######## design 1 ########
==> design_1/clock_map.png <==
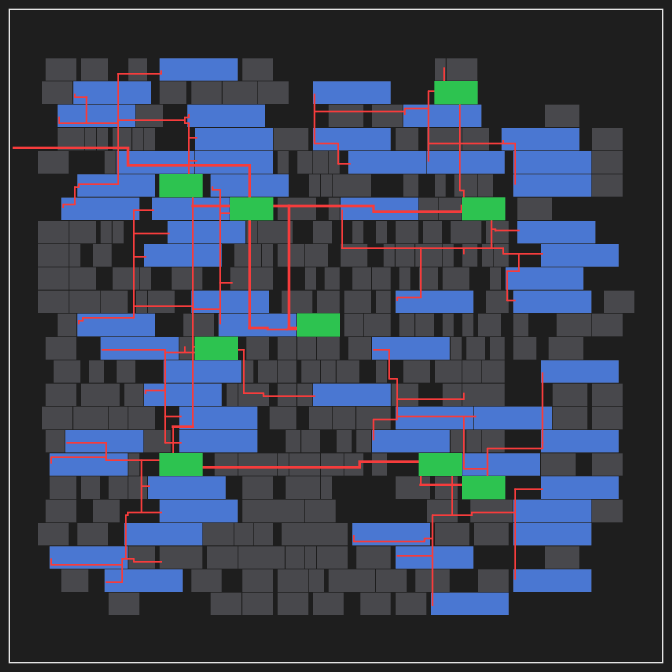

[src/rtl/frame_loader_pkg.sv]
// frame_loader_pkg: shared frame geometry, ASCII codes and byte classifiers for the frame loader.
package frame_loader_pkg;
    localparam int PX_WIDTH  = 160;
    localparam int PX_HEIGHT = 120;
    localparam logic [7:0] CH_0  = 8'h30;
    localparam logic [7:0] CH_7  = 8'h37;
    localparam logic [7:0] CH_LF = 8'h0A;
    localparam logic [7:0] CH_CR = 8'h0D;
    function automatic logic is_pix(input logic [7:0] b);
        return (b >= CH_0) && (b <= CH_7);
    endfunction
    function automatic logic is_lf(input logic [7:0] b);
        return b == CH_LF;
    endfunction
    function automatic logic is_cr(input logic [7:0] b);
        return b == CH_CR;
    endfunction
endpackage

[src/rtl/frame_loader_if.sv]
// frame_loader_if: byte stream in, framebuffer write port and frame status out.
interface frame_loader_if #(parameter int ADDR_W = 16);
    logic              in_valid;
    logic [7:0]        in_data;
    logic              in_ready;
    logic              fb_busy;
    logic              wr_en;
    logic [ADDR_W-1:0] wr_addr;
    logic [2:0]        wr_data;
    logic              frame_done;
    logic              frame_ok;
    logic [15:0]       frame_cnt;
    modport master (
        output in_valid, in_data, fb_busy,
        input  in_ready, wr_en, wr_addr, wr_data, frame_done, frame_ok, frame_cnt
    );
    modport slave (
        input  in_valid, in_data, fb_busy,
        output in_ready, wr_en, wr_addr, wr_data, frame_done, frame_ok, frame_cnt
    );
endinterface

[src/rtl/frame_loader.sv]
// frame_loader: decodes an ASCII pixel stream ('0'..'7' per pixel, '\n' per frame) into framebuffer writes.
module frame_loader #(
    parameter int PX_WIDTH  = frame_loader_pkg::PX_WIDTH,
    parameter int PX_HEIGHT = frame_loader_pkg::PX_HEIGHT,
    parameter int ADDR_W    = 16
) (
    input logic           clk,
    input logic           clr,
    frame_loader_if.slave bus
);
    import frame_loader_pkg::*;
    localparam logic [1:0] S_RUN   = 2'd0;
    localparam logic [1:0] S_FLUSH = 2'd1;
    localparam logic [1:0] S_DONE  = 2'd2;
    localparam logic [ADDR_W-1:0] NPIX = ADDR_W'(PX_WIDTH * PX_HEIGHT);
    logic [1:0]        state;
    logic [ADDR_W-1:0] pix_idx;
    logic              err;
    logic              acc;
    assign bus.in_ready = (state != S_DONE) & ~bus.fb_busy & ~clr;
    assign acc = bus.in_valid & bus.in_ready;
    // frame_done/frame_ok are raised on the '\n' edge so they coincide with the S_DONE cycle
    always_ff @(posedge clk or posedge clr) begin
        if (clr) begin
            state          <= S_RUN;
            pix_idx        <= '0;
            err            <= 1'b0;
            bus.wr_en      <= 1'b0;
            bus.wr_addr    <= '0;
            bus.wr_data    <= '0;
            bus.frame_done <= 1'b0;
            bus.frame_ok   <= 1'b0;
            bus.frame_cnt  <= '0;
        end else begin
            bus.wr_en      <= 1'b0;
            bus.frame_done <= 1'b0;
            bus.frame_ok   <= 1'b0;
            if (state == S_DONE) begin
                state   <= S_RUN;
                pix_idx <= '0;
                err     <= 1'b0;
            end else if (acc && is_lf(bus.in_data)) begin
                state          <= S_DONE;
                bus.frame_done <= 1'b1;
                bus.frame_ok   <= ~err & (pix_idx == NPIX);
                bus.frame_cnt  <= bus.frame_cnt + 16'd1;
            end else if (acc && state == S_RUN) begin
                if (is_pix(bus.in_data)) begin
                    if (pix_idx != NPIX) begin
                        bus.wr_en   <= 1'b1;
                        bus.wr_addr <= pix_idx;
                        bus.wr_data <= bus.in_data[2:0];
                        pix_idx     <= pix_idx + 1'b1;
                    end else begin
                        err   <= 1'b1;
                        state <= S_FLUSH;
                    end
                end else if (!is_cr(bus.in_data)) begin
                    err <= 1'b1;
                end
            end
        end
    end
endmodule
[src/flat_wrapper.sv]
// flat-port wrapper written by rule: the top's interface ports become plain ports
module frame_loader_flat import frame_loader_pkg::*;
#(
    parameter int PX_WIDTH  = frame_loader_pkg::PX_WIDTH,
    parameter int PX_HEIGHT = frame_loader_pkg::PX_HEIGHT,
    parameter int ADDR_W    = 16
)
  (clk, clr, bus_in_valid, bus_in_data, bus_fb_busy, bus_in_ready, bus_wr_en, bus_wr_addr, bus_wr_data, bus_frame_done, bus_frame_ok, bus_frame_cnt);
  frame_loader_if #(.ADDR_W(ADDR_W)) bus_i ();
  input logic clk;
  input logic clr;
  input wire logic [$bits(bus_i.in_valid)-1:0] bus_in_valid;
  input wire logic [$bits(bus_i.in_data)-1:0] bus_in_data;
  input wire logic [$bits(bus_i.fb_busy)-1:0] bus_fb_busy;
  output wire logic [$bits(bus_i.in_ready)-1:0] bus_in_ready;
  output wire logic [$bits(bus_i.wr_en)-1:0] bus_wr_en;
  output wire logic [$bits(bus_i.wr_addr)-1:0] bus_wr_addr;
  output wire logic [$bits(bus_i.wr_data)-1:0] bus_wr_data;
  output wire logic [$bits(bus_i.frame_done)-1:0] bus_frame_done;
  output wire logic [$bits(bus_i.frame_ok)-1:0] bus_frame_ok;
  output wire logic [$bits(bus_i.frame_cnt)-1:0] bus_frame_cnt;
  assign bus_i.in_valid = bus_in_valid;
  assign bus_i.in_data = bus_in_data;
  assign bus_i.fb_busy = bus_fb_busy;
  assign bus_in_ready = bus_i.in_ready;
  assign bus_wr_en = bus_i.wr_en;
  assign bus_wr_addr = bus_i.wr_addr;
  assign bus_wr_data = bus_i.wr_data;
  assign bus_frame_done = bus_i.frame_done;
  assign bus_frame_ok = bus_i.frame_ok;
  assign bus_frame_cnt = bus_i.frame_cnt;
  frame_loader #(.PX_WIDTH(PX_WIDTH), .PX_HEIGHT(PX_HEIGHT), .ADDR_W(ADDR_W)) u_core (.clk(clk), .clr(clr), .bus(bus_i));
endmodule
[config.mk]
export PLATFORM = sky130hd
export DESIGN_NAME = frame_loader_flat
export DESIGN_NICKNAME = d
export VERILOG_FILES = /design/src/rtl/frame_loader_pkg.sv /design/src/rtl/frame_loader_if.sv /design/src/rtl/frame_loader.sv /design/src/flat_wrapper.sv
export SDC_FILE = /design/constraint.sdc
export NUM_CORES = 1
export LEC_CHECK = 0
export CORE_MARGIN = 3
export CORE_UTILIZATION = 54
export DETAILED_ROUTE_END_ITERATION = 10
export PLACE_DENSITY = 0.87
export SLEW_MARGIN = 20
export SYNTH_ARGS = -nofsm -noshare
export SYNTH_HDL_FRONTEND = slang
export SYNTH_SLANG_ARGS = --single-unit
[constraint.sdc]
create_clock -name clk -period 4 [get_ports clk]
set_input_delay 0.8 -clock clk [delete_from_list [all_inputs] [get_ports clk]]
set_output_delay 0.8 -clock clk [all_outputs]
set_load 0.01 [all_outputs]
######## design 2 ########
$ cat config.mk
export PLATFORM = sky130hd
export DESIGN_NAME = imem_loader
export DESIGN_NICKNAME = d
export VERILOG_FILES = /design/src/rtl/loader_pkg.sv /design/src/rtl/word_assembler.sv /design/src/rtl/imem_loader.sv
export SDC_FILE = /design/constraint.sdc
export NUM_CORES = 1
export LEC_CHECK = 0
export ABC_AREA = 1
export CAP_MARGIN = 20
export CORE_MARGIN = 8
export CORE_UTILIZATION = 50
export DETAILED_ROUTE_END_ITERATION = 8
export GPL_ROUTABILITY_DRIVEN = 0
export GPL_TIMING_DRIVEN = 0
export PLACE_DENSITY = 0.75
export SLEW_MARGIN = 20
export SYNTH_ARGS = -nofsm -noshare
export SYNTH_HDL_FRONTEND = slang
export SYNTH_SLANG_ARGS = --single-unit
export TNS_END_PERCENT = 30
$ cat constraint.sdc
create_clock -name clock -period 4.36 [get_ports clock]
set_clock_uncertainty 0.2 [all_clocks]
set_input_delay 1.09 -clock clock [delete_from_list [all_inputs] [get_ports clock]]
set_output_delay 1.09 -clock clock [all_outputs]
set_load 0.01 [all_outputs]
$ cat src/rtl/loader_pkg.sv
// rtl/loader_pkg.sv - shared constants and state encoding for the instruction-memory loader
package loader_pkg;

    localparam int BYTES_PER_WORD = 4;
    localparam int COUNT_WIDTH    = 16;

    localparam logic [2:0] ST_IDLE = 3'd0;
    localparam logic [2:0] ST_HDR0 = 3'd1;
    localparam logic [2:0] ST_HDR1 = 3'd2;
    localparam logic [2:0] ST_WORD = 3'd3;
    localparam logic [2:0] ST_CHK  = 3'd4;
    localparam logic [2:0] ST_DONE = 3'd5;
    localparam logic [2:0] ST_ERR  = 3'd6;

    typedef enum logic [2:0] {
        IDLE = ST_IDLE,
        HDR0 = ST_HDR0,
        HDR1 = ST_HDR1,
        WORD = ST_WORD,
        CHK  = ST_CHK,
        DONE = ST_DONE,
        ERR  = ST_ERR
    } state_t;

endpackage

$ cat src/rtl/word_assembler.sv
// rtl/word_assembler.sv - little-endian byte-to-word shift register with byte index
module word_assembler
    import loader_pkg::*;
(
    input  logic        clock,
    input  logic        reset,
    input  logic        clear,
    input  logic        byte_valid,
    input  logic [7:0]  byte_data,
    output logic [31:0] word,
    output logic        word_ready
);

    localparam logic [1:0] LAST_IDX = 2'(BYTES_PER_WORD - 1);

    logic [23:0] shreg;
    logic [1:0]  idx;

    always_ff @(posedge clock or posedge reset) begin
        if (reset) begin
            shreg <= '0;
            idx   <= '0;
        end else if (clear) begin
            shreg <= '0;
            idx   <= '0;
        end else if (byte_valid) begin
            shreg <= {byte_data, shreg[23:8]};
            idx   <= idx + 2'd1;
        end
    end

    // The final byte is merged combinationally so the word is ready on its accept edge.
    assign word       = {byte_data, shreg};
    assign word_ready = byte_valid && (idx == LAST_IDX);

endmodule

$ cat src/rtl/imem_loader.sv
// rtl/imem_loader.sv - boot loader writing a framed byte stream into instruction memory
// Optional trailing XOR checksum byte: LOADER_CHECKSUM_EN.
module imem_loader
    import loader_pkg::*;
#(
    parameter int ADDR_WIDTH = 8,
    parameter int BASE_ADDR  = 0
) (
    input  logic                  clock,
    input  logic                  reset,
    input  logic                  in_valid,
    input  logic [7:0]            in_data,
    output logic                  in_ready,
    input  logic                  reload,
    output logic                  wr_en,
    output logic [ADDR_WIDTH-1:0] wr_addr,
    output logic [31:0]           wr_data,
    output logic                  cpu_hold,
    output logic                  done,
    output logic                  error
);

    localparam logic [32:0]           CAPACITY  = 33'(1) << ADDR_WIDTH;
    localparam logic [ADDR_WIDTH-1:0] BASE_WORD = ADDR_WIDTH'(BASE_ADDR);
`ifdef LOADER_CHECKSUM_EN
    localparam state_t END_STATE = CHK;
`else
    localparam state_t END_STATE = DONE;
`endif

    state_t                 state;
    state_t                 state_nxt;
    logic [7:0]             count_lo;
    logic [COUNT_WIDTH-1:0] count;
    logic [COUNT_WIDTH-1:0] word_idx;
    logic [COUNT_WIDTH-1:0] hdr_count;
    logic                   hdr_too_big;
    logic                   hdr_zero;
    logic                   last_word;
    logic                   accept;
    logic                   reload_ok;
    logic                   asm_valid;
    logic [31:0]            asm_word;
    logic                   asm_ready;
`ifdef LOADER_CHECKSUM_EN
    logic [7:0]             csum;
`endif

    assign accept      = in_valid && in_ready;
    assign asm_valid   = accept && (state == WORD);
    assign reload_ok   = reload && ((state == DONE) || (state == ERR));
    assign hdr_count   = {in_data, count_lo};
    assign hdr_too_big = 33'(hdr_count) > CAPACITY;
    assign hdr_zero    = (hdr_count == '0);
    assign last_word   = (17'(word_idx) + 17'd1) == 17'(count);

    word_assembler u_word_assembler (
        .clock      (clock),
        .reset      (reset),
        .clear      (reload_ok),
        .byte_valid (asm_valid),
        .byte_data  (in_data),
        .word       (asm_word),
        .word_ready (asm_ready)
    );

    always_ff @(posedge clock or posedge reset) begin
        if (reset) begin
            state <= IDLE;
        end else begin
            state <= state_nxt;
        end
    end

    // Next-state uses in_valid directly; in_ready is a pure state decode.
    always_comb begin
        state_nxt = state;
        in_ready  = 1'b0;
        done      = 1'b0;
        error     = 1'b0;
        cpu_hold  = 1'b1;
        case (state)
            IDLE: state_nxt = HDR0;
            HDR0: begin
                in_ready = 1'b1;
                if (in_valid) state_nxt = HDR1;
            end
            HDR1: begin
                in_ready = 1'b1;
                if (in_valid) begin
                    if (hdr_too_big)   state_nxt = ERR;
                    else if (hdr_zero) state_nxt = END_STATE;
                    else               state_nxt = WORD;
                end
            end
            WORD: begin
                in_ready = 1'b1;
                if (asm_ready && last_word) state_nxt = END_STATE;
            end
`ifdef LOADER_CHECKSUM_EN
            CHK: begin
                in_ready = 1'b1;
                if (in_valid) state_nxt = (in_data == csum) ? DONE : ERR;
            end
`endif
            DONE: begin
                done     = 1'b1;
                cpu_hold = 1'b0;
                if (reload) state_nxt = HDR0;
            end
            ERR: begin
                error = 1'b1;
                if (reload) state_nxt = HDR0;
            end
            default: state_nxt = IDLE;
        endcase
    end

    always_ff @(posedge clock or posedge reset) begin
        if (reset) begin
            count_lo <= '0;
            count    <= '0;
            word_idx <= '0;
            wr_en    <= 1'b0;
            wr_addr  <= BASE_WORD;
            wr_data  <= '0;
`ifdef LOADER_CHECKSUM_EN
            csum     <= '0;
`endif
        end else begin
            wr_en <= 1'b0;
            if (reload_ok) begin
                word_idx <= '0;
`ifdef LOADER_CHECKSUM_EN
                csum     <= '0;
`endif
            end else begin
`ifdef LOADER_CHECKSUM_EN
                if (accept) csum <= csum ^ in_data;
`endif
                if (accept && (state == HDR0)) count_lo <= in_data;
                if (accept && (state == HDR1)) count <= hdr_count;
                if (asm_ready) begin
                    wr_en    <= 1'b1;
                    wr_data  <= asm_word;
                    wr_addr  <= ADDR_WIDTH'(32'(BASE_ADDR) + 32'(word_idx));
                    word_idx <= word_idx + 1'b1;
                end
            end
        end
    end

endmodule

######## design 3 ########
===== src/rtl/dmem_pkg.sv =====
// Shared types and helpers for the dmem_lsu data memory: funct3 and FSM encodings,
// byte-enable generation and load extraction/extension.
package dmem_pkg;

  typedef enum logic [2:0] {
    F3_B  = 3'b000,
    F3_H  = 3'b001,
    F3_W  = 3'b010,
    F3_BU = 3'b100,
    F3_HU = 3'b101
  } funct3_e;

  typedef enum logic [2:0] {IDLE, RD, RD2, WR2, RESP} state_e;

  // Eight lanes: [3:0] land in word w, [7:4] spill into word w+1.
  function automatic logic [7:0] be_of(input logic [1:0] size, input logic [1:0] off);
    logic [7:0] base;
    case (size)
      2'b00:   base = 8'h01;
      2'b01:   base = 8'h03;
      2'b10:   base = 8'h0F;
      default: base = 8'h00;
    endcase
    return base << off;
  endfunction

  function automatic logic [31:0] load_ext(input logic [63:0] dword, input logic [1:0] off,
                                           input logic [2:0] funct3);
    logic [31:0] s;
    s = 32'(dword >> {off, 3'b000});
    case (funct3_e'(funct3))
      F3_B:    return {{24{s[7]}}, s[7:0]};
      F3_H:    return {{16{s[15]}}, s[15:0]};
      F3_W:    return s;
      F3_BU:   return {24'b0, s[7:0]};
      F3_HU:   return {16'b0, s[15:0]};
      default: return 32'b0;
    endcase
  endfunction

endpackage


===== src/rtl/dmem_bank.sv =====
// Byte-lane data RAM: four 8-bit lanes sharing one word address, registered read,
// write-first on the written lanes.
module dmem_bank #(
  parameter int    AW        = 7,
  parameter string INIT_FILE = ""
) (
  input  logic          clk,
  input  logic [AW-1:0] addr,
  input  logic [3:0]    be,
  input  logic [31:0]   wdata,
  output logic [31:0]   rdata
);

  localparam int DEPTH = 2 ** AW;

  logic [3:0][7:0] mem [DEPTH];

  // NOTE: RAM contents and the read register carry no reset so the array maps onto block RAM.
  always_ff @(posedge clk) begin
    for (int i = 0; i < 4; i++) begin
      if (be[i]) begin
        mem[addr][i]     <= wdata[8*i +: 8];
        rdata[8*i +: 8]  <= wdata[8*i +: 8];
      end else begin
        rdata[8*i +: 8]  <= mem[addr][i];
      end
    end
  end

endmodule


===== src/rtl/dmem_lsu.sv =====
// Load/store unit over byte-banked data RAM with valid/ready request and response.
// Define DMEM_MISALIGN_SPLIT_EN to split word-crossing accesses instead of flagging them.
module dmem_lsu
  import dmem_pkg::*;
#(
  parameter int    ADDR_W    = 9,
  parameter int    DATA_W    = 32,
  parameter string INIT_FILE = ""
) (
  input  logic              clk,
  input  logic              rst,
  input  logic              req_valid,
  output logic              req_ready,
  input  logic              req_we,
  input  logic [2:0]        req_funct3,
  input  logic [ADDR_W-1:0] req_addr,
  input  logic [DATA_W-1:0] req_wdata,
  output logic              rsp_valid,
  input  logic              rsp_ready,
  output logic [DATA_W-1:0] rsp_rdata,
  output logic              rsp_err
);

  localparam int WORD_W = ADDR_W - 2;

  if (DATA_W != 32) begin : g_bad_width
    $error("dmem_lsu supports DATA_W == 32 only");
  end

  state_e            state;
  logic [1:0]        off_q;
  logic [2:0]        f3_q;
  logic              accept, req_cross, req_illegal, req_err;
  logic [1:0]        req_off;
  logic [WORD_W-1:0] req_word;
  logic [7:0]        req_be;
  logic [WORD_W-1:0] bank_addr;
  logic [3:0]        bank_be;
  logic [31:0]       bank_wdata, bank_rdata;

  assign accept    = req_valid & req_ready;
  assign req_off   = req_addr[1:0];
  assign req_word  = req_addr[ADDR_W-1:2];
  assign req_be    = be_of(req_funct3[1:0], req_off);
  assign req_cross = |req_be[7:4];
  assign req_illegal = req_we ? (req_funct3[2] | (req_funct3[1:0] == 2'b11))
                              : ((req_funct3 == 3'b011) | (req_funct3[2:1] == 2'b11));

`ifdef DMEM_MISALIGN_SPLIT_EN
  logic [WORD_W-1:0] word_q;
  logic              cross_q;
  logic [3:0]        be_hi_q;
  logic [31:0]       wdata_hi_q, lo_q;
  logic [63:0]       wdata_sh;
  assign wdata_sh = {32'b0, req_wdata} << {req_off, 3'b000};
  assign req_err  = req_illegal;
`else
  logic [31:0]       wdata_sh;
  assign wdata_sh = req_wdata << {req_off, 3'b000};
  assign req_err  = req_illegal | req_cross;
`endif

  // NOTE: every always_comb output gets a default first so no path leaves a latch behind.
  always_comb begin
    bank_addr  = req_word;
    bank_be    = '0;
    bank_wdata = wdata_sh[31:0];
    case (state)
      IDLE: if (accept && req_we && !req_err) bank_be = req_be[3:0];
`ifdef DMEM_MISALIGN_SPLIT_EN
      RD:   bank_addr = word_q + WORD_W'(1);
      WR2: begin
        bank_addr  = word_q + WORD_W'(1);
        bank_be    = be_hi_q;
        bank_wdata = wdata_hi_q;
      end
`endif
      default: ;
    endcase
  end

  dmem_bank #(.AW(WORD_W), .INIT_FILE(INIT_FILE)) u_bank (
    .clk   (clk),
    .addr  (bank_addr),
    .be    (bank_be),
    .wdata (bank_wdata),
    .rdata (bank_rdata)
  );

  // NOTE: sequential state uses <= only, so every register samples pre-edge values.
  always_ff @(posedge clk or posedge rst) begin
    if (rst) begin
      state     <= IDLE;
      req_ready <= 1'b0;
      rsp_valid <= 1'b0;
      rsp_rdata <= '0;
      rsp_err   <= 1'b0;
      off_q     <= '0;
      f3_q      <= '0;
`ifdef DMEM_MISALIGN_SPLIT_EN
      word_q     <= '0;
      cross_q    <= 1'b0;
      be_hi_q    <= '0;
      wdata_hi_q <= '0;
      lo_q       <= '0;
`endif
    end else begin
      case (state)
        IDLE: begin
          req_ready <= 1'b1;
          if (accept) begin
            req_ready <= 1'b0;
            off_q     <= req_off;
            f3_q      <= req_funct3;
`ifdef DMEM_MISALIGN_SPLIT_EN
            word_q     <= req_word;
            cross_q    <= req_cross;
            be_hi_q    <= req_be[7:4];
            wdata_hi_q <= wdata_sh[63:32];
`endif
            if (req_err) begin
              rsp_valid <= 1'b1;
              rsp_err   <= 1'b1;
              rsp_rdata <= '0;
              state     <= RESP;
            end else if (req_we) begin
`ifdef DMEM_MISALIGN_SPLIT_EN
              if (req_cross) state <= WR2;
              else
`endif
              begin
                rsp_valid <= 1'b1;
                rsp_err   <= 1'b0;
                rsp_rdata <= '0;
                state     <= RESP;
              end
            end else begin
              state <= RD;
            end
          end
        end
        RD: begin
`ifdef DMEM_MISALIGN_SPLIT_EN
          if (cross_q) begin
            lo_q  <= bank_rdata;
            state <= RD2;
          end else
`endif
          begin
            rsp_rdata <= load_ext({32'b0, bank_rdata}, off_q, f3_q);
            rsp_valid <= 1'b1;
            rsp_err   <= 1'b0;
            state     <= RESP;
          end
        end
`ifdef DMEM_MISALIGN_SPLIT_EN
        RD2: begin
          rsp_rdata <= load_ext({bank_rdata, lo_q}, off_q, f3_q);
          rsp_valid <= 1'b1;
          rsp_err   <= 1'b0;
          state     <= RESP;
        end
        WR2: begin
          rsp_rdata <= '0;
          rsp_valid <= 1'b1;
          rsp_err   <= 1'b0;
          state     <= RESP;
        end
`endif
        RESP: begin
          if (rsp_ready) begin
            rsp_valid <= 1'b0;
            req_ready <= 1'b1;
            state     <= IDLE;
          end
        end
        default: state <= IDLE;
      endcase
    end
  end

endmodule


===== config.mk =====
export PLATFORM = sky130hd
export DESIGN_NAME = dmem_lsu
export DESIGN_NICKNAME = d
export VERILOG_FILES = /design/src/rtl/dmem_pkg.sv /design/src/rtl/dmem_bank.sv /design/src/rtl/dmem_lsu.sv
export SDC_FILE = /design/constraint.sdc
export NUM_CORES = 2
export LEC_CHECK = 0
export CORE_UTILIZATION = 57
export CTS_CLUSTER_DIAMETER = 200
export DETAILED_ROUTE_END_ITERATION = 12
export PLACE_DENSITY = 0.81
export SKIP_LAST_GASP = 1
export SYNTH_ARGS = -nofsm -noshare
export SYNTH_HDL_FRONTEND = slang
export SYNTH_SLANG_ARGS = --single-unit

===== constraint.sdc =====
create_clock -name clk -period 3.4 [get_ports clk]
set_clock_uncertainty 0.2 [all_clocks]
set_input_delay 0.68 -clock clk [delete_from_list [all_inputs] [get_ports clk]]
set_output_delay 0.68 -clock clk [all_outputs]
set_load 0.005 [all_outputs]

==> design_3/pins.png <==
Pins as bars across the die edge, other pins in gray.
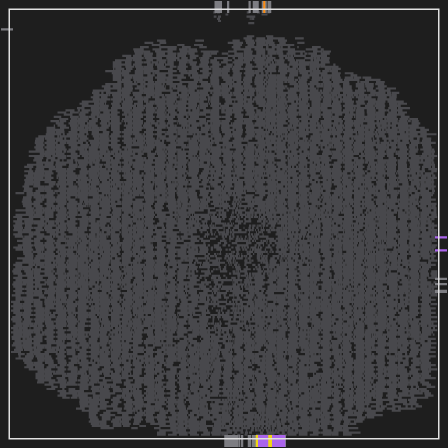
- orange: rsp_valid (pins 1; direction output; edge north)
- yellow: req_funct3 (pins 3; direction input; edge south)
- purple: req_wdata (pins 32; direction input; edge 30 south, 2 east)

==> design_3/final_clocks.png <==
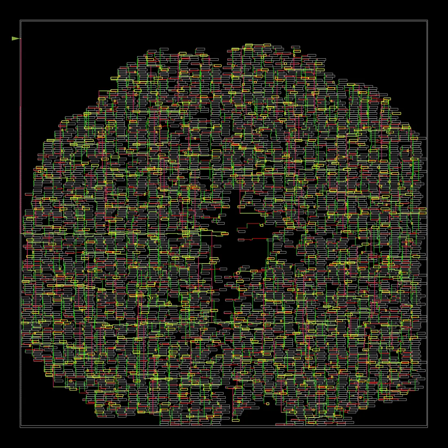
CTS Buf Count: 395
clk latency late pin: 980 ps
power of the clock network: 0.0450 W
CTS sink cnt: 4145
CLK BUF: 460

==> results_slide.txt, design 3 <==
Key Metrics from the Run

Final timing
  • Worst-margin pin slew: 1160 ps
  • Final setup viols: 34
  • Fin Setup TNS: -15840 ps
  • Fin crit share: 1.17
  • Setup ws final: -562 ps

Setup path
  • Slowest CP cell: mux4_2
  • Most used cell, CP: buf_12
  • Worst setup path category: reg2reg
  • CP cell instances: buf_12 -> buf_8 -> buf_12 -> buf_16 -> mux4_2 -> mux2i_1 -> nor2_1 -> o41a_1 -> o311ai_4 -> buf_6 -> a31o_4 -> o211ai_1 -> o211a_4 -> a211o_1
  • Reg-to-Reg End: rsp_rdata[23]$_DFFE_PP0P_

Flow run
  • Tool warning count: 41

Logic synthesis
  • Dominant Register Cell: edfxtp_1
  • XOR Share, Synth: 0
  • Asr flop ratio synth: 0.0101
  • Comb area leader: multiplexers
  • AO/OA Area Share: 0.0269
  • Yosys cell count: 7686
  • Mapped Cells: 7686
  • Syn nets: 7737

CTS
  • Clock root cell: clkbuf_16

Run status
  • Status: finished, violations left
  • Failing checks: setup timing

Cells and area
  • Buffer share of cell area: 0.0904
  • Nets: 9478
  • Comb area: 36700 um^2
  • Register area: 124000 um^2

Route
  • Detail Route Antenna Nets: 0
  • TritonRoute pass-1 iters: 7
  • DRC Markers: 0
  • Metal-1 WL: 163000 um

Global route
  • Global route total overflow: 0
  • Largest net degree at the start of global routing: 129
  • Initial antenna violation count: 41
  • Met3 usage: 0.139

Place
  • PortBufs: 83
  • Placed cell areas: 180000 um^2

Die
  • I/O pin cnt: 84
design 3: power groups by stage:
stage / Sequential (W) / Combinational, W / Clock [W]
finish: 0.0569 / 0.00877 / 0.0450
global route: 0.0569 / 0.00879 / 0.0465
CTS: 0.0569 / 0.00791 / 0.0445
detailed placement: 0.0580 / 0.00747 / 0
global placement: 0.0580 / 0.00725 / 0
floorplan: 0.0578 / 0.00374 / 0
design 3: sequential cells by signal, indices dropped and copies added, names as in the netlist, named ones only:
signal	cells
rsp_valid	1
rsp_rdata	32
rsp_err	1
f3_q	3
u_bank.mem	4096
off_q	2
req_ready	1
state	2
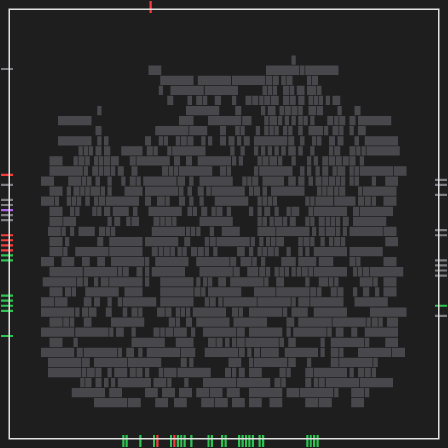
(design_2/pins.png)
Pins as bars across the die edge, other pins in gray.
- red: in_data (pins 8; direction input; edge 5 west, 2 south, 1 north)
- green: wr_data (pins 32; direction output; edge 24 south, 7 west, 1 east)
- purple: done (pins 1; direction output; edge west)

==> design_2/drive_strength.png <==
Bar = 20 um.
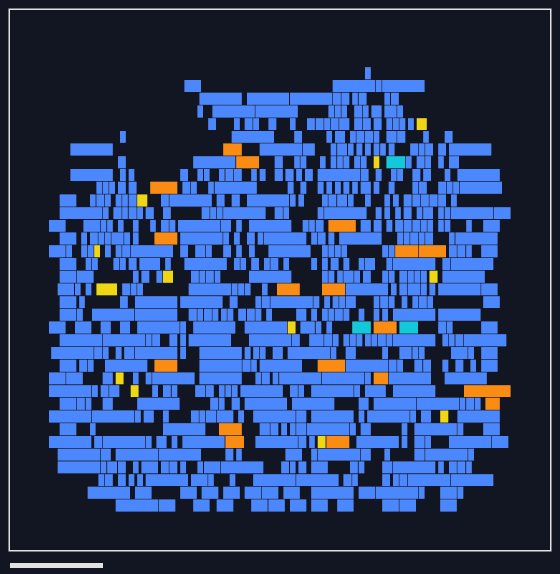
- yellow: drive 2 (cells 12)
- cyan: drive 3 to 4 (cells 3)
- orange: drive 6 and up (cells 18)
- blue: drive 1 or less (cells 640)

==> results_slide.txt, design 2 <==
Key Metrics from the Run

Final timing
  • Fin. Hold Viols: 0
  • Fin Setup TNS: 0 ps

Logic synthesis
  • Top cells by count: nand2_1 (157), dfrtp_1 (110), inv_1 (87)
  • Top-area cell type share of the netlist area: 0.556
  • Synth top cell by count: nand2_1
  • Synth Seq Share: 0.556
  • Mapped Cells: 600

Cells and area
  • Max reg flops: 32
  • Filler cells: 836
  • Most numerous logic cell after layout: nand2_1

Global route
  • Met1 usage: 0.252
  • Global route total overflow: 0
  • Met3 usage: 0.0521
  • First-pass GRT wire length: 20200 um

Setup path
  • Largest stage delay, worst path: 510 ps
  • WP data arrival: 3210 ps
  • Critical Path RT: 4410 ps
  • Reg-to-Reg End: state[1]$_DFFE_PP0P_
  • Slowest CP cell: clkdlybuf4s50_1

Route
  • Wire length per cell: 14.9 um
  • TritonRoute pass-1 iters: 5
  • Routed met3 length: 915 um

Place
  • Post-place setup slack: 769 ps

Run status
  • Status: finished clean

Die
  • I/O pin cnt: 57

CTS
  • Clk slew on worst S/H paths: 120 ps
## design 2: cell type report
class                   instances  area (um^2)  share of cell area
multi-input cells             382         1790               0.301
plain buffers                  19         78.8              0.0133
inverters                      89          339              0.0571
repair buffers                 57          588              0.0991
clock inverters                 7         96.3              0.0162
clock buffers                   9          124              0.0209
well taps                     133          166              0.0280
flip-flops and latches        110         2750               0.464
## design 2: where the power goes
part           total, W  internal [W]  switching [W]
Combinational   0.00135      0.000597       0.000753
Sequential      0.00167       0.00141       0.000264
Clock          0.000643      0.000240       0.000403
Total           0.00366       0.00225        0.00142
==> design_1/final_clocks.png <==
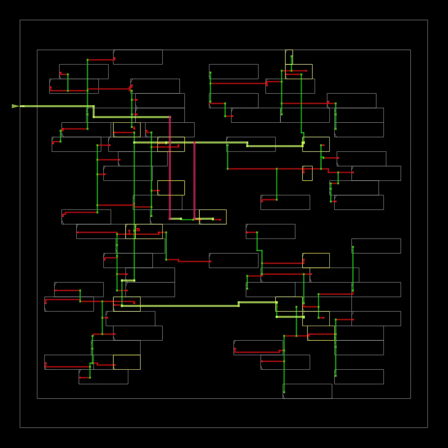
skew final: 4.97 ps
power of the clock network: 0.000502 W
clk latency late pin: 320 ps
CTS Buf Count: 9

About design_1/clock_map.png:
- blue: flip-flops (count 57)
- red: clock wires (length 663 um)
- green: cells driving clock nets (count 9)
- routed clock nets: 10

==> results_slide.txt, design 1 <==
Key Metrics from the Run

Run status
  • Status: finished clean

Route
  • Routed met3 length: 373 um

Die
  • Std cell rows: 24
  • Core Area: 4560 um^2

Pwr
  • Sequential share of power: 0.510
  • Comb pwr share: 0.061
  • Internal power: 0.000913 W

Cells and area
  • #MultiIn Comb: 161
  • Comb area: 1180 um^2

CTS
  • Hold buffers post-CTS: 0

Logic synthesis
  • Synth flops: 57
  • Syn nets: 248

Min path
  • Worst Hold Class: reg2reg
  • Hold path cells: 1

Final timing
  • Fin. Hold Viols: 0
  • Final setup viols: 0

Global route
  • Met1 usage: 0.276
  • GRT Total Usage: 0.218
design 1: sequential cells by signal (all words and copies together) (netlist names):
register,count
u_core.state,2
u_core.bus.frame_cnt,16
u_core.bus.wr_en,1
u_core.bus.frame_done,1
u_core.bus.wr_addr,16
u_core.bus.wr_data,3
u_core.pix_idx,16
u_core.err,1
u_core.bus.frame_ok,1
design 1: worst register-to-register path, stage by stage, from the launching register on:
cell and delay [ps]:
dfrtp_1 400, inv_1 90, ha_1 210, and3b_1 160, nand4_1 190, and3_1 530
buf_4 300, mux2_1 350

######## design 4 ########
==> design_4/met4.png <==
Bar = 20 um.
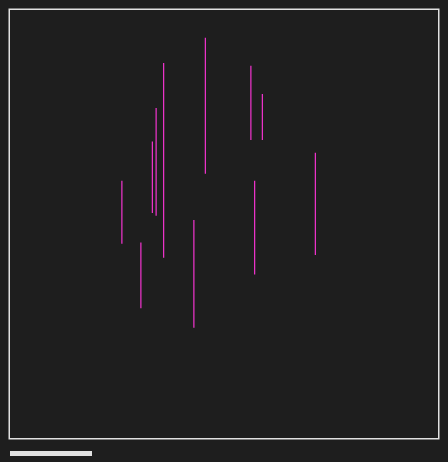

<file path="config.mk">
export PLATFORM = sky130hd
export DESIGN_NAME = ma_burst_ctrl
export DESIGN_NICKNAME = d
export VERILOG_FILES = /design/src/rtl/ma_burst_ctrl.sv
export SDC_FILE = /design/constraint.sdc
export NUM_CORES = 1
export LEC_CHECK = 0
export CAP_MARGIN = 25
export CORE_MARGIN = 2
export CORE_UTILIZATION = 52
export CTS_BUF_LIST = sky130_fd_sc_hd__clkbuf_8
export CTS_CLUSTER_DIAMETER = 60
export DETAILED_ROUTE_END_ITERATION = 8
export GPL_ROUTABILITY_DRIVEN = 0
export PLACE_DENSITY = 0.82
export REMOVE_ABC_BUFFERS = 1
export SLEW_MARGIN = 10
export SYNTH_ARGS = -nofsm -noshare
export SYNTH_HDL_FRONTEND = slang
export SYNTH_SLANG_ARGS = --single-unit
</file>
<file path="constraint.sdc">
create_clock -name clk -period 3.52 [get_ports clk]
set_input_delay 0.704 -clock clk [delete_from_list [all_inputs] [get_ports clk]]
set_output_delay 0.704 -clock clk [all_outputs]
set_load 0.01 [all_outputs]
</file>
<file path="src/rtl/ma_burst_ctrl.sv">
// Memory-access burst controller: resolves an ARF-relative byte address, then
// sequences one (vector) or MAT_ROWS (matrix) beat requests across DDR4 channels.
module ma_burst_ctrl #(
  parameter int NUM_OF_DDR4     = 2,
  parameter int DDR4_ADDRWIDTH  = 28,
  parameter int ARF_ADDRWIDTH   = 5,
  parameter int ARF_DATAWIDTH   = 32,
  parameter int VRF_ADDRWIDTH   = 5,
  parameter int MAT_ROWS        = 4,
  parameter int BEAT_BYTES      = 64,
  parameter int MAX_OUTSTANDING = 8,
  localparam int CHW = (NUM_OF_DDR4 > 1) ? $clog2(NUM_OF_DDR4) : 1,
  localparam int RW  = $clog2(MAT_ROWS),
  localparam int BB  = $clog2(BEAT_BYTES)
) (
  input  logic                      clk,
  input  logic                      rst,
  input  logic [NUM_OF_DDR4-1:0]    ma_ddr4_calib_complete_i,
  output logic                      ma_ddr4_linkup_o,
  input  logic                      ma_start_i,
  input  logic                      ma_select_v_m_i,
  input  logic                      ma_v_load_or_store_i,
  input  logic [VRF_ADDRWIDTH-1:0]  ma_v_m_reg_i,
  input  logic [ARF_ADDRWIDTH-1:0]  ma_a_reg_i,
  input  logic [15:0]               ma_a_offset_i,
  output logic                      ma_busy_o,
  output logic                      ma_done_o,
  output logic                      ma_err_o,
  output logic                      arf_en_o,
  output logic                      arf_we_o,
  output logic [ARF_ADDRWIDTH-1:0]  arf_addr_o,
  input  logic [ARF_DATAWIDTH-1:0]  arf_dout_i,
  output logic                      mem_req_valid_o,
  input  logic                      mem_req_ready_i,
  output logic [CHW-1:0]            mem_req_ch_o,
  output logic                      mem_req_we_o,
  output logic [DDR4_ADDRWIDTH-1:0] mem_req_addr_o,
  output logic [VRF_ADDRWIDTH-1:0]  mem_req_reg_o,
  output logic [RW-1:0]             mem_req_row_o,
  input  logic                      mem_rsp_valid_i,
  output logic [2:0]                dbg_state
);

  localparam int AW = DDR4_ADDRWIDTH;
  localparam int OW = $clog2(MAX_OUTSTANDING + 1);

  typedef enum logic [2:0] {
    S_IDLE     = 3'd0,
    S_ARF_RD   = 3'd1,
    S_CALC     = 3'd2,
    S_ISSUE    = 3'd3,
    S_WAIT_RSP = 3'd4,
    S_DONE     = 3'd5
  } state_t;

  state_t                   state;
  logic                     mode_q;
  logic                     dir_q;
  logic [VRF_ADDRWIDTH-1:0] vreg_q;
  logic [15:0]              off_q;
  logic                     abort_q;
  logic [OW-1:0]            outstanding;
  logic [OW-1:0]            out_next;

  logic          link_next;
  logic          hs;
  logic          rsp_take;
  logic          room;
  logic          beat_last;
  logic          misaligned;
  logic [AW-1:0] base;
  logic [AW-1:0] off_ext;
  logic [AW-1:0] ea;
  logic [AW-1:0] addr_inc;

  function automatic logic [CHW-1:0] ch_of(input logic [AW-1:0] a);
    logic [AW-1:0] beat_idx;
    beat_idx = a >> BB;
    return CHW'(beat_idx % AW'(NUM_OF_DDR4));
  endfunction

  assign arf_we_o  = 1'b0;
  assign dbg_state = state;
  assign link_next = &ma_ddr4_calib_complete_i;

  // Request channel: a beat transfers on any cycle where valid and ready are both
  // high; valid never drops and no field changes until that transfer happens,
  // except on link loss, which withdraws the request.
  assign hs       = mem_req_valid_o & mem_req_ready_i;
  assign rsp_take = mem_rsp_valid_i && (outstanding != '0);

  always_comb begin
    out_next = outstanding;
    if (hs)       out_next = out_next + 1'b1;
    if (rsp_take) out_next = out_next - 1'b1;
  end

  assign room       = out_next < OW'(MAX_OUTSTANDING);
  assign beat_last  = !mode_q || (mem_req_row_o == RW'(MAT_ROWS - 1));
  assign base       = AW'(arf_dout_i);
  assign off_ext    = AW'($signed(off_q));
  assign ea         = base + off_ext;
  assign misaligned = |ea[BB-1:0];
  assign addr_inc   = mem_req_addr_o + AW'(BEAT_BYTES);

  always_ff @(posedge clk or posedge rst) begin
    if (rst) begin
      state            <= S_IDLE;
      ma_ddr4_linkup_o <= 1'b0;
      ma_busy_o        <= 1'b0;
      ma_done_o        <= 1'b0;
      ma_err_o         <= 1'b0;
      arf_en_o         <= 1'b0;
      arf_addr_o       <= '0;
      mem_req_valid_o  <= 1'b0;
      mem_req_ch_o     <= '0;
      mem_req_we_o     <= 1'b0;
      mem_req_addr_o   <= '0;
      mem_req_reg_o    <= '0;
      mem_req_row_o    <= '0;
      outstanding      <= '0;
      mode_q           <= 1'b0;
      dir_q            <= 1'b0;
      vreg_q           <= '0;
      off_q            <= '0;
      abort_q          <= 1'b0;
    end else begin
      ma_ddr4_linkup_o <= link_next;
      outstanding      <= out_next;
      ma_done_o        <= 1'b0;
      ma_err_o         <= 1'b0;
      arf_en_o         <= 1'b0;
      case (state)
        S_IDLE: begin
          if (ma_start_i && ma_ddr4_linkup_o) begin
            mode_q     <= ma_select_v_m_i;
            dir_q      <= ma_v_load_or_store_i;
            vreg_q     <= ma_v_m_reg_i;
            off_q      <= ma_a_offset_i;
            abort_q    <= 1'b0;
            ma_busy_o  <= 1'b1;
            arf_en_o   <= 1'b1;
            arf_addr_o <= ma_a_reg_i;
            state      <= S_ARF_RD;
          end
        end
        S_ARF_RD: begin
          if (!link_next) begin
            abort_q <= 1'b1;
            state   <= S_WAIT_RSP;
          end else begin
            state <= S_CALC;
          end
        end
        S_CALC: begin
          if (!link_next) begin
            abort_q <= 1'b1;
            state   <= S_WAIT_RSP;
          end else if (misaligned) begin
            ma_done_o <= 1'b1;
            ma_err_o  <= 1'b1;
            state     <= S_DONE;
          end else begin
            mem_req_addr_o  <= ea;
            mem_req_ch_o    <= ch_of(ea);
            mem_req_row_o   <= '0;
            mem_req_we_o    <= dir_q;
            mem_req_reg_o   <= vreg_q;
            mem_req_valid_o <= room;
            state           <= S_ISSUE;
          end
        end
        S_ISSUE: begin
          if (!link_next) begin
            // Beats already handed over still complete; drain them in WAIT_RSP.
            mem_req_valid_o <= 1'b0;
            abort_q         <= 1'b1;
            state           <= S_WAIT_RSP;
          end else if (hs && beat_last) begin
            mem_req_valid_o <= 1'b0;
            state           <= S_WAIT_RSP;
          end else begin
            if (hs) begin
              mem_req_addr_o <= addr_inc;
              mem_req_ch_o   <= ch_of(addr_inc);
              mem_req_row_o  <= mem_req_row_o + 1'b1;
            end
            mem_req_valid_o <= room;
          end
        end
        S_WAIT_RSP: begin
          if (!link_next) abort_q <= 1'b1;
          if (out_next == '0) begin
            ma_done_o <= 1'b1;
            ma_err_o  <= abort_q | !link_next;
            state     <= S_DONE;
          end
        end
        S_DONE: begin
          ma_busy_o <= 1'b0;
          state     <= S_IDLE;
        end
        default: state <= S_IDLE;
      endcase
    end
  end

endmodule

</file>
######## design 5 ########
--- src/rtl/qformat_requant_if.sv ---
// Valid/ready stream bundle for qformat_requant: accumulator words in, requantized words out.
// master = upstream producer / downstream consumer side, slave = the requantizer.
interface qformat_requant_if #(
  parameter int ACC_W   = 32,
  parameter int SCALE_W = 16,
  parameter int OUT_W   = 8,
  parameter int SHIFT_W = 6
);
  logic                      in_valid;
  logic                      in_ready;
  logic signed [ACC_W-1:0]   in_acc;
  logic        [SCALE_W-1:0] scale;
  logic        [SHIFT_W-1:0] shift;
  logic                      out_valid;
  logic                      out_ready;
  logic signed [OUT_W-1:0]   out_value;
  logic                      out_sat;

  modport master (
    output in_valid, in_acc, scale, shift, out_ready,
    input  in_ready, out_valid, out_value, out_sat
  );

  modport slave (
    input  in_valid, in_acc, scale, shift, out_ready,
    output in_ready, out_valid, out_value, out_sat
  );
endinterface

--- src/rtl/qformat_requant.sv ---
// Two-stage requantizer: scale multiply, then round/shift/saturate to OUT_W-bit signed Q-format.
// Define QFORMAT_ROUND_EN for round-half-up; otherwise the shift truncates toward -inf.
module qformat_requant #(
  parameter int ACC_W   = 32,
  parameter int SCALE_W = 16,
  parameter int OUT_W   = 8,
  parameter int SHIFT_W = 6
) (
  input  logic                  clk,
  input  logic                  reset,
  qformat_requant_if.slave      bus,
  input  logic                  clear_count,
  output logic [15:0]           sat_count
);
  localparam int PW = ACC_W + SCALE_W + 1;
  localparam int RW = PW + 1;
  localparam logic [SHIFT_W-1:0]    SH_MAX = SHIFT_W'(PW - 1);
  localparam logic signed [RW-1:0]  QMAX   = RW'((1 << (OUT_W - 1)) - 1);
  localparam logic signed [RW-1:0]  QMIN   = ~QMAX;

  function automatic logic [SHIFT_W-1:0] clamp_shift(input logic [SHIFT_W-1:0] s);
    return (s > SH_MAX) ? SH_MAX : s;
  endfunction

`ifdef QFORMAT_ROUND_EN
  // Widened by one bit so adding 2^(sh-1) to the largest product cannot wrap.
  function automatic logic signed [RW-1:0] round_add(input logic signed [PW-1:0] p,
                                                     input logic [SHIFT_W-1:0]   sh);
    logic [RW-1:0] term;
    term = '0;
    if (sh != '0) term = {{(RW-1){1'b0}}, 1'b1} << (sh - SHIFT_W'(1));
    return {p[PW-1], p} + term;
  endfunction
`endif

  // Returns {clamped, value}.
  function automatic logic [OUT_W:0] saturate(input logic signed [RW-1:0] q);
    if (q > QMAX)      return {1'b1, QMAX[OUT_W-1:0]};
    else if (q < QMIN) return {1'b1, QMIN[OUT_W-1:0]};
    else               return {1'b0, q[OUT_W-1:0]};
  endfunction

  logic                      adv1, adv2;
  logic signed [PW-1:0]      prod_p0;
  logic                      vld_p1;
  logic signed [PW-1:0]      prod_p1;
  logic        [SHIFT_W-1:0] shift_p1;
  logic signed [RW-1:0]      rnd_p1;
  logic signed [RW-1:0]      q_p1;
  logic        [OUT_W:0]     sat_p1;

  always_comb begin
    adv2        = !bus.out_valid || bus.out_ready;
    adv1        = !vld_p1 || adv2;
    bus.in_ready = adv1;
    prod_p0     = PW'(bus.in_acc) * PW'($signed({1'b0, bus.scale}));
  end

  // ---- stage 1: product and clamped shift amount ----
  always_ff @(posedge clk) begin
    if (adv1 && bus.in_valid) begin
      prod_p1  <= prod_p0;
      shift_p1 <= clamp_shift(bus.shift);
    end
  end

  always_comb begin
`ifdef QFORMAT_ROUND_EN
    rnd_p1 = round_add(prod_p1, shift_p1);
`else
    rnd_p1 = {prod_p1[PW-1], prod_p1};
`endif
    q_p1   = rnd_p1 >>> shift_p1;
    sat_p1 = saturate(q_p1);
  end

  // ---- stage 2: registered output and saturation counter ----
  always_ff @(posedge clk or negedge reset) begin
    if (!reset) begin
      vld_p1        <= 1'b0;
      bus.out_valid <= 1'b0;
      bus.out_value <= '0;
      bus.out_sat   <= 1'b0;
      sat_count     <= '0;
    end else begin
      if (adv1) vld_p1 <= bus.in_valid;
      if (adv2) begin
        bus.out_valid <= vld_p1;
        if (vld_p1) begin
          bus.out_value <= sat_p1[OUT_W-1:0];
          bus.out_sat   <= sat_p1[OUT_W];
        end
      end
      if (clear_count)
        sat_count <= '0;
      else if (bus.out_valid && bus.out_ready && bus.out_sat && sat_count != 16'hFFFF)
        sat_count <= sat_count + 16'd1;
    end
  end
endmodule
--- src/flat_wrapper.sv ---
// flat-port wrapper written by rule: the top's interface ports become plain ports
module qformat_requant_flat 
#(
  parameter int ACC_W   = 32,
  parameter int SCALE_W = 16,
  parameter int OUT_W   = 8,
  parameter int SHIFT_W = 6
)
  (clk, reset, clear_count, sat_count, bus_in_valid, bus_in_acc, bus_scale, bus_shift, bus_out_ready, bus_in_ready, bus_out_valid, bus_out_value, bus_out_sat);
  qformat_requant_if #(.ACC_W(ACC_W), .SCALE_W(SCALE_W), .OUT_W(OUT_W), .SHIFT_W(SHIFT_W)) bus_i ();
  input  logic clk;
  input  logic reset;
  input  logic clear_count;
  output logic [15:0] sat_count;
  input wire logic [$bits(bus_i.in_valid)-1:0] bus_in_valid;
  input wire logic [$bits(bus_i.in_acc)-1:0] bus_in_acc;
  input wire logic [$bits(bus_i.scale)-1:0] bus_scale;
  input wire logic [$bits(bus_i.shift)-1:0] bus_shift;
  input wire logic [$bits(bus_i.out_ready)-1:0] bus_out_ready;
  output wire logic [$bits(bus_i.in_ready)-1:0] bus_in_ready;
  output wire logic [$bits(bus_i.out_valid)-1:0] bus_out_valid;
  output wire logic [$bits(bus_i.out_value)-1:0] bus_out_value;
  output wire logic [$bits(bus_i.out_sat)-1:0] bus_out_sat;
  assign bus_i.in_valid = bus_in_valid;
  assign bus_i.in_acc = bus_in_acc;
  assign bus_i.scale = bus_scale;
  assign bus_i.shift = bus_shift;
  assign bus_i.out_ready = bus_out_ready;
  assign bus_in_ready = bus_i.in_ready;
  assign bus_out_valid = bus_i.out_valid;
  assign bus_out_value = bus_i.out_value;
  assign bus_out_sat = bus_i.out_sat;
  qformat_requant #(.ACC_W(ACC_W), .SCALE_W(SCALE_W), .OUT_W(OUT_W), .SHIFT_W(SHIFT_W)) u_core (.clk(clk), .reset(reset), .bus(bus_i), .clear_count(clear_count), .sat_count(sat_count));
endmodule
--- config.mk ---
export PLATFORM = sky130hd
export DESIGN_NAME = qformat_requant_flat
export DESIGN_NICKNAME = d
export VERILOG_FILES = /design/src/rtl/qformat_requant_if.sv /design/src/rtl/qformat_requant.sv /design/src/flat_wrapper.sv
export SDC_FILE = /design/constraint.sdc
export NUM_CORES = 2
export LEC_CHECK = 0
export ABC_AREA = 1
export CAP_MARGIN = 10
export CORE_UTILIZATION = 38
export DETAILED_ROUTE_END_ITERATION = 6
export GPL_TIMING_DRIVEN = 0
export MAX_ROUTING_LAYER = met4
export SLEW_MARGIN = 20
export SYNTH_ARGS = -nofsm -noshare
export SYNTH_HDL_FRONTEND = slang
export SYNTH_SLANG_ARGS = --single-unit
--- constraint.sdc ---
create_clock -name clk -period 4.9 [get_ports clk]
set_input_delay 0.98 -clock clk [delete_from_list [all_inputs] [get_ports clk]]
set_output_delay 0.98 -clock clk [all_outputs]
set_load 0.01 [all_outputs]
######## design 6 ########
`src/rtl/speck128_round_unit.sv`:
```
// speck128_round_unit
//   Single-stage SPECK128/128 datapath with two independent engines sharing
//   one FSM shape (IDLE -> ADD -> MIX -> DONE):
//     round engine : x' = (ROR(x,8) + y) ^ subkey ; y' = ROL(y,3) ^ x'
//     key schedule : l' = (ROR(l,8) + k) ^ round_ctr ; k' = ROL(k,3) ^ l'
//   Ports:
//     clk, rst                 clock, asynchronous active-high reset
//     ks_start, key, round_ctr key-schedule start and operands
//     out_key, ks_finished     next key state {k',l'} and sticky valid
//     ks_state                 key-schedule FSM state code
//     rd_start, subkey,        round start and operands ({x,y} block)
//     plaintext
//     ciphertext, rd_finished  round result {x',y'} and sticky valid
//     rd_state                 round FSM state code

// speck128_engine
//   Generic rotate-add-xor engine. Computes
//     first  = (ROR(a,8) + b) ^ c
//     second = ROL(b,3) ^ first
//   and presents result_o = {first, second}.
//   Ports:
//     clk_i, rst_i      clock, asynchronous active-high reset
//     start_i           start request, accepted in IDLE or DONE
//     a_i, b_i, c_i     64-bit operands, latched on acceptance
//     result_o          {first, second}, held from DONE until next MIX
//     finished_o        sticky valid, cleared on next accepted start
//     state_o           FSM state code
module speck128_engine (
  input  logic         clk_i,
  input  logic         rst_i,
  input  logic         start_i,
  input  logic [63:0]  a_i,
  input  logic [63:0]  b_i,
  input  logic [63:0]  c_i,
  output logic [127:0] result_o,
  output logic         finished_o,
  output logic [3:0]   state_o
);

  typedef enum logic [3:0] {
    S_IDLE = 4'd0,
    S_ADD  = 4'd1,
    S_MIX  = 4'd2,
    S_DONE = 4'd3
  } state_t;

  state_t        state_q;
  logic [63:0]   a_q, b_q, c_q;
  logic [63:0]   word_q;
  logic [127:0]  result_q;
  logic          finished_q;
  logic [63:0]   word_d;
  logic [63:0]   mix_d;

  always_comb begin
    word_d = ({a_q[7:0], a_q[63:8]} + b_q) ^ c_q;
    mix_d  = {b_q[60:0], b_q[63:61]} ^ word_q;
  end

  always_ff @(posedge clk_i or posedge rst_i) begin
    if (rst_i) begin
      state_q    <= S_IDLE;
      a_q        <= '0;
      b_q        <= '0;
      c_q        <= '0;
      word_q     <= '0;
      result_q   <= '0;
      finished_q <= 1'b0;
    end else begin
      case (state_q)
        S_IDLE, S_DONE: begin
          if (start_i) begin
            a_q        <= a_i;
            b_q        <= b_i;
            c_q        <= c_i;
            finished_q <= 1'b0;
            state_q    <= S_ADD;
          end
        end
        S_ADD: begin
          word_q  <= word_d;
          state_q <= S_MIX;
        end
        S_MIX: begin
          result_q   <= {word_q, mix_d};
          finished_q <= 1'b1;
          state_q    <= S_DONE;
        end
        default: state_q <= S_IDLE;
      endcase
    end
  end

  assign result_o   = result_q;
  assign finished_o = finished_q;
  assign state_o    = state_q;

endmodule

module speck128_round_unit (
  input  logic         clk,
  input  logic         rst,
  input  logic         ks_start,
  input  logic [127:0] key,
  input  logic [63:0]  round_ctr,
  output logic [127:0] out_key,
  output logic         ks_finished,
  output logic [3:0]   ks_state,
  input  logic         rd_start,
  input  logic [63:0]  subkey,
  input  logic [127:0] plaintext,
  output logic [127:0] ciphertext,
  output logic         rd_finished,
  output logic [3:0]   rd_state
);

  logic [127:0] ks_res;

  speck128_engine u_round (
    .clk_i      (clk),
    .rst_i      (rst),
    .start_i    (rd_start),
    .a_i        (plaintext[127:64]),
    .b_i        (plaintext[63:0]),
    .c_i        (subkey),
    .result_o   (ciphertext),
    .finished_o (rd_finished),
    .state_o    (rd_state)
  );

  // Key schedule maps onto the same engine with a=l, b=k, c=round_ctr;
  // the engine yields {l', k'}, so the halves are swapped to form {k', l'}.
  speck128_engine u_keysched (
    .clk_i      (clk),
    .rst_i      (rst),
    .start_i    (ks_start),
    .a_i        (key[63:0]),
    .b_i        (key[127:64]),
    .c_i        (round_ctr),
    .result_o   (ks_res),
    .finished_o (ks_finished),
    .state_o    (ks_state)
  );

  assign out_key = {ks_res[63:0], ks_res[127:64]};

endmodule

```
`config.mk`:
```
export PLATFORM = sky130hd
export DESIGN_NAME = speck128_round_unit
export DESIGN_NICKNAME = d
export VERILOG_FILES = /design/src/rtl/speck128_round_unit.sv
export SDC_FILE = /design/constraint.sdc
export NUM_CORES = 2
export LEC_CHECK = 0
export CORE_UTILIZATION = 35
export CTS_CLUSTER_DIAMETER = 80
export CTS_CLUSTER_SIZE = 25
export DETAILED_ROUTE_END_ITERATION = 12
export GPL_ROUTABILITY_DRIVEN = 0
export GPL_TIMING_DRIVEN = 0
export SYNTH_ARGS = -nofsm -noshare
export SYNTH_HDL_FRONTEND = slang
export SYNTH_HIERARCHICAL = 1
export SYNTH_SLANG_ARGS = --single-unit
export TNS_END_PERCENT = 20
```
`constraint.sdc`:
```
create_clock -name clk -period 12.7 [get_ports clk]
set_input_delay 2.54 -clock clk [delete_from_list [all_inputs] [get_ports clk]]
set_output_delay 2.54 -clock clk [all_outputs]
set_load 0.05 [all_outputs]
```
==> design_6/drive_strength.png <==
Bar = 100 um.
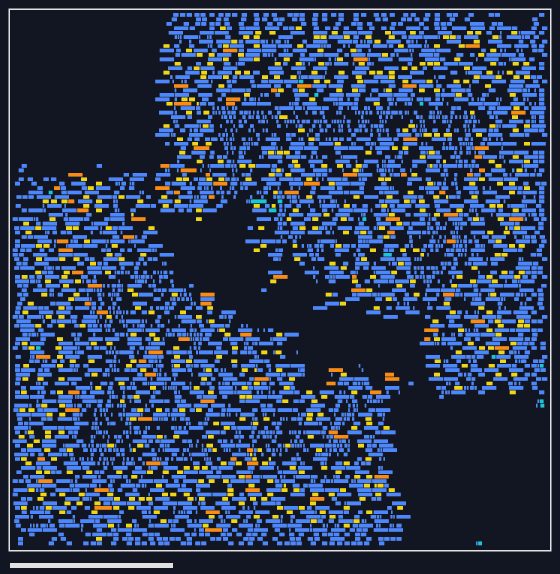
- cyan: drive 3 to 4 (cells 15)
- blue: drive 1 or less (cells 3370)
- orange: drive 6 and up (cells 88)
- yellow: drive 2 (cells 558)

==> results_slide.txt, design 6 <==
Key Metrics from the Run

Cells and area
  • Largest class: registers
  • Fin area: 47900 um^2
  • Filler cells: 10112
  • Non-Clock Buffer Count: 830
  • Register area: 19400 um^2

Setup path
  • Critical path depth: 1
  • Reg2Reg Depth: 12
  • Reg-to-Reg End: u_round/word_q[54]$_DFFE_PP0N_
  • Worst setup path category: reg2out
  • WP buf/inv: 1

Final timing
  • Tmin final: 4560 ps
  • Final setup viols: 0
  • Skew final: 56.4 ps
  • FMAX: 0.219 GHz
  • RSZ-0062 raised after global routing: false

Place
  • DP Cell Count: 5362

Logic synthesis
  • Mapped Cells: 3294
  • Top cells by count: dfrtp_1 (774), mux2_2 (521), a21oi_1 (391)
  • Synth top cell by count: dfrtp_1
  • Yosys cell count: 3294
  • Top-area cell type share of the netlist area: 0.512
  • Synth Area in Adders: 0.0440

CTS
  • CTS sink cnt: 774
  • Post-CTS sizing: 0
  • Bufs on Longest Clock Path: 3
  • TritonCTS clock tree: yes

Global route
  • Met2 Use GR: 0.373

Die
  • Die height: 331 um
  • Core Area: 107000 um^2
  • Die X-Extent: 331 um
  • Tap Count: 1403

Route
  • Wire length per cell: 23.6 um
  • Via count: 28171

Min path
  • Worst Hold Class: reg2reg

Run status
  • Status: finished clean
design 6: metrics by stage:
stage	worst slack, ps	utilization	setup TNS [ps]
finish	8140	0.448	0
global route	8030	0.448	0
CTS	8020	0.447	0
detailed placement	7590	0.434	0
global placement	-5950	0.431	-2283860
floorplan	-596	-	-230590
design 6: cell families (layout without fill, tap and decap cells):
family / after synthesis / after routing
xor+xnor: 370 / 370
fa+ha+maj: 132 / 132
compound gates: 690 / 690
other cells: 2 / 32
simple gates: 603 / 603
flops: 774 / 774
buf+inv: 199 / 934
mux: 524 / 524
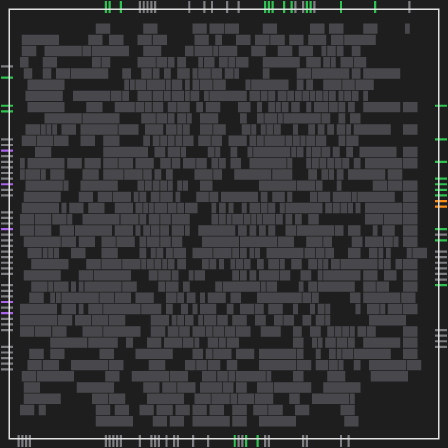
(design_4/pins.png)
Pins as bars across the die edge, other pins in gray.
- green: mem_req_addr_o (pins 28; direction output; edge 12 north, 10 east, 3 west, 3 south)
- purple: ma_v_m_reg_i (pins 5; direction input; edge west)
- orange: mem_req_row_o (pins 2; direction output; edge east)

## Picture notes: design_4/met4.png
- longest straight run: 46.9 um
- share of all routed wire: 2.0%
- nets with wire on the layer: 9
- main direction: vertical
- wire length on this layer: 254 um

==> results_slide.txt, design 4 <==
Key Metrics from the Run

Final timing
  • Skew final: 11.4 ps
  • Fin Setup TNS: 0 ps
  • Tmin final: 3230 ps
  • RSZ-0062 raised after global routing: false
  • Minimum hold slack: 469 ps
  • Final Slew Violations: 0

CTS
  • CTS Buf Count: 9
  • Clk slew on worst S/H paths: 80 ps
  • Post-CTS sizing: 0

Logic synthesis
  • Synth Seq Share: 0.377
  • Post-synth area hogs: dfrtp_1 (38%), ha_1 (7.7%), mux2_2 (6.1%), a21oi_1 (5.9%), nand2_1 (4.5%)
  • Netlist Area Pre-Place: 5180 um^2
  • Synth warn: 0
  • Top cells by count: dfrtp_1 (78), nand2_1 (62), a21oi_1 (61)

Cells and area
  • Comb/total area: 0.449
  • Non-clock inverter count: 15
  • Buffer share of cell area: 0.195
  • Layout cell share with drive strength beyond 1: 0.122

Route
  • Met2 Routed Length: 6220 um
  • Vias per inst: 5.79
  • TritonRoute pass-1 iters: 4

Run status
  • Status: finished clean

Setup path
  • WP buf/inv: 2
  • Reg-to-Reg End: mem_req_addr_o[24]$_DFFE_PP0P_
  • CP cell instances: clkdlybuf4s50_1 -> ha_1 -> fa_1 -> buf_4 -> a211oi_2 -> o211ai_1 -> a211oi_2 -> o31a_1 -> o21ai_0 -> a21oi_1 -> xor2_1 -> o21ai_0
  • R2R setup slack: 680 ps
  • End point of the critical path: mem_req_addr_o[24]$_DFFE_PP0P_
  • Crit path from: arf_dout_i[0]

Min path
  • Hold path startpoint: dir_q$_DFFE_PP0P_

Die
  • Std cell rows: 36
  • Die height: 104 um
  • Die X-Extent: 104 um

Place
  • Post-DP HPWL: 9830 um
==> design 4: flip-flops by register name, summed over array words and instances (netlist names) <==
signal and flops:
ma_busy_o 1, mode_q 1, mem_req_valid_o 1, vreg_q 5, dbg_state 3, abort_q 1
off_q 16, ma_ddr4_linkup_o 1, ma_done_o 1, arf_en_o 1, mem_req_we_o 1, dir_q 1
arf_addr_o 5, mem_req_row_o 2, outstanding 4, ma_err_o 1, mem_req_reg_o 5, mem_req_addr_o 28
==> design_5/drive_strength.png <==
Bar = 100 um.
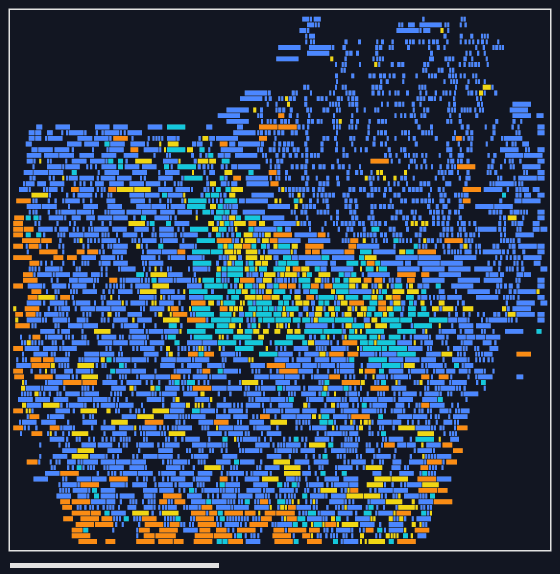
- orange: drive 6 and up (cells 197)
- blue: drive 1 or less (cells 2871)
- yellow: drive 2 (cells 338)
- cyan: drive 3 to 4 (cells 271)

==> results_slide.txt, design 5 <==
Key Metrics from the Run

Flow run
  • Tool warning count: 30

Final timing
  • FMAX: 0.161 GHz
  • Max_slew headroom: 0.504
  • Setup ws final: -1310 ps
  • Final setup viols: 39

Global route
  • Global route total overflow: 0

Logic synthesis
  • Comb area leader: adder cells
  • AO/OA Area Share: 0.0444
  • Synth mux share: 0.000400
  • Synth flops: 82

Run status
  • Status: finished, violations left
  • Failing checks: DRC, setup timing

CTS
  • CTS Buf Count: 9

Setup path
  • Crit path from: bus_scale[5]
  • WP data arrival: 6320 ps
  • Reg-to-Reg End: u_core.bus.out_value[5]$_DFFE_PN0P_
  • Slowest CP cell: fa_2
  • Reg2Reg Depth: 17

Cells and area
  • Non-Clock Buffer Count: 425
  • Largest class: multi-input combinational cells
  • #MultiIn Comb: 2261

Route
  • Iter 0 DRT Violations: 1773
  • DRC Markers: 2
  • TritonRoute pass-1 iters: 7

Place
  • Post-DP HPWL: 69000 um
==> design 5: metrics by stage <==
stage	instances	area (um^2)	setup WS, ps
2_1_floorplan	3417	26600	-1250
3_3_place_gp	4325	28200	-3270
3_5_place_dp	4325	28200	-3260
4_1_cts	4470	30900	-1240
5_1_grt	4532	32400	-1450
6_report	4532	32400	-1310
==> design 5: layer usage <==
metal  global-route usage  vias up  part of all wire
li1                     -    10579                 -
met1                0.349    11497              0.42
met2                0.442      891              0.47
met3               0.0373      191             0.072
met4               0.0833        0             0.040
met5                    -        -                 0

######## design 7 ########
## config.mk

```make
export PLATFORM = sky130hd
export DESIGN_NAME = mem_copy_engine
export DESIGN_NICKNAME = d
export VERILOG_FILES = /design/src/rtl/mem_copy_engine.sv
export SDC_FILE = /design/constraint.sdc
export NUM_CORES = 1
export LEC_CHECK = 0
export CAP_MARGIN = 20
export CORE_ASPECT_RATIO = 1.1
export CORE_UTILIZATION = 35
export DETAILED_ROUTE_END_ITERATION = 12
export PLACE_DENSITY = 0.62
export SLEW_MARGIN = 20
export SYNTH_ARGS = -nofsm -noshare
export SYNTH_HDL_FRONTEND = slang
export SYNTH_SLANG_ARGS = --single-unit
```

## constraint.sdc

```tcl
create_clock -name CLK -period 4.3 [get_ports CLK]
set_input_delay 0.86 -clock CLK [delete_from_list [all_inputs] [get_ports CLK]]
set_output_delay 0.86 -clock CLK [all_outputs]
set_load 0.03 [all_outputs]
```

## src/rtl/mem_copy_engine.sv

```systemverilog
// ---------------------------------------------------------------------------
// mem_copy_engine
//
// Purpose:
//   Byte-block copy engine that sits directly in front of a single-port data
//   memory. When idle, CPU load/store traffic passes straight through to the
//   memory. When a copy is requested, the engine takes the memory for one read
//   cycle and one write cycle per byte, and it stalls the CPU until the copy
//   completes.
//
// Optional feature (macro MEM_COPY_CHECKSUM_EN):
//   When the macro is defined, a modulo-2^DATA_W sum of every byte read during
//   a copy is kept and driven on 'checksum'. When it is undefined, 'checksum'
//   is tied to zero.
//
// Ports:
//   CLK, reset            clock, asynchronous active-high reset
//   start                 copy request, sampled only in IDLE
//   src_addr, dst_addr    first source and destination addresses
//   length                byte count (0 = no-op that still pulses done)
//   busy, done            busy in RD/WR/DONE; done is a one-cycle pulse in DONE
//   cpu_*                 CPU memory request and response
//   cpu_stall             high while the engine owns the memory (RD/WR)
//   Data_*                memory-side address, enables and data
//   checksum              sum of the copied bytes, or 0 when the feature is off
//   o_dbg_state           current FSM state, for observation
//
// Handshake: the CPU issues a request by holding cpu_read_en or cpu_write_en
// with the address and data stable. The request completes on the first rising
// edge where cpu_stall is low. A copy is accepted on the edge where start is
// high and the engine is in IDLE (busy low). A start that arrives while busy
// is high is dropped; it is not queued.
// ---------------------------------------------------------------------------
module mem_copy_engine #(
  parameter int ADDR_W = 8,
  parameter int DATA_W = 8
) (
  input  logic              CLK,
  input  logic              reset,
  input  logic              start,
  input  logic [ADDR_W-1:0] src_addr,
  input  logic [ADDR_W-1:0] dst_addr,
  input  logic [ADDR_W-1:0] length,
  output logic              busy,
  output logic              done,
  input  logic [ADDR_W-1:0] cpu_address,
  input  logic              cpu_read_en,
  input  logic              cpu_write_en,
  input  logic [DATA_W-1:0] cpu_wdata,
  output logic [DATA_W-1:0] cpu_rdata,
  output logic              cpu_stall,
  output logic [ADDR_W-1:0] Data_address,
  output logic              Data_read_en,
  output logic              Data_write_en,
  output logic [DATA_W-1:0] Data_memory_in,
  input  logic [DATA_W-1:0] Data_memory_out,
  output logic [DATA_W-1:0] checksum,
  output logic [1:0]        o_dbg_state
);

  typedef enum logic [1:0] {
    ST_IDLE = 2'd0,
    ST_RD   = 2'd1,
    ST_WR   = 2'd2,
    ST_DONE = 2'd3
  } state_t;

  state_t            r_state;
  state_t            w_next_state;
  logic [ADDR_W-1:0] r_src;
  logic [ADDR_W-1:0] r_dst;
  logic [ADDR_W-1:0] r_count;
  logic [DATA_W-1:0] r_buf;
  logic              w_accept;

  // A request is taken only in IDLE; elsewhere start is ignored.
  assign w_accept = (r_state == ST_IDLE) && start;

  // State register
  always_ff @(posedge CLK or posedge reset) begin
    if (reset) begin
      r_state <= ST_IDLE;
    end else begin
      r_state <= w_next_state;
    end
  end

  // Next-state logic
  always_comb begin
    w_next_state = r_state;
    case (r_state)
      ST_IDLE: begin
        if (start) begin
          // A zero-length request skips the memory and only pulses done.
          w_next_state = (length != '0) ? ST_RD : ST_DONE;
        end
      end
      ST_RD:   w_next_state = ST_WR;
      ST_WR:   w_next_state = (r_count == ADDR_W'(1)) ? ST_DONE : ST_RD;
      ST_DONE: w_next_state = ST_IDLE;
      default: w_next_state = ST_IDLE;
    endcase
  end

  // Copy datapath: pointers, remaining count and the one-byte buffer.
  // Addresses increment modulo 2^ADDR_W by natural width overflow.
  always_ff @(posedge CLK or posedge reset) begin
    if (reset) begin
      r_src   <= '0;
      r_dst   <= '0;
      r_count <= '0;
      r_buf   <= '0;
    end else begin
      case (r_state)
        ST_IDLE: begin
          if (w_accept && (length != '0)) begin
            r_src   <= src_addr;
            r_dst   <= dst_addr;
            r_count <= length;
          end
        end
        ST_RD: begin
          r_buf <= Data_memory_out;
        end
        ST_WR: begin
          r_src   <= r_src + ADDR_W'(1);
          r_dst   <= r_dst + ADDR_W'(1);
          r_count <= r_count - ADDR_W'(1);
        end
        default: begin
        end
      endcase
    end
  end

  // Memory bus mux and status outputs. Outside RD/WR the CPU drives the
  // memory combinationally, which includes the DONE cycle.
  always_comb begin
    Data_address   = cpu_address;
    Data_read_en   = cpu_read_en;
    Data_write_en  = cpu_write_en;
    Data_memory_in = cpu_wdata;
    busy           = 1'b0;
    done           = 1'b0;
    cpu_stall      = 1'b0;
    case (r_state)
      ST_RD: begin
        Data_address   = r_src;
        Data_read_en   = 1'b1;
        Data_write_en  = 1'b0;
        Data_memory_in = r_buf;
        busy           = 1'b1;
        cpu_stall      = 1'b1;
      end
      ST_WR: begin
        Data_address   = r_dst;
        Data_read_en   = 1'b0;
        Data_write_en  = 1'b1;
        Data_memory_in = r_buf;
        busy           = 1'b1;
        cpu_stall      = 1'b1;
      end
      ST_DONE: begin
        busy = 1'b1;
        done = 1'b1;
      end
      default: begin
      end
    endcase
  end

  assign cpu_rdata   = Data_memory_out;
  assign o_dbg_state = r_state;

`ifdef MEM_COPY_CHECKSUM_EN
  logic [DATA_W-1:0] r_checksum;

  // The sum restarts on every accepted request, including zero-length ones.
  // It accumulates on each read cycle and then holds until the next request.
  always_ff @(posedge CLK or posedge reset) begin
    if (reset) begin
      r_checksum <= '0;
    end else if (w_accept) begin
      r_checksum <= '0;
    end else if (r_state == ST_RD) begin
      r_checksum <= r_checksum + Data_memory_out;
    end
  end

  assign checksum = r_checksum;
`else
  assign checksum = '0;
`endif

endmodule
```

######## design 8 ########
===== config.mk =====
export PLATFORM = sky130hd
export DESIGN_NAME = motor_drive_interlock
export DESIGN_NICKNAME = d
export VERILOG_FILES = /design/src/rtl/motor_drv_pkg.sv /design/src/rtl/motor_drive_interlock_pwm.sv /design/src/rtl/motor_drive_interlock.sv
export SDC_FILE = /design/constraint.sdc
export NUM_CORES = 1
export LEC_CHECK = 0
export CAP_MARGIN = 20
export CORE_UTILIZATION = 48
export CTS_BUF_LIST = sky130_fd_sc_hd__clkbuf_4 sky130_fd_sc_hd__clkbuf_8 sky130_fd_sc_hd__clkbuf_16
export DETAILED_ROUTE_END_ITERATION = 6
export PLACE_DENSITY = 0.76
export SETUP_SLACK_MARGIN = 0.5
export SLEW_MARGIN = 20
export SYNTH_ARGS = -nofsm -noshare
export SYNTH_HDL_FRONTEND = slang
export SYNTH_SLANG_ARGS = --single-unit

===== constraint.sdc =====
create_clock -name clk -period 3.3 [get_ports clk]
set_input_delay 0.66 -clock clk [delete_from_list [all_inputs] [get_ports clk]]
set_output_delay 0.66 -clock clk [all_outputs]
set_load 0.03 [all_outputs]

===== src/rtl/motor_drv_pkg.sv =====
// =============================================================================
// motor_drv_pkg : shared types and helpers for the two-motor drive stage
// Revision 1.0
// =============================================================================
`default_nettype none

package motor_drv_pkg;

    localparam int              DUTY_W   = 8;
    localparam logic [DUTY_W-1:0] DUTY_MAX = 8'd255;

    typedef enum logic [2:0] {
        IDLE   = 3'd0,
        DEAD   = 3'd1,
        RAMP   = 3'd2,
        RUN    = 3'd3,
        RAMPDN = 3'd4
    } drv_state_t;

    typedef enum logic {
        M1 = 1'b0,
        M2 = 1'b1
    } motor_sel_t;

    // Bits needed for a counter spanning 0..n-1, never narrower than one bit.
    function automatic int width_for(input int n);
        return (n <= 2) ? 1 : $clog2(n);
    endfunction

    function automatic int clamp_min1(input int v);
        return (v < 1) ? 1 : v;
    endfunction

endpackage

`default_nettype wire


===== src/rtl/motor_drive_interlock_pwm.sv =====
// =============================================================================
// motor_pwm_gen : free-running prescaler + 8-bit frame counter, registered PWM
// Revision 1.0
// =============================================================================
`default_nettype none

module motor_pwm_gen
    import motor_drv_pkg::*;
#(
    parameter int PRE_CYC = 1
) (
    input  logic              clk,
    input  logic              rst,
    input  logic              en_i,
    input  logic [DUTY_W-1:0] duty_i,
    output logic              pwm_o
);

    localparam int               PRE_W    = width_for(PRE_CYC);
    localparam logic [PRE_W-1:0] PRE_LAST = PRE_W'(PRE_CYC - 1);

    logic [PRE_W-1:0]  pre_q;
    logic [DUTY_W-1:0] pc_q;
    logic              pwm_q;

    always_ff @(posedge clk or posedge rst) begin
        if (rst) begin
            pre_q <= '0;
            pc_q  <= '0;
            pwm_q <= 1'b0;
        end else begin
            if (pre_q == PRE_LAST) begin
                pre_q <= '0;
                pc_q  <= pc_q + 1'b1;
            end else begin
                pre_q <= pre_q + 1'b1;
            end
            // Full duty forces a constant high; otherwise compare against the frame position.
            pwm_q <= en_i & ((duty_i == DUTY_MAX) | (pc_q < duty_i));
        end
    end

    assign pwm_o = pwm_q;

endmodule

`default_nettype wire


===== src/rtl/motor_drive_interlock.sv =====
// =============================================================================
// motor_drive_interlock : dead-time, soft-start and interlocked gate drive for
// two alternating motors. Optional soft stop: define MOTOR_DRV_SOFTSTOP_EN.
// Revision 1.0
// =============================================================================
`default_nettype none

module motor_drive_interlock
    import motor_drv_pkg::*;
#(
    parameter int F_CLK_HZ = 25_000_000,
    parameter int PWM_HZ   = 1_000,
    parameter int DEAD_MS  = 500,
    parameter int RAMP_MS  = 1_000
) (
    input  logic              clk,
    input  logic              rst,
    input  logic              req_m1,
    input  logic              req_m2,
    output logic              drv_m1,
    output logic              drv_m2,
    output logic [DUTY_W-1:0] duty,
    output logic              busy,
    output logic              fault
);

    localparam int DEAD_CYC = clamp_min1(F_CLK_HZ / 1000 * DEAD_MS);
    localparam int STEP_CYC = clamp_min1(F_CLK_HZ / 1000 * RAMP_MS / 255);
    localparam int PWM_PRE  = clamp_min1(F_CLK_HZ / (PWM_HZ * 256));
    localparam int CNT_W    = width_for((DEAD_CYC > STEP_CYC) ? DEAD_CYC : STEP_CYC);
    localparam logic [CNT_W-1:0] DEAD_LAST = CNT_W'(DEAD_CYC - 1);
    localparam logic [CNT_W-1:0] STEP_LAST = CNT_W'(STEP_CYC - 1);

    drv_state_t        state_q, state_d;
    motor_sel_t        sel_q,   sel_d;
    logic [DUTY_W-1:0] duty_q,  duty_d;
    logic [CNT_W-1:0]  cnt_q,   cnt_d;
    logic              fault_q, busy_q;

    logic       w_both, w_want, w_sel_req, w_oth_req, w_drive_en, w_pwm;
    motor_sel_t w_tgt, w_oth;

    assign w_both    = req_m1 & req_m2;
    assign w_want    = req_m1 ^ req_m2;
    assign w_tgt     = motor_sel_t'(req_m2);
    assign w_oth     = motor_sel_t'(sel_q == M1);
    assign w_sel_req = (sel_q == M1) ? req_m1 : req_m2;
    assign w_oth_req = (sel_q == M1) ? req_m2 : req_m1;

    always_comb begin
        state_d = state_q;
        sel_d   = sel_q;
        duty_d  = duty_q;
        cnt_d   = cnt_q;
        if (w_both) begin
            state_d = IDLE;
            duty_d  = '0;
            cnt_d   = '0;
        end else begin
            case (state_q)
                IDLE: begin
                    if (w_want) begin
                        sel_d   = w_tgt;
                        cnt_d   = '0;
                        state_d = DEAD;
                    end
                end
                DEAD: begin
                    if (!w_want) begin
                        state_d = IDLE;
                        cnt_d   = '0;
                    end else if (w_tgt != sel_q) begin
                        sel_d = w_tgt;
                        cnt_d = '0;
                    end else if (cnt_q == DEAD_LAST) begin
                        state_d = RAMP;
                        duty_d  = '0;
                        cnt_d   = '0;
                    end else begin
                        cnt_d = cnt_q + 1'b1;
                    end
                end
                RAMP, RUN: begin
                    if (!w_sel_req) begin
`ifdef MOTOR_DRV_SOFTSTOP_EN
                        state_d = RAMPDN;
                        cnt_d   = '0;
`else
                        duty_d = '0;
                        cnt_d  = '0;
                        if (w_oth_req) begin
                            sel_d   = w_oth;
                            state_d = DEAD;
                        end else begin
                            state_d = IDLE;
                        end
`endif
                    end else if (state_q == RAMP) begin
                        if (duty_q == DUTY_MAX) begin
                            state_d = RUN;
                        end else if (cnt_q == STEP_LAST) begin
                            cnt_d  = '0;
                            duty_d = duty_q + 1'b1;
                            if (duty_q == DUTY_MAX - 1'b1) begin
                                state_d = RUN;
                            end
                        end else begin
                            cnt_d = cnt_q + 1'b1;
                        end
                    end
                end
`ifdef MOTOR_DRV_SOFTSTOP_EN
                RAMPDN: begin
                    if (w_sel_req) begin
                        cnt_d = '0;
                        if (duty_q == DUTY_MAX) begin
                            state_d = RUN;
                        end else begin
                            state_d = RAMP;
                        end
                    end else if ((duty_q == '0) ||
                                 ((cnt_q == STEP_LAST) && (duty_q == DUTY_W'(1)))) begin
                        // Ramp-down finished: hand over through a fresh dead time.
                        duty_d = '0;
                        cnt_d  = '0;
                        if (w_oth_req) begin
                            sel_d   = w_oth;
                            state_d = DEAD;
                        end else begin
                            state_d = IDLE;
                        end
                    end else if (cnt_q == STEP_LAST) begin
                        cnt_d  = '0;
                        duty_d = duty_q - 1'b1;
                    end else begin
                        cnt_d = cnt_q + 1'b1;
                    end
                end
`endif
                default: begin
                    state_d = IDLE;
                    duty_d  = '0;
                    cnt_d   = '0;
                end
            endcase
        end
    end

    always_ff @(posedge clk or posedge rst) begin
        if (rst) begin
            state_q <= IDLE;
            sel_q   <= M1;
            duty_q  <= '0;
            cnt_q   <= '0;
            fault_q <= 1'b0;
            busy_q  <= 1'b0;
        end else begin
            state_q <= state_d;
            sel_q   <= sel_d;
            duty_q  <= duty_d;
            cnt_q   <= cnt_d;
            fault_q <= w_both;
            busy_q  <= (state_d != IDLE);
        end
    end

    // Gating from next-state values makes a drop or fault kill the drive on the very next edge.
    assign w_drive_en = (state_d == RAMP) | (state_d == RUN) | (state_d == RAMPDN);

    motor_pwm_gen #(
        .PRE_CYC (PWM_PRE)
    ) u_pwm (
        .clk    (clk),
        .rst    (rst),
        .en_i   (w_drive_en),
        .duty_i (duty_d),
        .pwm_o  (w_pwm)
    );

    // A single registered PWM routed by a single registered select cannot reach both motors.
    assign drv_m1 = w_pwm & (sel_q == M1);
    assign drv_m2 = w_pwm & (sel_q == M2);
    assign duty   = duty_q;
    assign busy   = busy_q;
    assign fault  = fault_q;

endmodule

`default_nettype wire


######## design 9 ########
### src/rtl/wb_stage_pipe.sv
// -----------------------------------------------------------------------------
// wb_stage_pipe
//
// Registered write-back stage for the 32I core. Sits between the MEM stage
// and the register-file write port. One retiring instruction is captured per
// cycle; its write-back value is selected from PC+4, (extended) load data,
// ALU result or CSR read data. The captured entry drives the register-file
// write port and an identical forwarding tap one cycle later. A retired
// instruction counter advances once per retiring entry.
//
// Compile-time option:
//   WB_LOAD_EXT_EN  defined   -> sub-word load extraction and sign/zero
//                                extension (LB/LBU/LH/LHU/LW) done here.
//                   undefined -> load data (source 1) passes through
//                                unmodified; funct3 and alu_result[1:0] are
//                                not used for loads and the LSU must extend.
//
// Parameters:
//   XLEN   datapath width (32 or 64)
//   RA_W   register address width
//   CNT_W  retired-instruction counter width
//
// Ports:
//   clk, rst_n                  clock, asynchronous active-low reset
//   in_valid / in_ready         MEM stage offers an instruction / stage accepts
//   stall                       hold the stage register (no capture, no retire)
//   flush                       kill the held entry and any offered entry
//   pc4, mem_data, alu_result,  candidate write-back sources
//   csr_data
//   mem_to_reg                  source select (0 pc4, 1 load, 2 alu, 3 csr)
//   funct3                      load type
//   reg_write, rd               instruction writes rd / destination register
//   rf_we, rf_waddr, rf_wdata   register-file write port
//   fwd_valid, fwd_rd, fwd_data forwarding tap, mirrors the write port
//   instret                     retired-instruction count (wraps)
// -----------------------------------------------------------------------------
module wb_stage_pipe #(
    parameter int XLEN  = 32,
    parameter int RA_W  = 5,
    parameter int CNT_W = 64
) (
    input  logic             clk,
    input  logic             rst_n,

    input  logic             in_valid,
    output logic             in_ready,
    input  logic             stall,
    input  logic             flush,

    input  logic [XLEN-1:0]  pc4,
    input  logic [XLEN-1:0]  mem_data,
    input  logic [XLEN-1:0]  alu_result,
    input  logic [XLEN-1:0]  csr_data,
    input  logic [1:0]       mem_to_reg,
    input  logic [2:0]       funct3,
    input  logic             reg_write,
    input  logic [RA_W-1:0]  rd,

    output logic             rf_we,
    output logic [RA_W-1:0]  rf_waddr,
    output logic [XLEN-1:0]  rf_wdata,

    output logic             fwd_valid,
    output logic [RA_W-1:0]  fwd_rd,
    output logic [XLEN-1:0]  fwd_data,

    output logic [CNT_W-1:0] instret
);

    // -------------------------------------------------------------------------
    // Encodings
    // -------------------------------------------------------------------------
    typedef enum logic [1:0] {
        SRC_PC4 = 2'd0,
        SRC_MEM = 2'd1,
        SRC_ALU = 2'd2,
        SRC_CSR = 2'd3
    } wb_src_e;

    typedef enum logic [2:0] {
        LD_B  = 3'b000,
        LD_H  = 3'b001,
        LD_W  = 3'b010,
        LD_BU = 3'b100,
        LD_HU = 3'b101
    } load_type_e;

    // -------------------------------------------------------------------------
    // Stage register
    // -------------------------------------------------------------------------
    logic             valid_q, valid_d;
    logic             we_q,    we_d;
    logic [RA_W-1:0]  waddr_q, waddr_d;
    logic [XLEN-1:0]  wdata_q, wdata_d;
    logic [CNT_W-1:0] instret_q, instret_d;

    logic             capture;
    logic             retire;
    logic [XLEN-1:0]  load_data;
    logic [XLEN-1:0]  sel_data;

    // Back-pressure is purely a function of stall; flush does not block the
    // handshake, it just discards whatever is offered.
    assign in_ready = !stall;

    assign capture  = in_valid && !stall && !flush;

    // The held entry leaves the stage on any edge where it is neither held
    // by stall nor killed by flush. A stalled entry therefore retires only
    // once, on its release cycle.
    assign retire   = valid_q && !stall && !flush;

    // -------------------------------------------------------------------------
    // Load extraction / extension
    // -------------------------------------------------------------------------
`ifdef WB_LOAD_EXT_EN
    logic [1:0]  load_addr;
    logic [7:0]  load_byte;
    logic [15:0] load_half;

    assign load_addr = alu_result[1:0];

    // NOTE: every variable assigned in this block gets a value before the
    // case statements, so no path leaves it unassigned and no latch is
    // inferred.
    always_comb begin
        load_byte = mem_data[7:0];
        load_half = mem_data[15:0];
        load_data = XLEN'($signed(mem_data[31:0]));

        case (load_addr)
            2'd0:    load_byte = mem_data[7:0];
            2'd1:    load_byte = mem_data[15:8];
            2'd2:    load_byte = mem_data[23:16];
            default: load_byte = mem_data[31:24];
        endcase

        // Halfword select uses addr[1] only; a misaligned addr[0] is ignored.
        load_half = load_addr[1] ? mem_data[31:16] : mem_data[15:0];

        case (load_type_e'(funct3))
            LD_B:    load_data = XLEN'($signed(load_byte));
            LD_BU:   load_data = XLEN'(load_byte);
            LD_H:    load_data = XLEN'($signed(load_half));
            LD_HU:   load_data = XLEN'(load_half);
            // LW and every unassigned code return the low word,
            // sign-extended when XLEN is 64.
            default: load_data = XLEN'($signed(mem_data[31:0]));
        endcase
    end
`else
    // Extension happens in the LSU; the raw word is written back as is.
    assign load_data = mem_data;

    logic unused_load_ctl;
    assign unused_load_ctl = ^funct3;
`endif

    // -------------------------------------------------------------------------
    // Write-back source select
    // -------------------------------------------------------------------------
    always_comb begin
        sel_data = pc4;
        case (wb_src_e'(mem_to_reg))
            SRC_PC4: sel_data = pc4;
            SRC_MEM: sel_data = load_data;
            SRC_ALU: sel_data = alu_result;
            SRC_CSR: sel_data = csr_data;
            default: sel_data = pc4;
        endcase
    end

    // -------------------------------------------------------------------------
    // Next-state logic
    // -------------------------------------------------------------------------
    // Priority: flush > stall > capture > bubble.
    // Address and data registers are only loaded on capture; a bubble or a
    // flush clears valid/we but leaves the last written value visible.
    always_comb begin
        valid_d = valid_q;
        we_d    = we_q;
        waddr_d = waddr_q;
        wdata_d = wdata_q;

        if (flush) begin
            valid_d = 1'b0;
            we_d    = 1'b0;
        end else if (stall) begin
            // Hold the entire stage register.
            valid_d = valid_q;
            we_d    = we_q;
        end else if (capture) begin
            valid_d = 1'b1;
            // Writes to x0 are dropped here so the RF and forwarding
            // network never see them; the instruction still retires.
            we_d    = reg_write && (rd != '0);
            waddr_d = rd;
            wdata_d = sel_data;
        end else begin
            valid_d = 1'b0;
            we_d    = 1'b0;
        end
    end

    // Counter wraps naturally at 2^CNT_W.
    assign instret_d = retire ? instret_q + CNT_W'(1) : instret_q;

    // -------------------------------------------------------------------------
    // State registers
    // -------------------------------------------------------------------------
    // NOTE: state is updated with non-blocking assignments so every register
    // samples the pre-edge values of its neighbours, independent of the
    // order of statements or blocks.
    always_ff @(posedge clk or negedge rst_n) begin
        if (!rst_n) begin
            valid_q   <= 1'b0;
            we_q      <= 1'b0;
            waddr_q   <= '0;
            wdata_q   <= '0;
            instret_q <= '0;
        end else begin
            valid_q   <= valid_d;
            we_q      <= we_d;
            waddr_q   <= waddr_d;
            wdata_q   <= wdata_d;
            instret_q <= instret_d;
        end
    end

    // -------------------------------------------------------------------------
    // Outputs
    // -------------------------------------------------------------------------
    // The write enable is the registered we bit qualified by the current
    // stall/flush: a held entry must not write on every stalled cycle, only
    // on the cycle it actually retires, and a killed entry never writes.
    assign rf_we     = valid_q && we_q && !stall && !flush;
    assign rf_waddr  = waddr_q;
    assign rf_wdata  = wdata_q;

    // Forwarding tap is a straight copy of the write port, same cycle.
    assign fwd_valid = rf_we;
    assign fwd_rd    = waddr_q;
    assign fwd_data  = wdata_q;

    assign instret   = instret_q;

endmodule

### config.mk
export PLATFORM = sky130hd
export DESIGN_NAME = wb_stage_pipe
export DESIGN_NICKNAME = d
export VERILOG_FILES = /design/src/rtl/wb_stage_pipe.sv
export SDC_FILE = /design/constraint.sdc
export NUM_CORES = 1
export LEC_CHECK = 0
export CAP_MARGIN = 20
export CORE_MARGIN = 10
export CORE_UTILIZATION = 41
export DETAILED_ROUTE_END_ITERATION = 8
export PLACE_DENSITY = 0.81
export SETUP_SLACK_MARGIN = 0.15
export SYNTH_ARGS = -nofsm -noshare
export SYNTH_HDL_FRONTEND = slang
export SYNTH_SLANG_ARGS = --single-unit
export TNS_END_PERCENT = 5
### constraint.sdc
create_clock -name clk -period 2.2 [get_ports clk]
set_input_delay 0.44 -clock clk [delete_from_list [all_inputs] [get_ports clk]]
set_output_delay 0.44 -clock clk [all_outputs]
set_load 0.05 [all_outputs]
######## design 10 ########
## config.mk

```make
export PLATFORM = sky130hd
export DESIGN_NAME = pc_unit
export DESIGN_NICKNAME = d
export VERILOG_FILES = /design/src/rtl/pc_unit_pkg.sv /design/src/rtl/pc_ras_stack.sv /design/src/rtl/pc_unit.sv
export SDC_FILE = /design/constraint.sdc
export NUM_CORES = 1
export LEC_CHECK = 0
export CORE_MARGIN = 2
export CORE_UTILIZATION = 50
export CTS_CLUSTER_DIAMETER = 120
export CTS_CLUSTER_SIZE = 16
export DETAILED_ROUTE_END_ITERATION = 16
export GPL_TIMING_DRIVEN = 0
export PLACE_DENSITY = 0.76
export SKIP_LAST_GASP = 1
export SLEW_MARGIN = 30
export SYNTH_ARGS = -nofsm -noshare
export SYNTH_HDL_FRONTEND = slang
export SYNTH_SLANG_ARGS = --single-unit
```

## constraint.sdc

```tcl
create_clock -name clock -period 3.85 [get_ports clock]
set_input_delay 0.77 -clock clock [delete_from_list [all_inputs] [get_ports clock]]
set_output_delay 0.77 -clock clock [all_outputs]
set_load 0.1 [all_outputs]
```

## src/rtl/pc_unit_pkg.sv

```systemverilog
// Shared definitions for the program-counter unit.
//   ACT_*      : action codes produced by the per-edge priority encoder.
//   signExtend : sign-extends the low fromWidth bits of a value to 64 bits.
package pc_unit_pkg;

  localparam logic [2:0] ACT_HOLD   = 3'd0;
  localparam logic [2:0] ACT_INC    = 3'd1;
  localparam logic [2:0] ACT_BRANCH = 3'd2;
  localparam logic [2:0] ACT_LOAD   = 3'd3;
  localparam logic [2:0] ACT_PUSH   = 3'd4;
  localparam logic [2:0] ACT_POP    = 3'd5;
  localparam logic [2:0] ACT_STALL  = 3'd6;

  // Move the sign bit to bit 63, then shift it back arithmetically.
  function automatic logic [63:0] signExtend(input logic [63:0] value,
                                             input int unsigned fromWidth);
    logic signed [63:0] shifted;
    shifted = value << (64 - fromWidth);
    return shifted >>> (64 - fromWidth);
  endfunction

endpackage

```

## src/rtl/pc_ras_stack.sv

```systemverilog
// Circular return-address stack.
//   clock, clear       : clock and asynchronous active-high reset
//   push, pop          : one-cycle requests, already priority-resolved and stall-gated
//   pushData           : return address written on push
//   topData            : most recent entry (stack[sp-1])
//   count, full, empty : occupancy
//   overflow/underflow : combinational strobes for push-when-full / pop-when-empty
module pc_ras_stack
  import pc_unit_pkg::*;
#(
  parameter int unsigned WIDTH     = 32,
  parameter int unsigned RAS_DEPTH = 4
) (
  input  logic                       clock,
  input  logic                       clear,
  input  logic                       push,
  input  logic                       pop,
  input  logic [WIDTH-1:0]           pushData,
  output logic [WIDTH-1:0]           topData,
  output logic [$clog2(RAS_DEPTH):0] count,
  output logic                       full,
  output logic                       empty,
  output logic                       overflow,
  output logic                       underflow
);

  localparam int unsigned PtrW = $clog2(RAS_DEPTH);

  logic [WIDTH-1:0] mem [RAS_DEPTH];
  logic [PtrW-1:0]  spQ, spD, topIdx;
  logic [PtrW:0]    countQ, countD;

  assign full      = (countQ == (PtrW + 1)'(RAS_DEPTH));
  assign empty     = (countQ == '0);
  assign count     = countQ;
  assign overflow  = push & full;
  assign underflow = pop & empty;
  assign topIdx    = spQ - 1'b1;
  assign topData   = mem[topIdx];

  always_comb begin
    spD    = spQ;
    countD = countQ;
    if (pop) begin
      if (!empty) begin
        spD    = spQ - 1'b1;
        countD = countQ - 1'b1;
      end
    end else if (push) begin
      // When full the pointer still advances, overwriting the oldest entry.
      spD = spQ + 1'b1;
      if (!full) countD = countQ + 1'b1;
    end
  end

  always_ff @(posedge clock or posedge clear) begin
    if (clear) begin
      spQ    <= '0;
      countQ <= '0;
    end else begin
      spQ    <= spD;
      countQ <= countD;
    end
  end

  // Storage needs no reset: entries are only read while counted valid.
  always_ff @(posedge clock) begin
    if (push && !pop) mem[spQ] <= pushData;
  end

endmodule

```

## src/rtl/pc_unit.sv

```systemverilog
// Parametrised program counter with branch, stall and return-address stack.
//   clock, clear  : clock and asynchronous active-high reset
//   Rin/Rout      : load PC from BusMuxOut / drive PC onto BusMuxIn
//   Inc, Branch   : PC += STEP / PC += sext(Offset)
//   Push, Pop     : call (save PC+STEP, jump to BusMuxOut) / return
//   Stall         : freeze PC, RAS and fault flag
//   pc_value      : registered PC; ras_* : stack status, ras_fault sticky
module pc_unit
  import pc_unit_pkg::*;
#(
  parameter int unsigned       WIDTH        = 32,
  parameter logic [WIDTH-1:0]  RESET_VECTOR = '0,
  parameter int unsigned       STEP         = 1,
  parameter int unsigned       OFFSET_WIDTH = 19,
  parameter int unsigned       RAS_DEPTH    = 4
) (
  input  logic                       clock,
  input  logic                       clear,
  input  logic                       Rin,
  input  logic                       Rout,
  input  logic                       Inc,
  input  logic                       Branch,
  input  logic [OFFSET_WIDTH-1:0]    Offset,
  input  logic                       Push,
  input  logic                       Pop,
  input  logic                       Stall,
  input  logic [WIDTH-1:0]           BusMuxOut,
  output logic [WIDTH-1:0]           BusMuxIn,
  output logic [WIDTH-1:0]           pc_value,
  output logic [$clog2(RAS_DEPTH):0] ras_count,
  output logic                       ras_empty,
  output logic                       ras_full,
  output logic                       ras_fault
);

  localparam logic [WIDTH-1:0] StepW = WIDTH'(STEP);

  logic [WIDTH-1:0] pcQ, pcD, offsetExt, retAddr, rasTop;
  logic [2:0]       action;
  logic             faultQ, faultD;
  logic             rasPush, rasPop, rasOverflow, rasUnderflow;

  // Offset is zero-padded to 64 bits then sign-extended from its own MSB (WIDTH <= 64).
  assign offsetExt = WIDTH'(signExtend(64'(Offset), OFFSET_WIDTH));
  assign retAddr   = pcQ + StepW;

  always_comb begin
    action = ACT_HOLD;
    if (Stall)       action = ACT_STALL;
    else if (Pop)    action = ACT_POP;
    else if (Push)   action = ACT_PUSH;
    else if (Rin)    action = ACT_LOAD;
    else if (Branch) action = ACT_BRANCH;
    else if (Inc)    action = ACT_INC;
  end

  assign rasPush = (action == ACT_PUSH);
  assign rasPop  = (action == ACT_POP);

  pc_ras_stack #(
    .WIDTH     (WIDTH),
    .RAS_DEPTH (RAS_DEPTH)
  ) u_ras (
    .clock     (clock),
    .clear     (clear),
    .push      (rasPush),
    .pop       (rasPop),
    .pushData  (retAddr),
    .topData   (rasTop),
    .count     (ras_count),
    .full      (ras_full),
    .empty     (ras_empty),
    .overflow  (rasOverflow),
    .underflow (rasUnderflow)
  );

  always_comb begin
    pcD = pcQ;
    unique case (action)
      ACT_POP:    if (!ras_empty) pcD = rasTop;
      ACT_PUSH:   pcD = BusMuxOut;
      ACT_LOAD:   pcD = BusMuxOut;
      ACT_BRANCH: pcD = pcQ + offsetExt;
      ACT_INC:    pcD = pcQ + StepW;
      default:    pcD = pcQ;
    endcase
  end

  assign faultD = faultQ | rasOverflow | rasUnderflow;

  always_ff @(posedge clock or posedge clear) begin
    if (clear) begin
      pcQ    <= RESET_VECTOR;
      faultQ <= 1'b0;
    end else begin
      pcQ    <= pcD;
      faultQ <= faultD;
    end
  end

  assign pc_value  = pcQ;
  assign ras_fault = faultQ;
  assign BusMuxIn  = Rout ? pcQ : '0;

endmodule

```

==> design_10/drive_strength.png <==
Bar = 50 um.
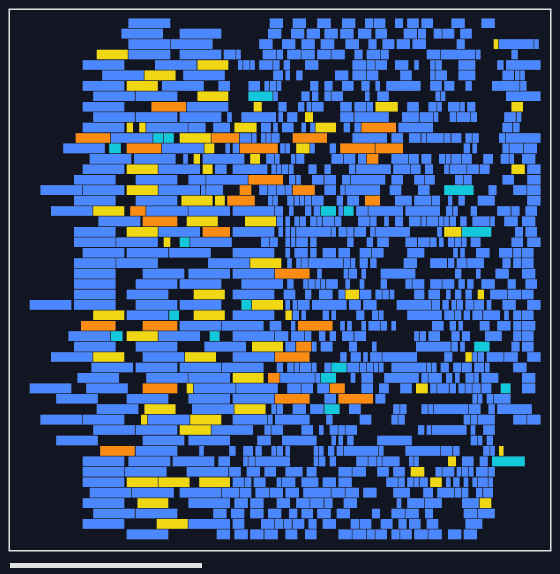
- cyan: drive 3 to 4 (cells 19)
- yellow: drive 2 (cells 62)
- blue: drive 1 or less (cells 844)
- orange: drive 6 and up (cells 30)

==> results_slide.txt, design 10 <==
Key Metrics from the Run

Cells and area
  • Non-Clock Buffer Count: 175
  • Non-clock inverter count: 15

Logic synthesis
  • Mapped Cells: 789
  • Synth flops: 166

CTS
  • TritonCTS clock tree: yes
  • Hold buffers post-CTS: 0
  • Post-CTS sizing: 34
  • CTS Buf Count: 17

Setup path
  • Reg-to-Reg End: pc_value[5]$_DFFE_PP0P_
  • R2R setup slack: 290 ps
  • Largest stage delay, worst path: 870 ps
  • WP buf/inv: 3

Die
  • I/O pin cnt: 130
  • Tap Count: 234

Route
  • DRC Markers: 0
  • Detail Route Antenna Nets: 0
  • TritonRoute pass-1 iters: 6
  • Final WL: 27300 um

Final timing
  • Worst-margin pin slew: 985 ps
  • Tmin final: 3700 ps

Flow run
  • Tool warning count: 29

Run status
  • Status: finished clean

Global route
  • Vias in the first global route: 6991
  • GRT Total Usage: 0.277
## design 10: metrics by stage
stage	instances	power, W
CTS	1189	0.0108
finish	1189	0.0109
global placement	1152	0.00914
floorplan	789	0.00752
detailed placement	1157	0.00924
global route	1189	0.0113
## design 10: power breakdown
group / internal [W] / leakage (nW) / total [W] / switching, W
registers: 0.00243 / 1.61 / 0.00289 / 0.000456
logic: 0.00197 / 2.43 / 0.00637 / 0.00440
clock network: 0.000852 / 0.271 / 0.00162 / 0.000770
total: 0.00525 / 4.31 / 0.0109 / 0.00563
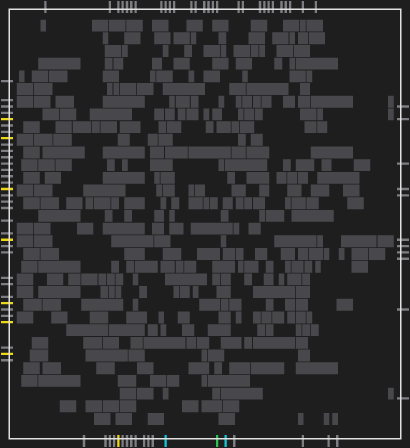
(design_7/pins.png)
Pins as bars across the die edge, other pins in gray.
- green: start (pins 1; direction input; edge south)
- yellow: Data_memory_in (pins 8; direction output; edge 7 west, 1 south)
- cyan: o_dbg_state (pins 2; direction output; edge south)

==> results_slide.txt, design 7 <==
Key Metrics from the Run

Run status
  • Status: finished clean

Die
  • Std cell rows: 32
  • Die height: 91.7 um

Global route
  • Global route total overflow: 0
  • Initial antenna violation count: 0
  • Largest net degree at the start of global routing: 55

Final timing
  • Fin. Hold Viols: 0

Setup path
  • CP delay by family, top: buffers and inverters
  • Reg2reg start: o_dbg_state[0]$_DFFE_PP0P_
  • Slowest CP cell: clkdlybuf4s50_1

Logic synthesis
  • Synth top cell by count: dfrtp_1
  • Synth mux share: 0.107
  • Synth Seq Share: 0.332
  • Comb area leader: AND-OR/OR-AND gates
  • Top-area cell type share of the netlist area: 0.332
  • Dominant Register Cell: dfrtp_1

Place
  • PortBufs: 83

Pwr
  • Biggest consumer: combinational cells
  • Internal power: 0.00155 W
  • Sequential power: 0.000670 W
  • Sw power: 0.00147 W

CTS
  • CTS Buf Count: 5

Cells and area
  • Post-Layout Cell Count: 442
  • Nets: 418
-- design 7: area by class of cell --
class / instances / share of cell area
clock buffers: 8 / 0.0318
repair buffers: 89 / 0.257
flip-flops and latches: 34 / 0.246
inverters: 12 / 0.0130
well taps: 85 / 0.0308
multi-input cells: 214 / 0.421
-- design 7: layer usage --
| metal | global-route usage | share of wire |
|---|---|---|
| met5 | 0 | 0 |
| met4 | 0.0537 | 0.013 |
| met3 | 0.0396 | 0.060 |
| met2 | 0.307 | 0.49 |
| met1 | 0.238 | 0.44 |
==> design_8/final_clocks.png <==
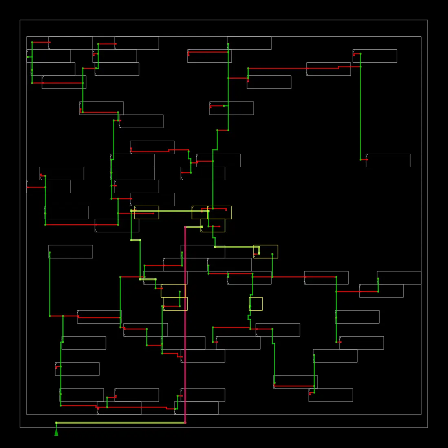
CLK BUF: 6
flop count: 54
power of the clock network: 0.000398 W

==> design_8/met4.png <==
Bar = 20 um.
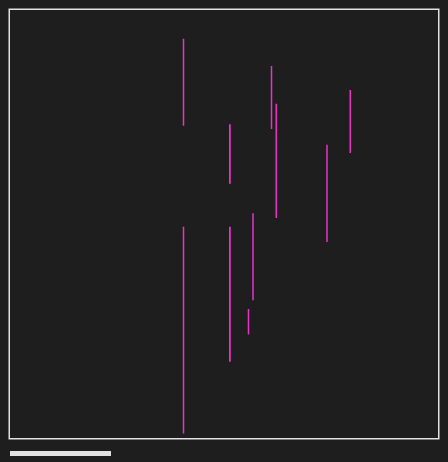
- longest straight run: 40.8 um
- nets with wire on the layer: 10
- share of all routed wire: 2.1%

==> results_slide.txt, design 8 <==
Key Metrics from the Run

CTS
  • Clock root cell: clkbuf_8

Route
  • TritonRoute pass-1 iters: 5
  • Top routing layer used: met4
  • Detail Route Antenna Nets: 0
  • Wire length per cell: 16.9 um

Cells and area
  • Post-Layout Cell Count: 523
  • Non-Clock Buffer Count: 85
  • Nets: 465
  • #MultiIn Comb: 279

Global route
  • Vias in the first global route: 3120
  • Initial antenna violation count: 0

Place
  • Post-DP HPWL: 6240 um
  • PortBufs: 15

Setup path
  • Critical Path RT: 3550 ps

Final timing
  • Final setup viols: 1
  • Setup ws final: -195 ps

Die
  • I/O pin cnt: 16

Logic synthesis
  • Comb area leader: simple AND/OR/NAND/NOR gates

Run status
  • Failing checks: setup timing
  • Status: finished, violations left
## design 8: sequential cells by signal, indices dropped and copies added (netlist names)
name / cells
cnt_q: 24
duty: 8
u_pwm.pc_q: 8
u_pwm.pre_q: 7
state_q: 3
busy: 1
fault: 1
sel_q: 1
u_pwm.pwm_o: 1
## design 8: power groups by stage
stage / logic [W] / clock network [W] / registers (W)
after floorplan: 0.0000587 / 0 / 0.000685
after global placement: 0.0000961 / 0 / 0.000689
after detailed placement: 0.0000977 / 0 / 0.000689
after CTS: 0.000105 / 0.000413 / 0.000677
after global routing: 0.000131 / 0.000437 / 0.000678
final: 0.000121 / 0.000398 / 0.000677
==> design_9/pins.png <==
Pins as bars across the die edge, other pins in gray.
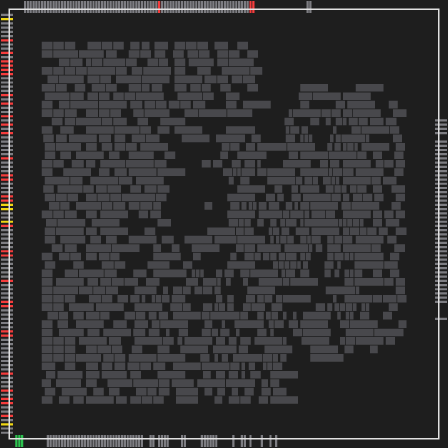
- yellow: fwd_rd (pins 5; direction output; edge west)
- red: alu_result (pins 32; direction input; edge 29 west, 3 north)
- green: funct3 (pins 3; direction input; edge south)

==> results_slide.txt, design 9 <==
Key Metrics from the Run

Run status
  • Status: finished clean

Cells and area
  • Layout cell share with drive strength beyond 1: 0.229
  • Register area: 2590 um^2
  • Non-Clock Buffer Count: 309
  • Fin area: 9120 um^2
  • Antenna cell count: 7

Flow run
  • Tool warning count: 31
  • Max Cap Viol: 0

Route
  • Wire length per cell: 22.8 um
  • TritonRoute pass-1 iters: 6

Setup path
  • Crit path from: fwd_data[21]$_DFFE_PN0P_
  • CP cell instances: clkdlybuf4s50_1
  • End point of the critical path: fwd_data[21]
  • CP endpoint kind: primary output
  • Reg-to-Reg End: instret[37]$_DFFE_PN0P_

Place
  • Post-DP HPWL: 17300 um
  • DP Cell Count: 900

Final timing
  • FMAX: 0.490 GHz
  • Minimum hold slack: 52.5 ps

Die
  • Tap Count: 180
  • Std cell rows: 43

Global route
  • GRT Total Usage: 0.218

Logic synthesis
  • Yosys cell count: 463

Pwr
  • PwrDens: 753 nW/um^2
## design 9: where the power goes
part	switching (W)	total, W	internal [W]	leakage, nW
registers	0.000179	0.00226	0.00208	1.32
logic	0.00169	0.00266	0.000966	2.93
clock network	0.000725	0.00195	0.00123	0.173
## design 9: what timing repair did
item,4_1_cts,5_1_grt
cloned,0,0
gates resized,62,41
buffers inserted,1,0
setup endpoints to repair,59,72
hold buffers,0,0
pin swaps,2,4
## design 9: metal layers
metal | global-route usage | part of all wire
met1 | 0.224 | 0.33
met2 | 0.358 | 0.50
met3 | 0.0978 | 0.12
met4 | 0.137 | 0.052
met5 | 0 | 0


==> notes/layouts.md <==
Pictures saved along the way, in no particular order.

Cells by drive strength.
shot_01.png
Bar = 20 um.
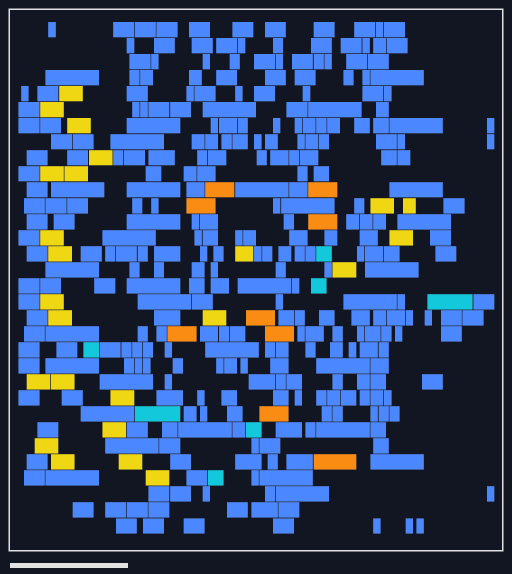
shot_02.png
Bar = 50 um.
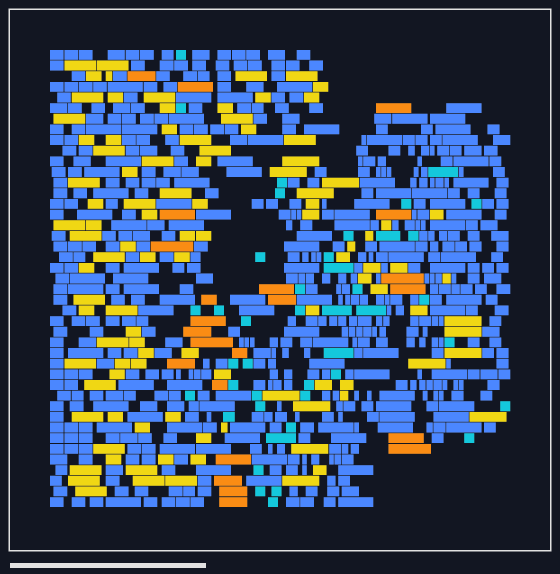
shot_03.png
Bar = 20 um.
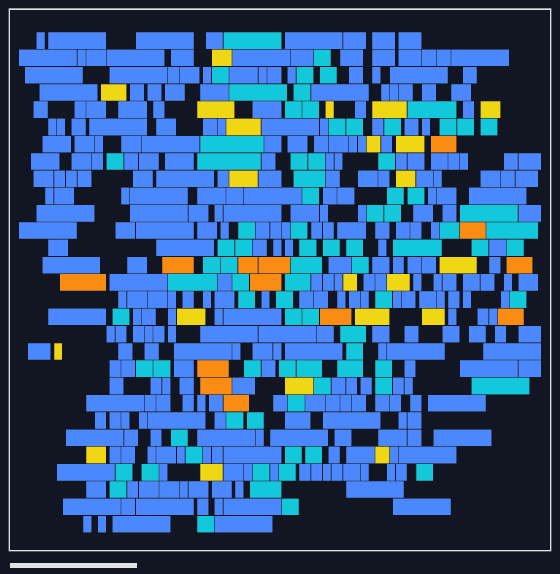
shot_04.png
Bar = 20 um.
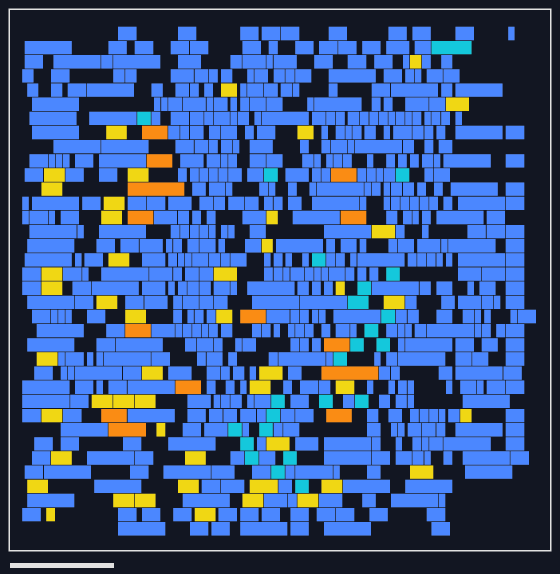
shot_05.png
Bar = 20 um.
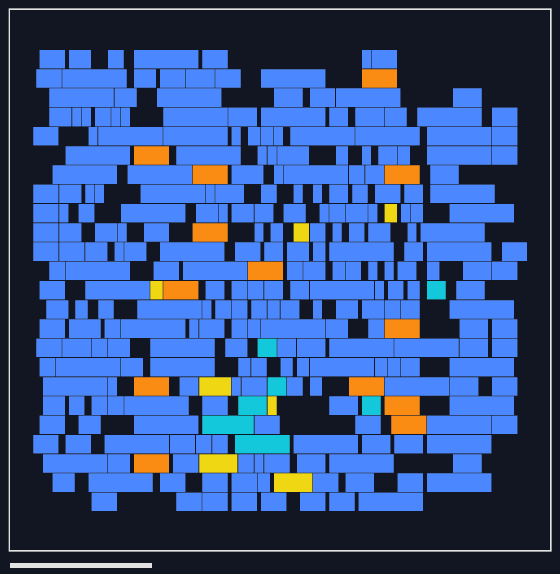
shot_05.png -> design 1
shot_03.png -> design 8
shot_02.png -> design 9
shot_04.png -> design 4
shot_01.png -> design 7
Of these, fewest cells: shot_05.png
Of these, largest die: shot_02.png

Key to shot_05.png:
- cyan: drive 3 to 4 (cells 7)
- orange: drive 6 and up (cells 13)
- yellow: drive 2 (cells 7)
- blue: drive 1 or less (cells 266)


==> gallery <==
Ports around the boundary.
Pins as bars across the die edge, other pins in gray.
(a)
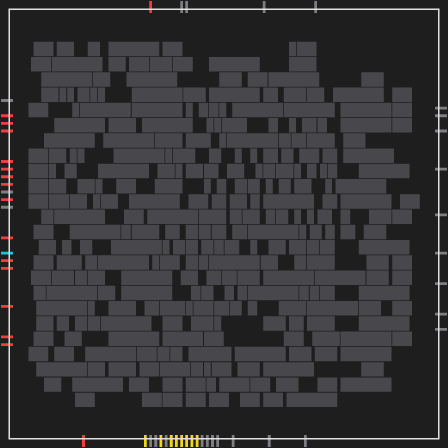
(b)
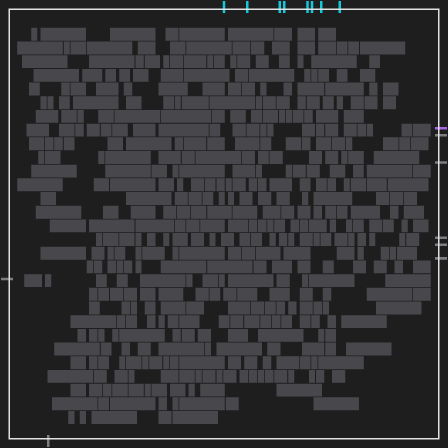
(c)
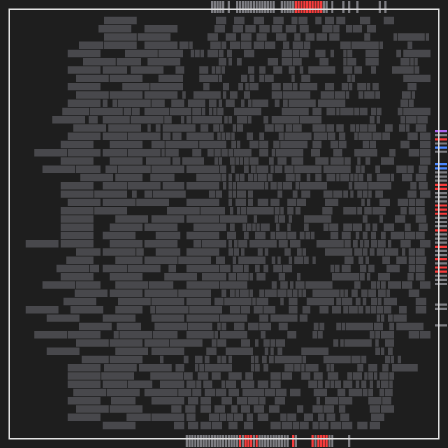
(d)
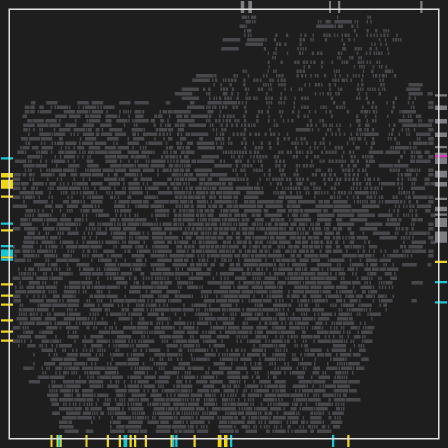
(e)
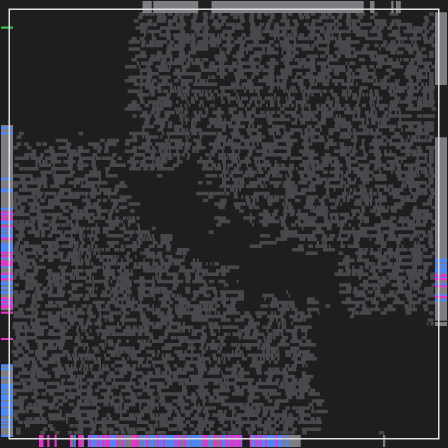
The one with the fewest pins is (b).
The one with the most pins is (e).
| from | picture |
|---|---|
| design 6 | (e) |
| design 8 | (b) |
| design 10 | (c) |
| design 1 | (a) |
| design 5 | (d) |

Key to (c):
- red: BusMuxIn (pins 32; direction output; edge 11 south, 11 east, 10 north)
- blue: ras_count (pins 3; direction output; edge east)
- purple: ras_fault (pins 1; direction output; edge east)

Power and IR drop assume default switching activity.
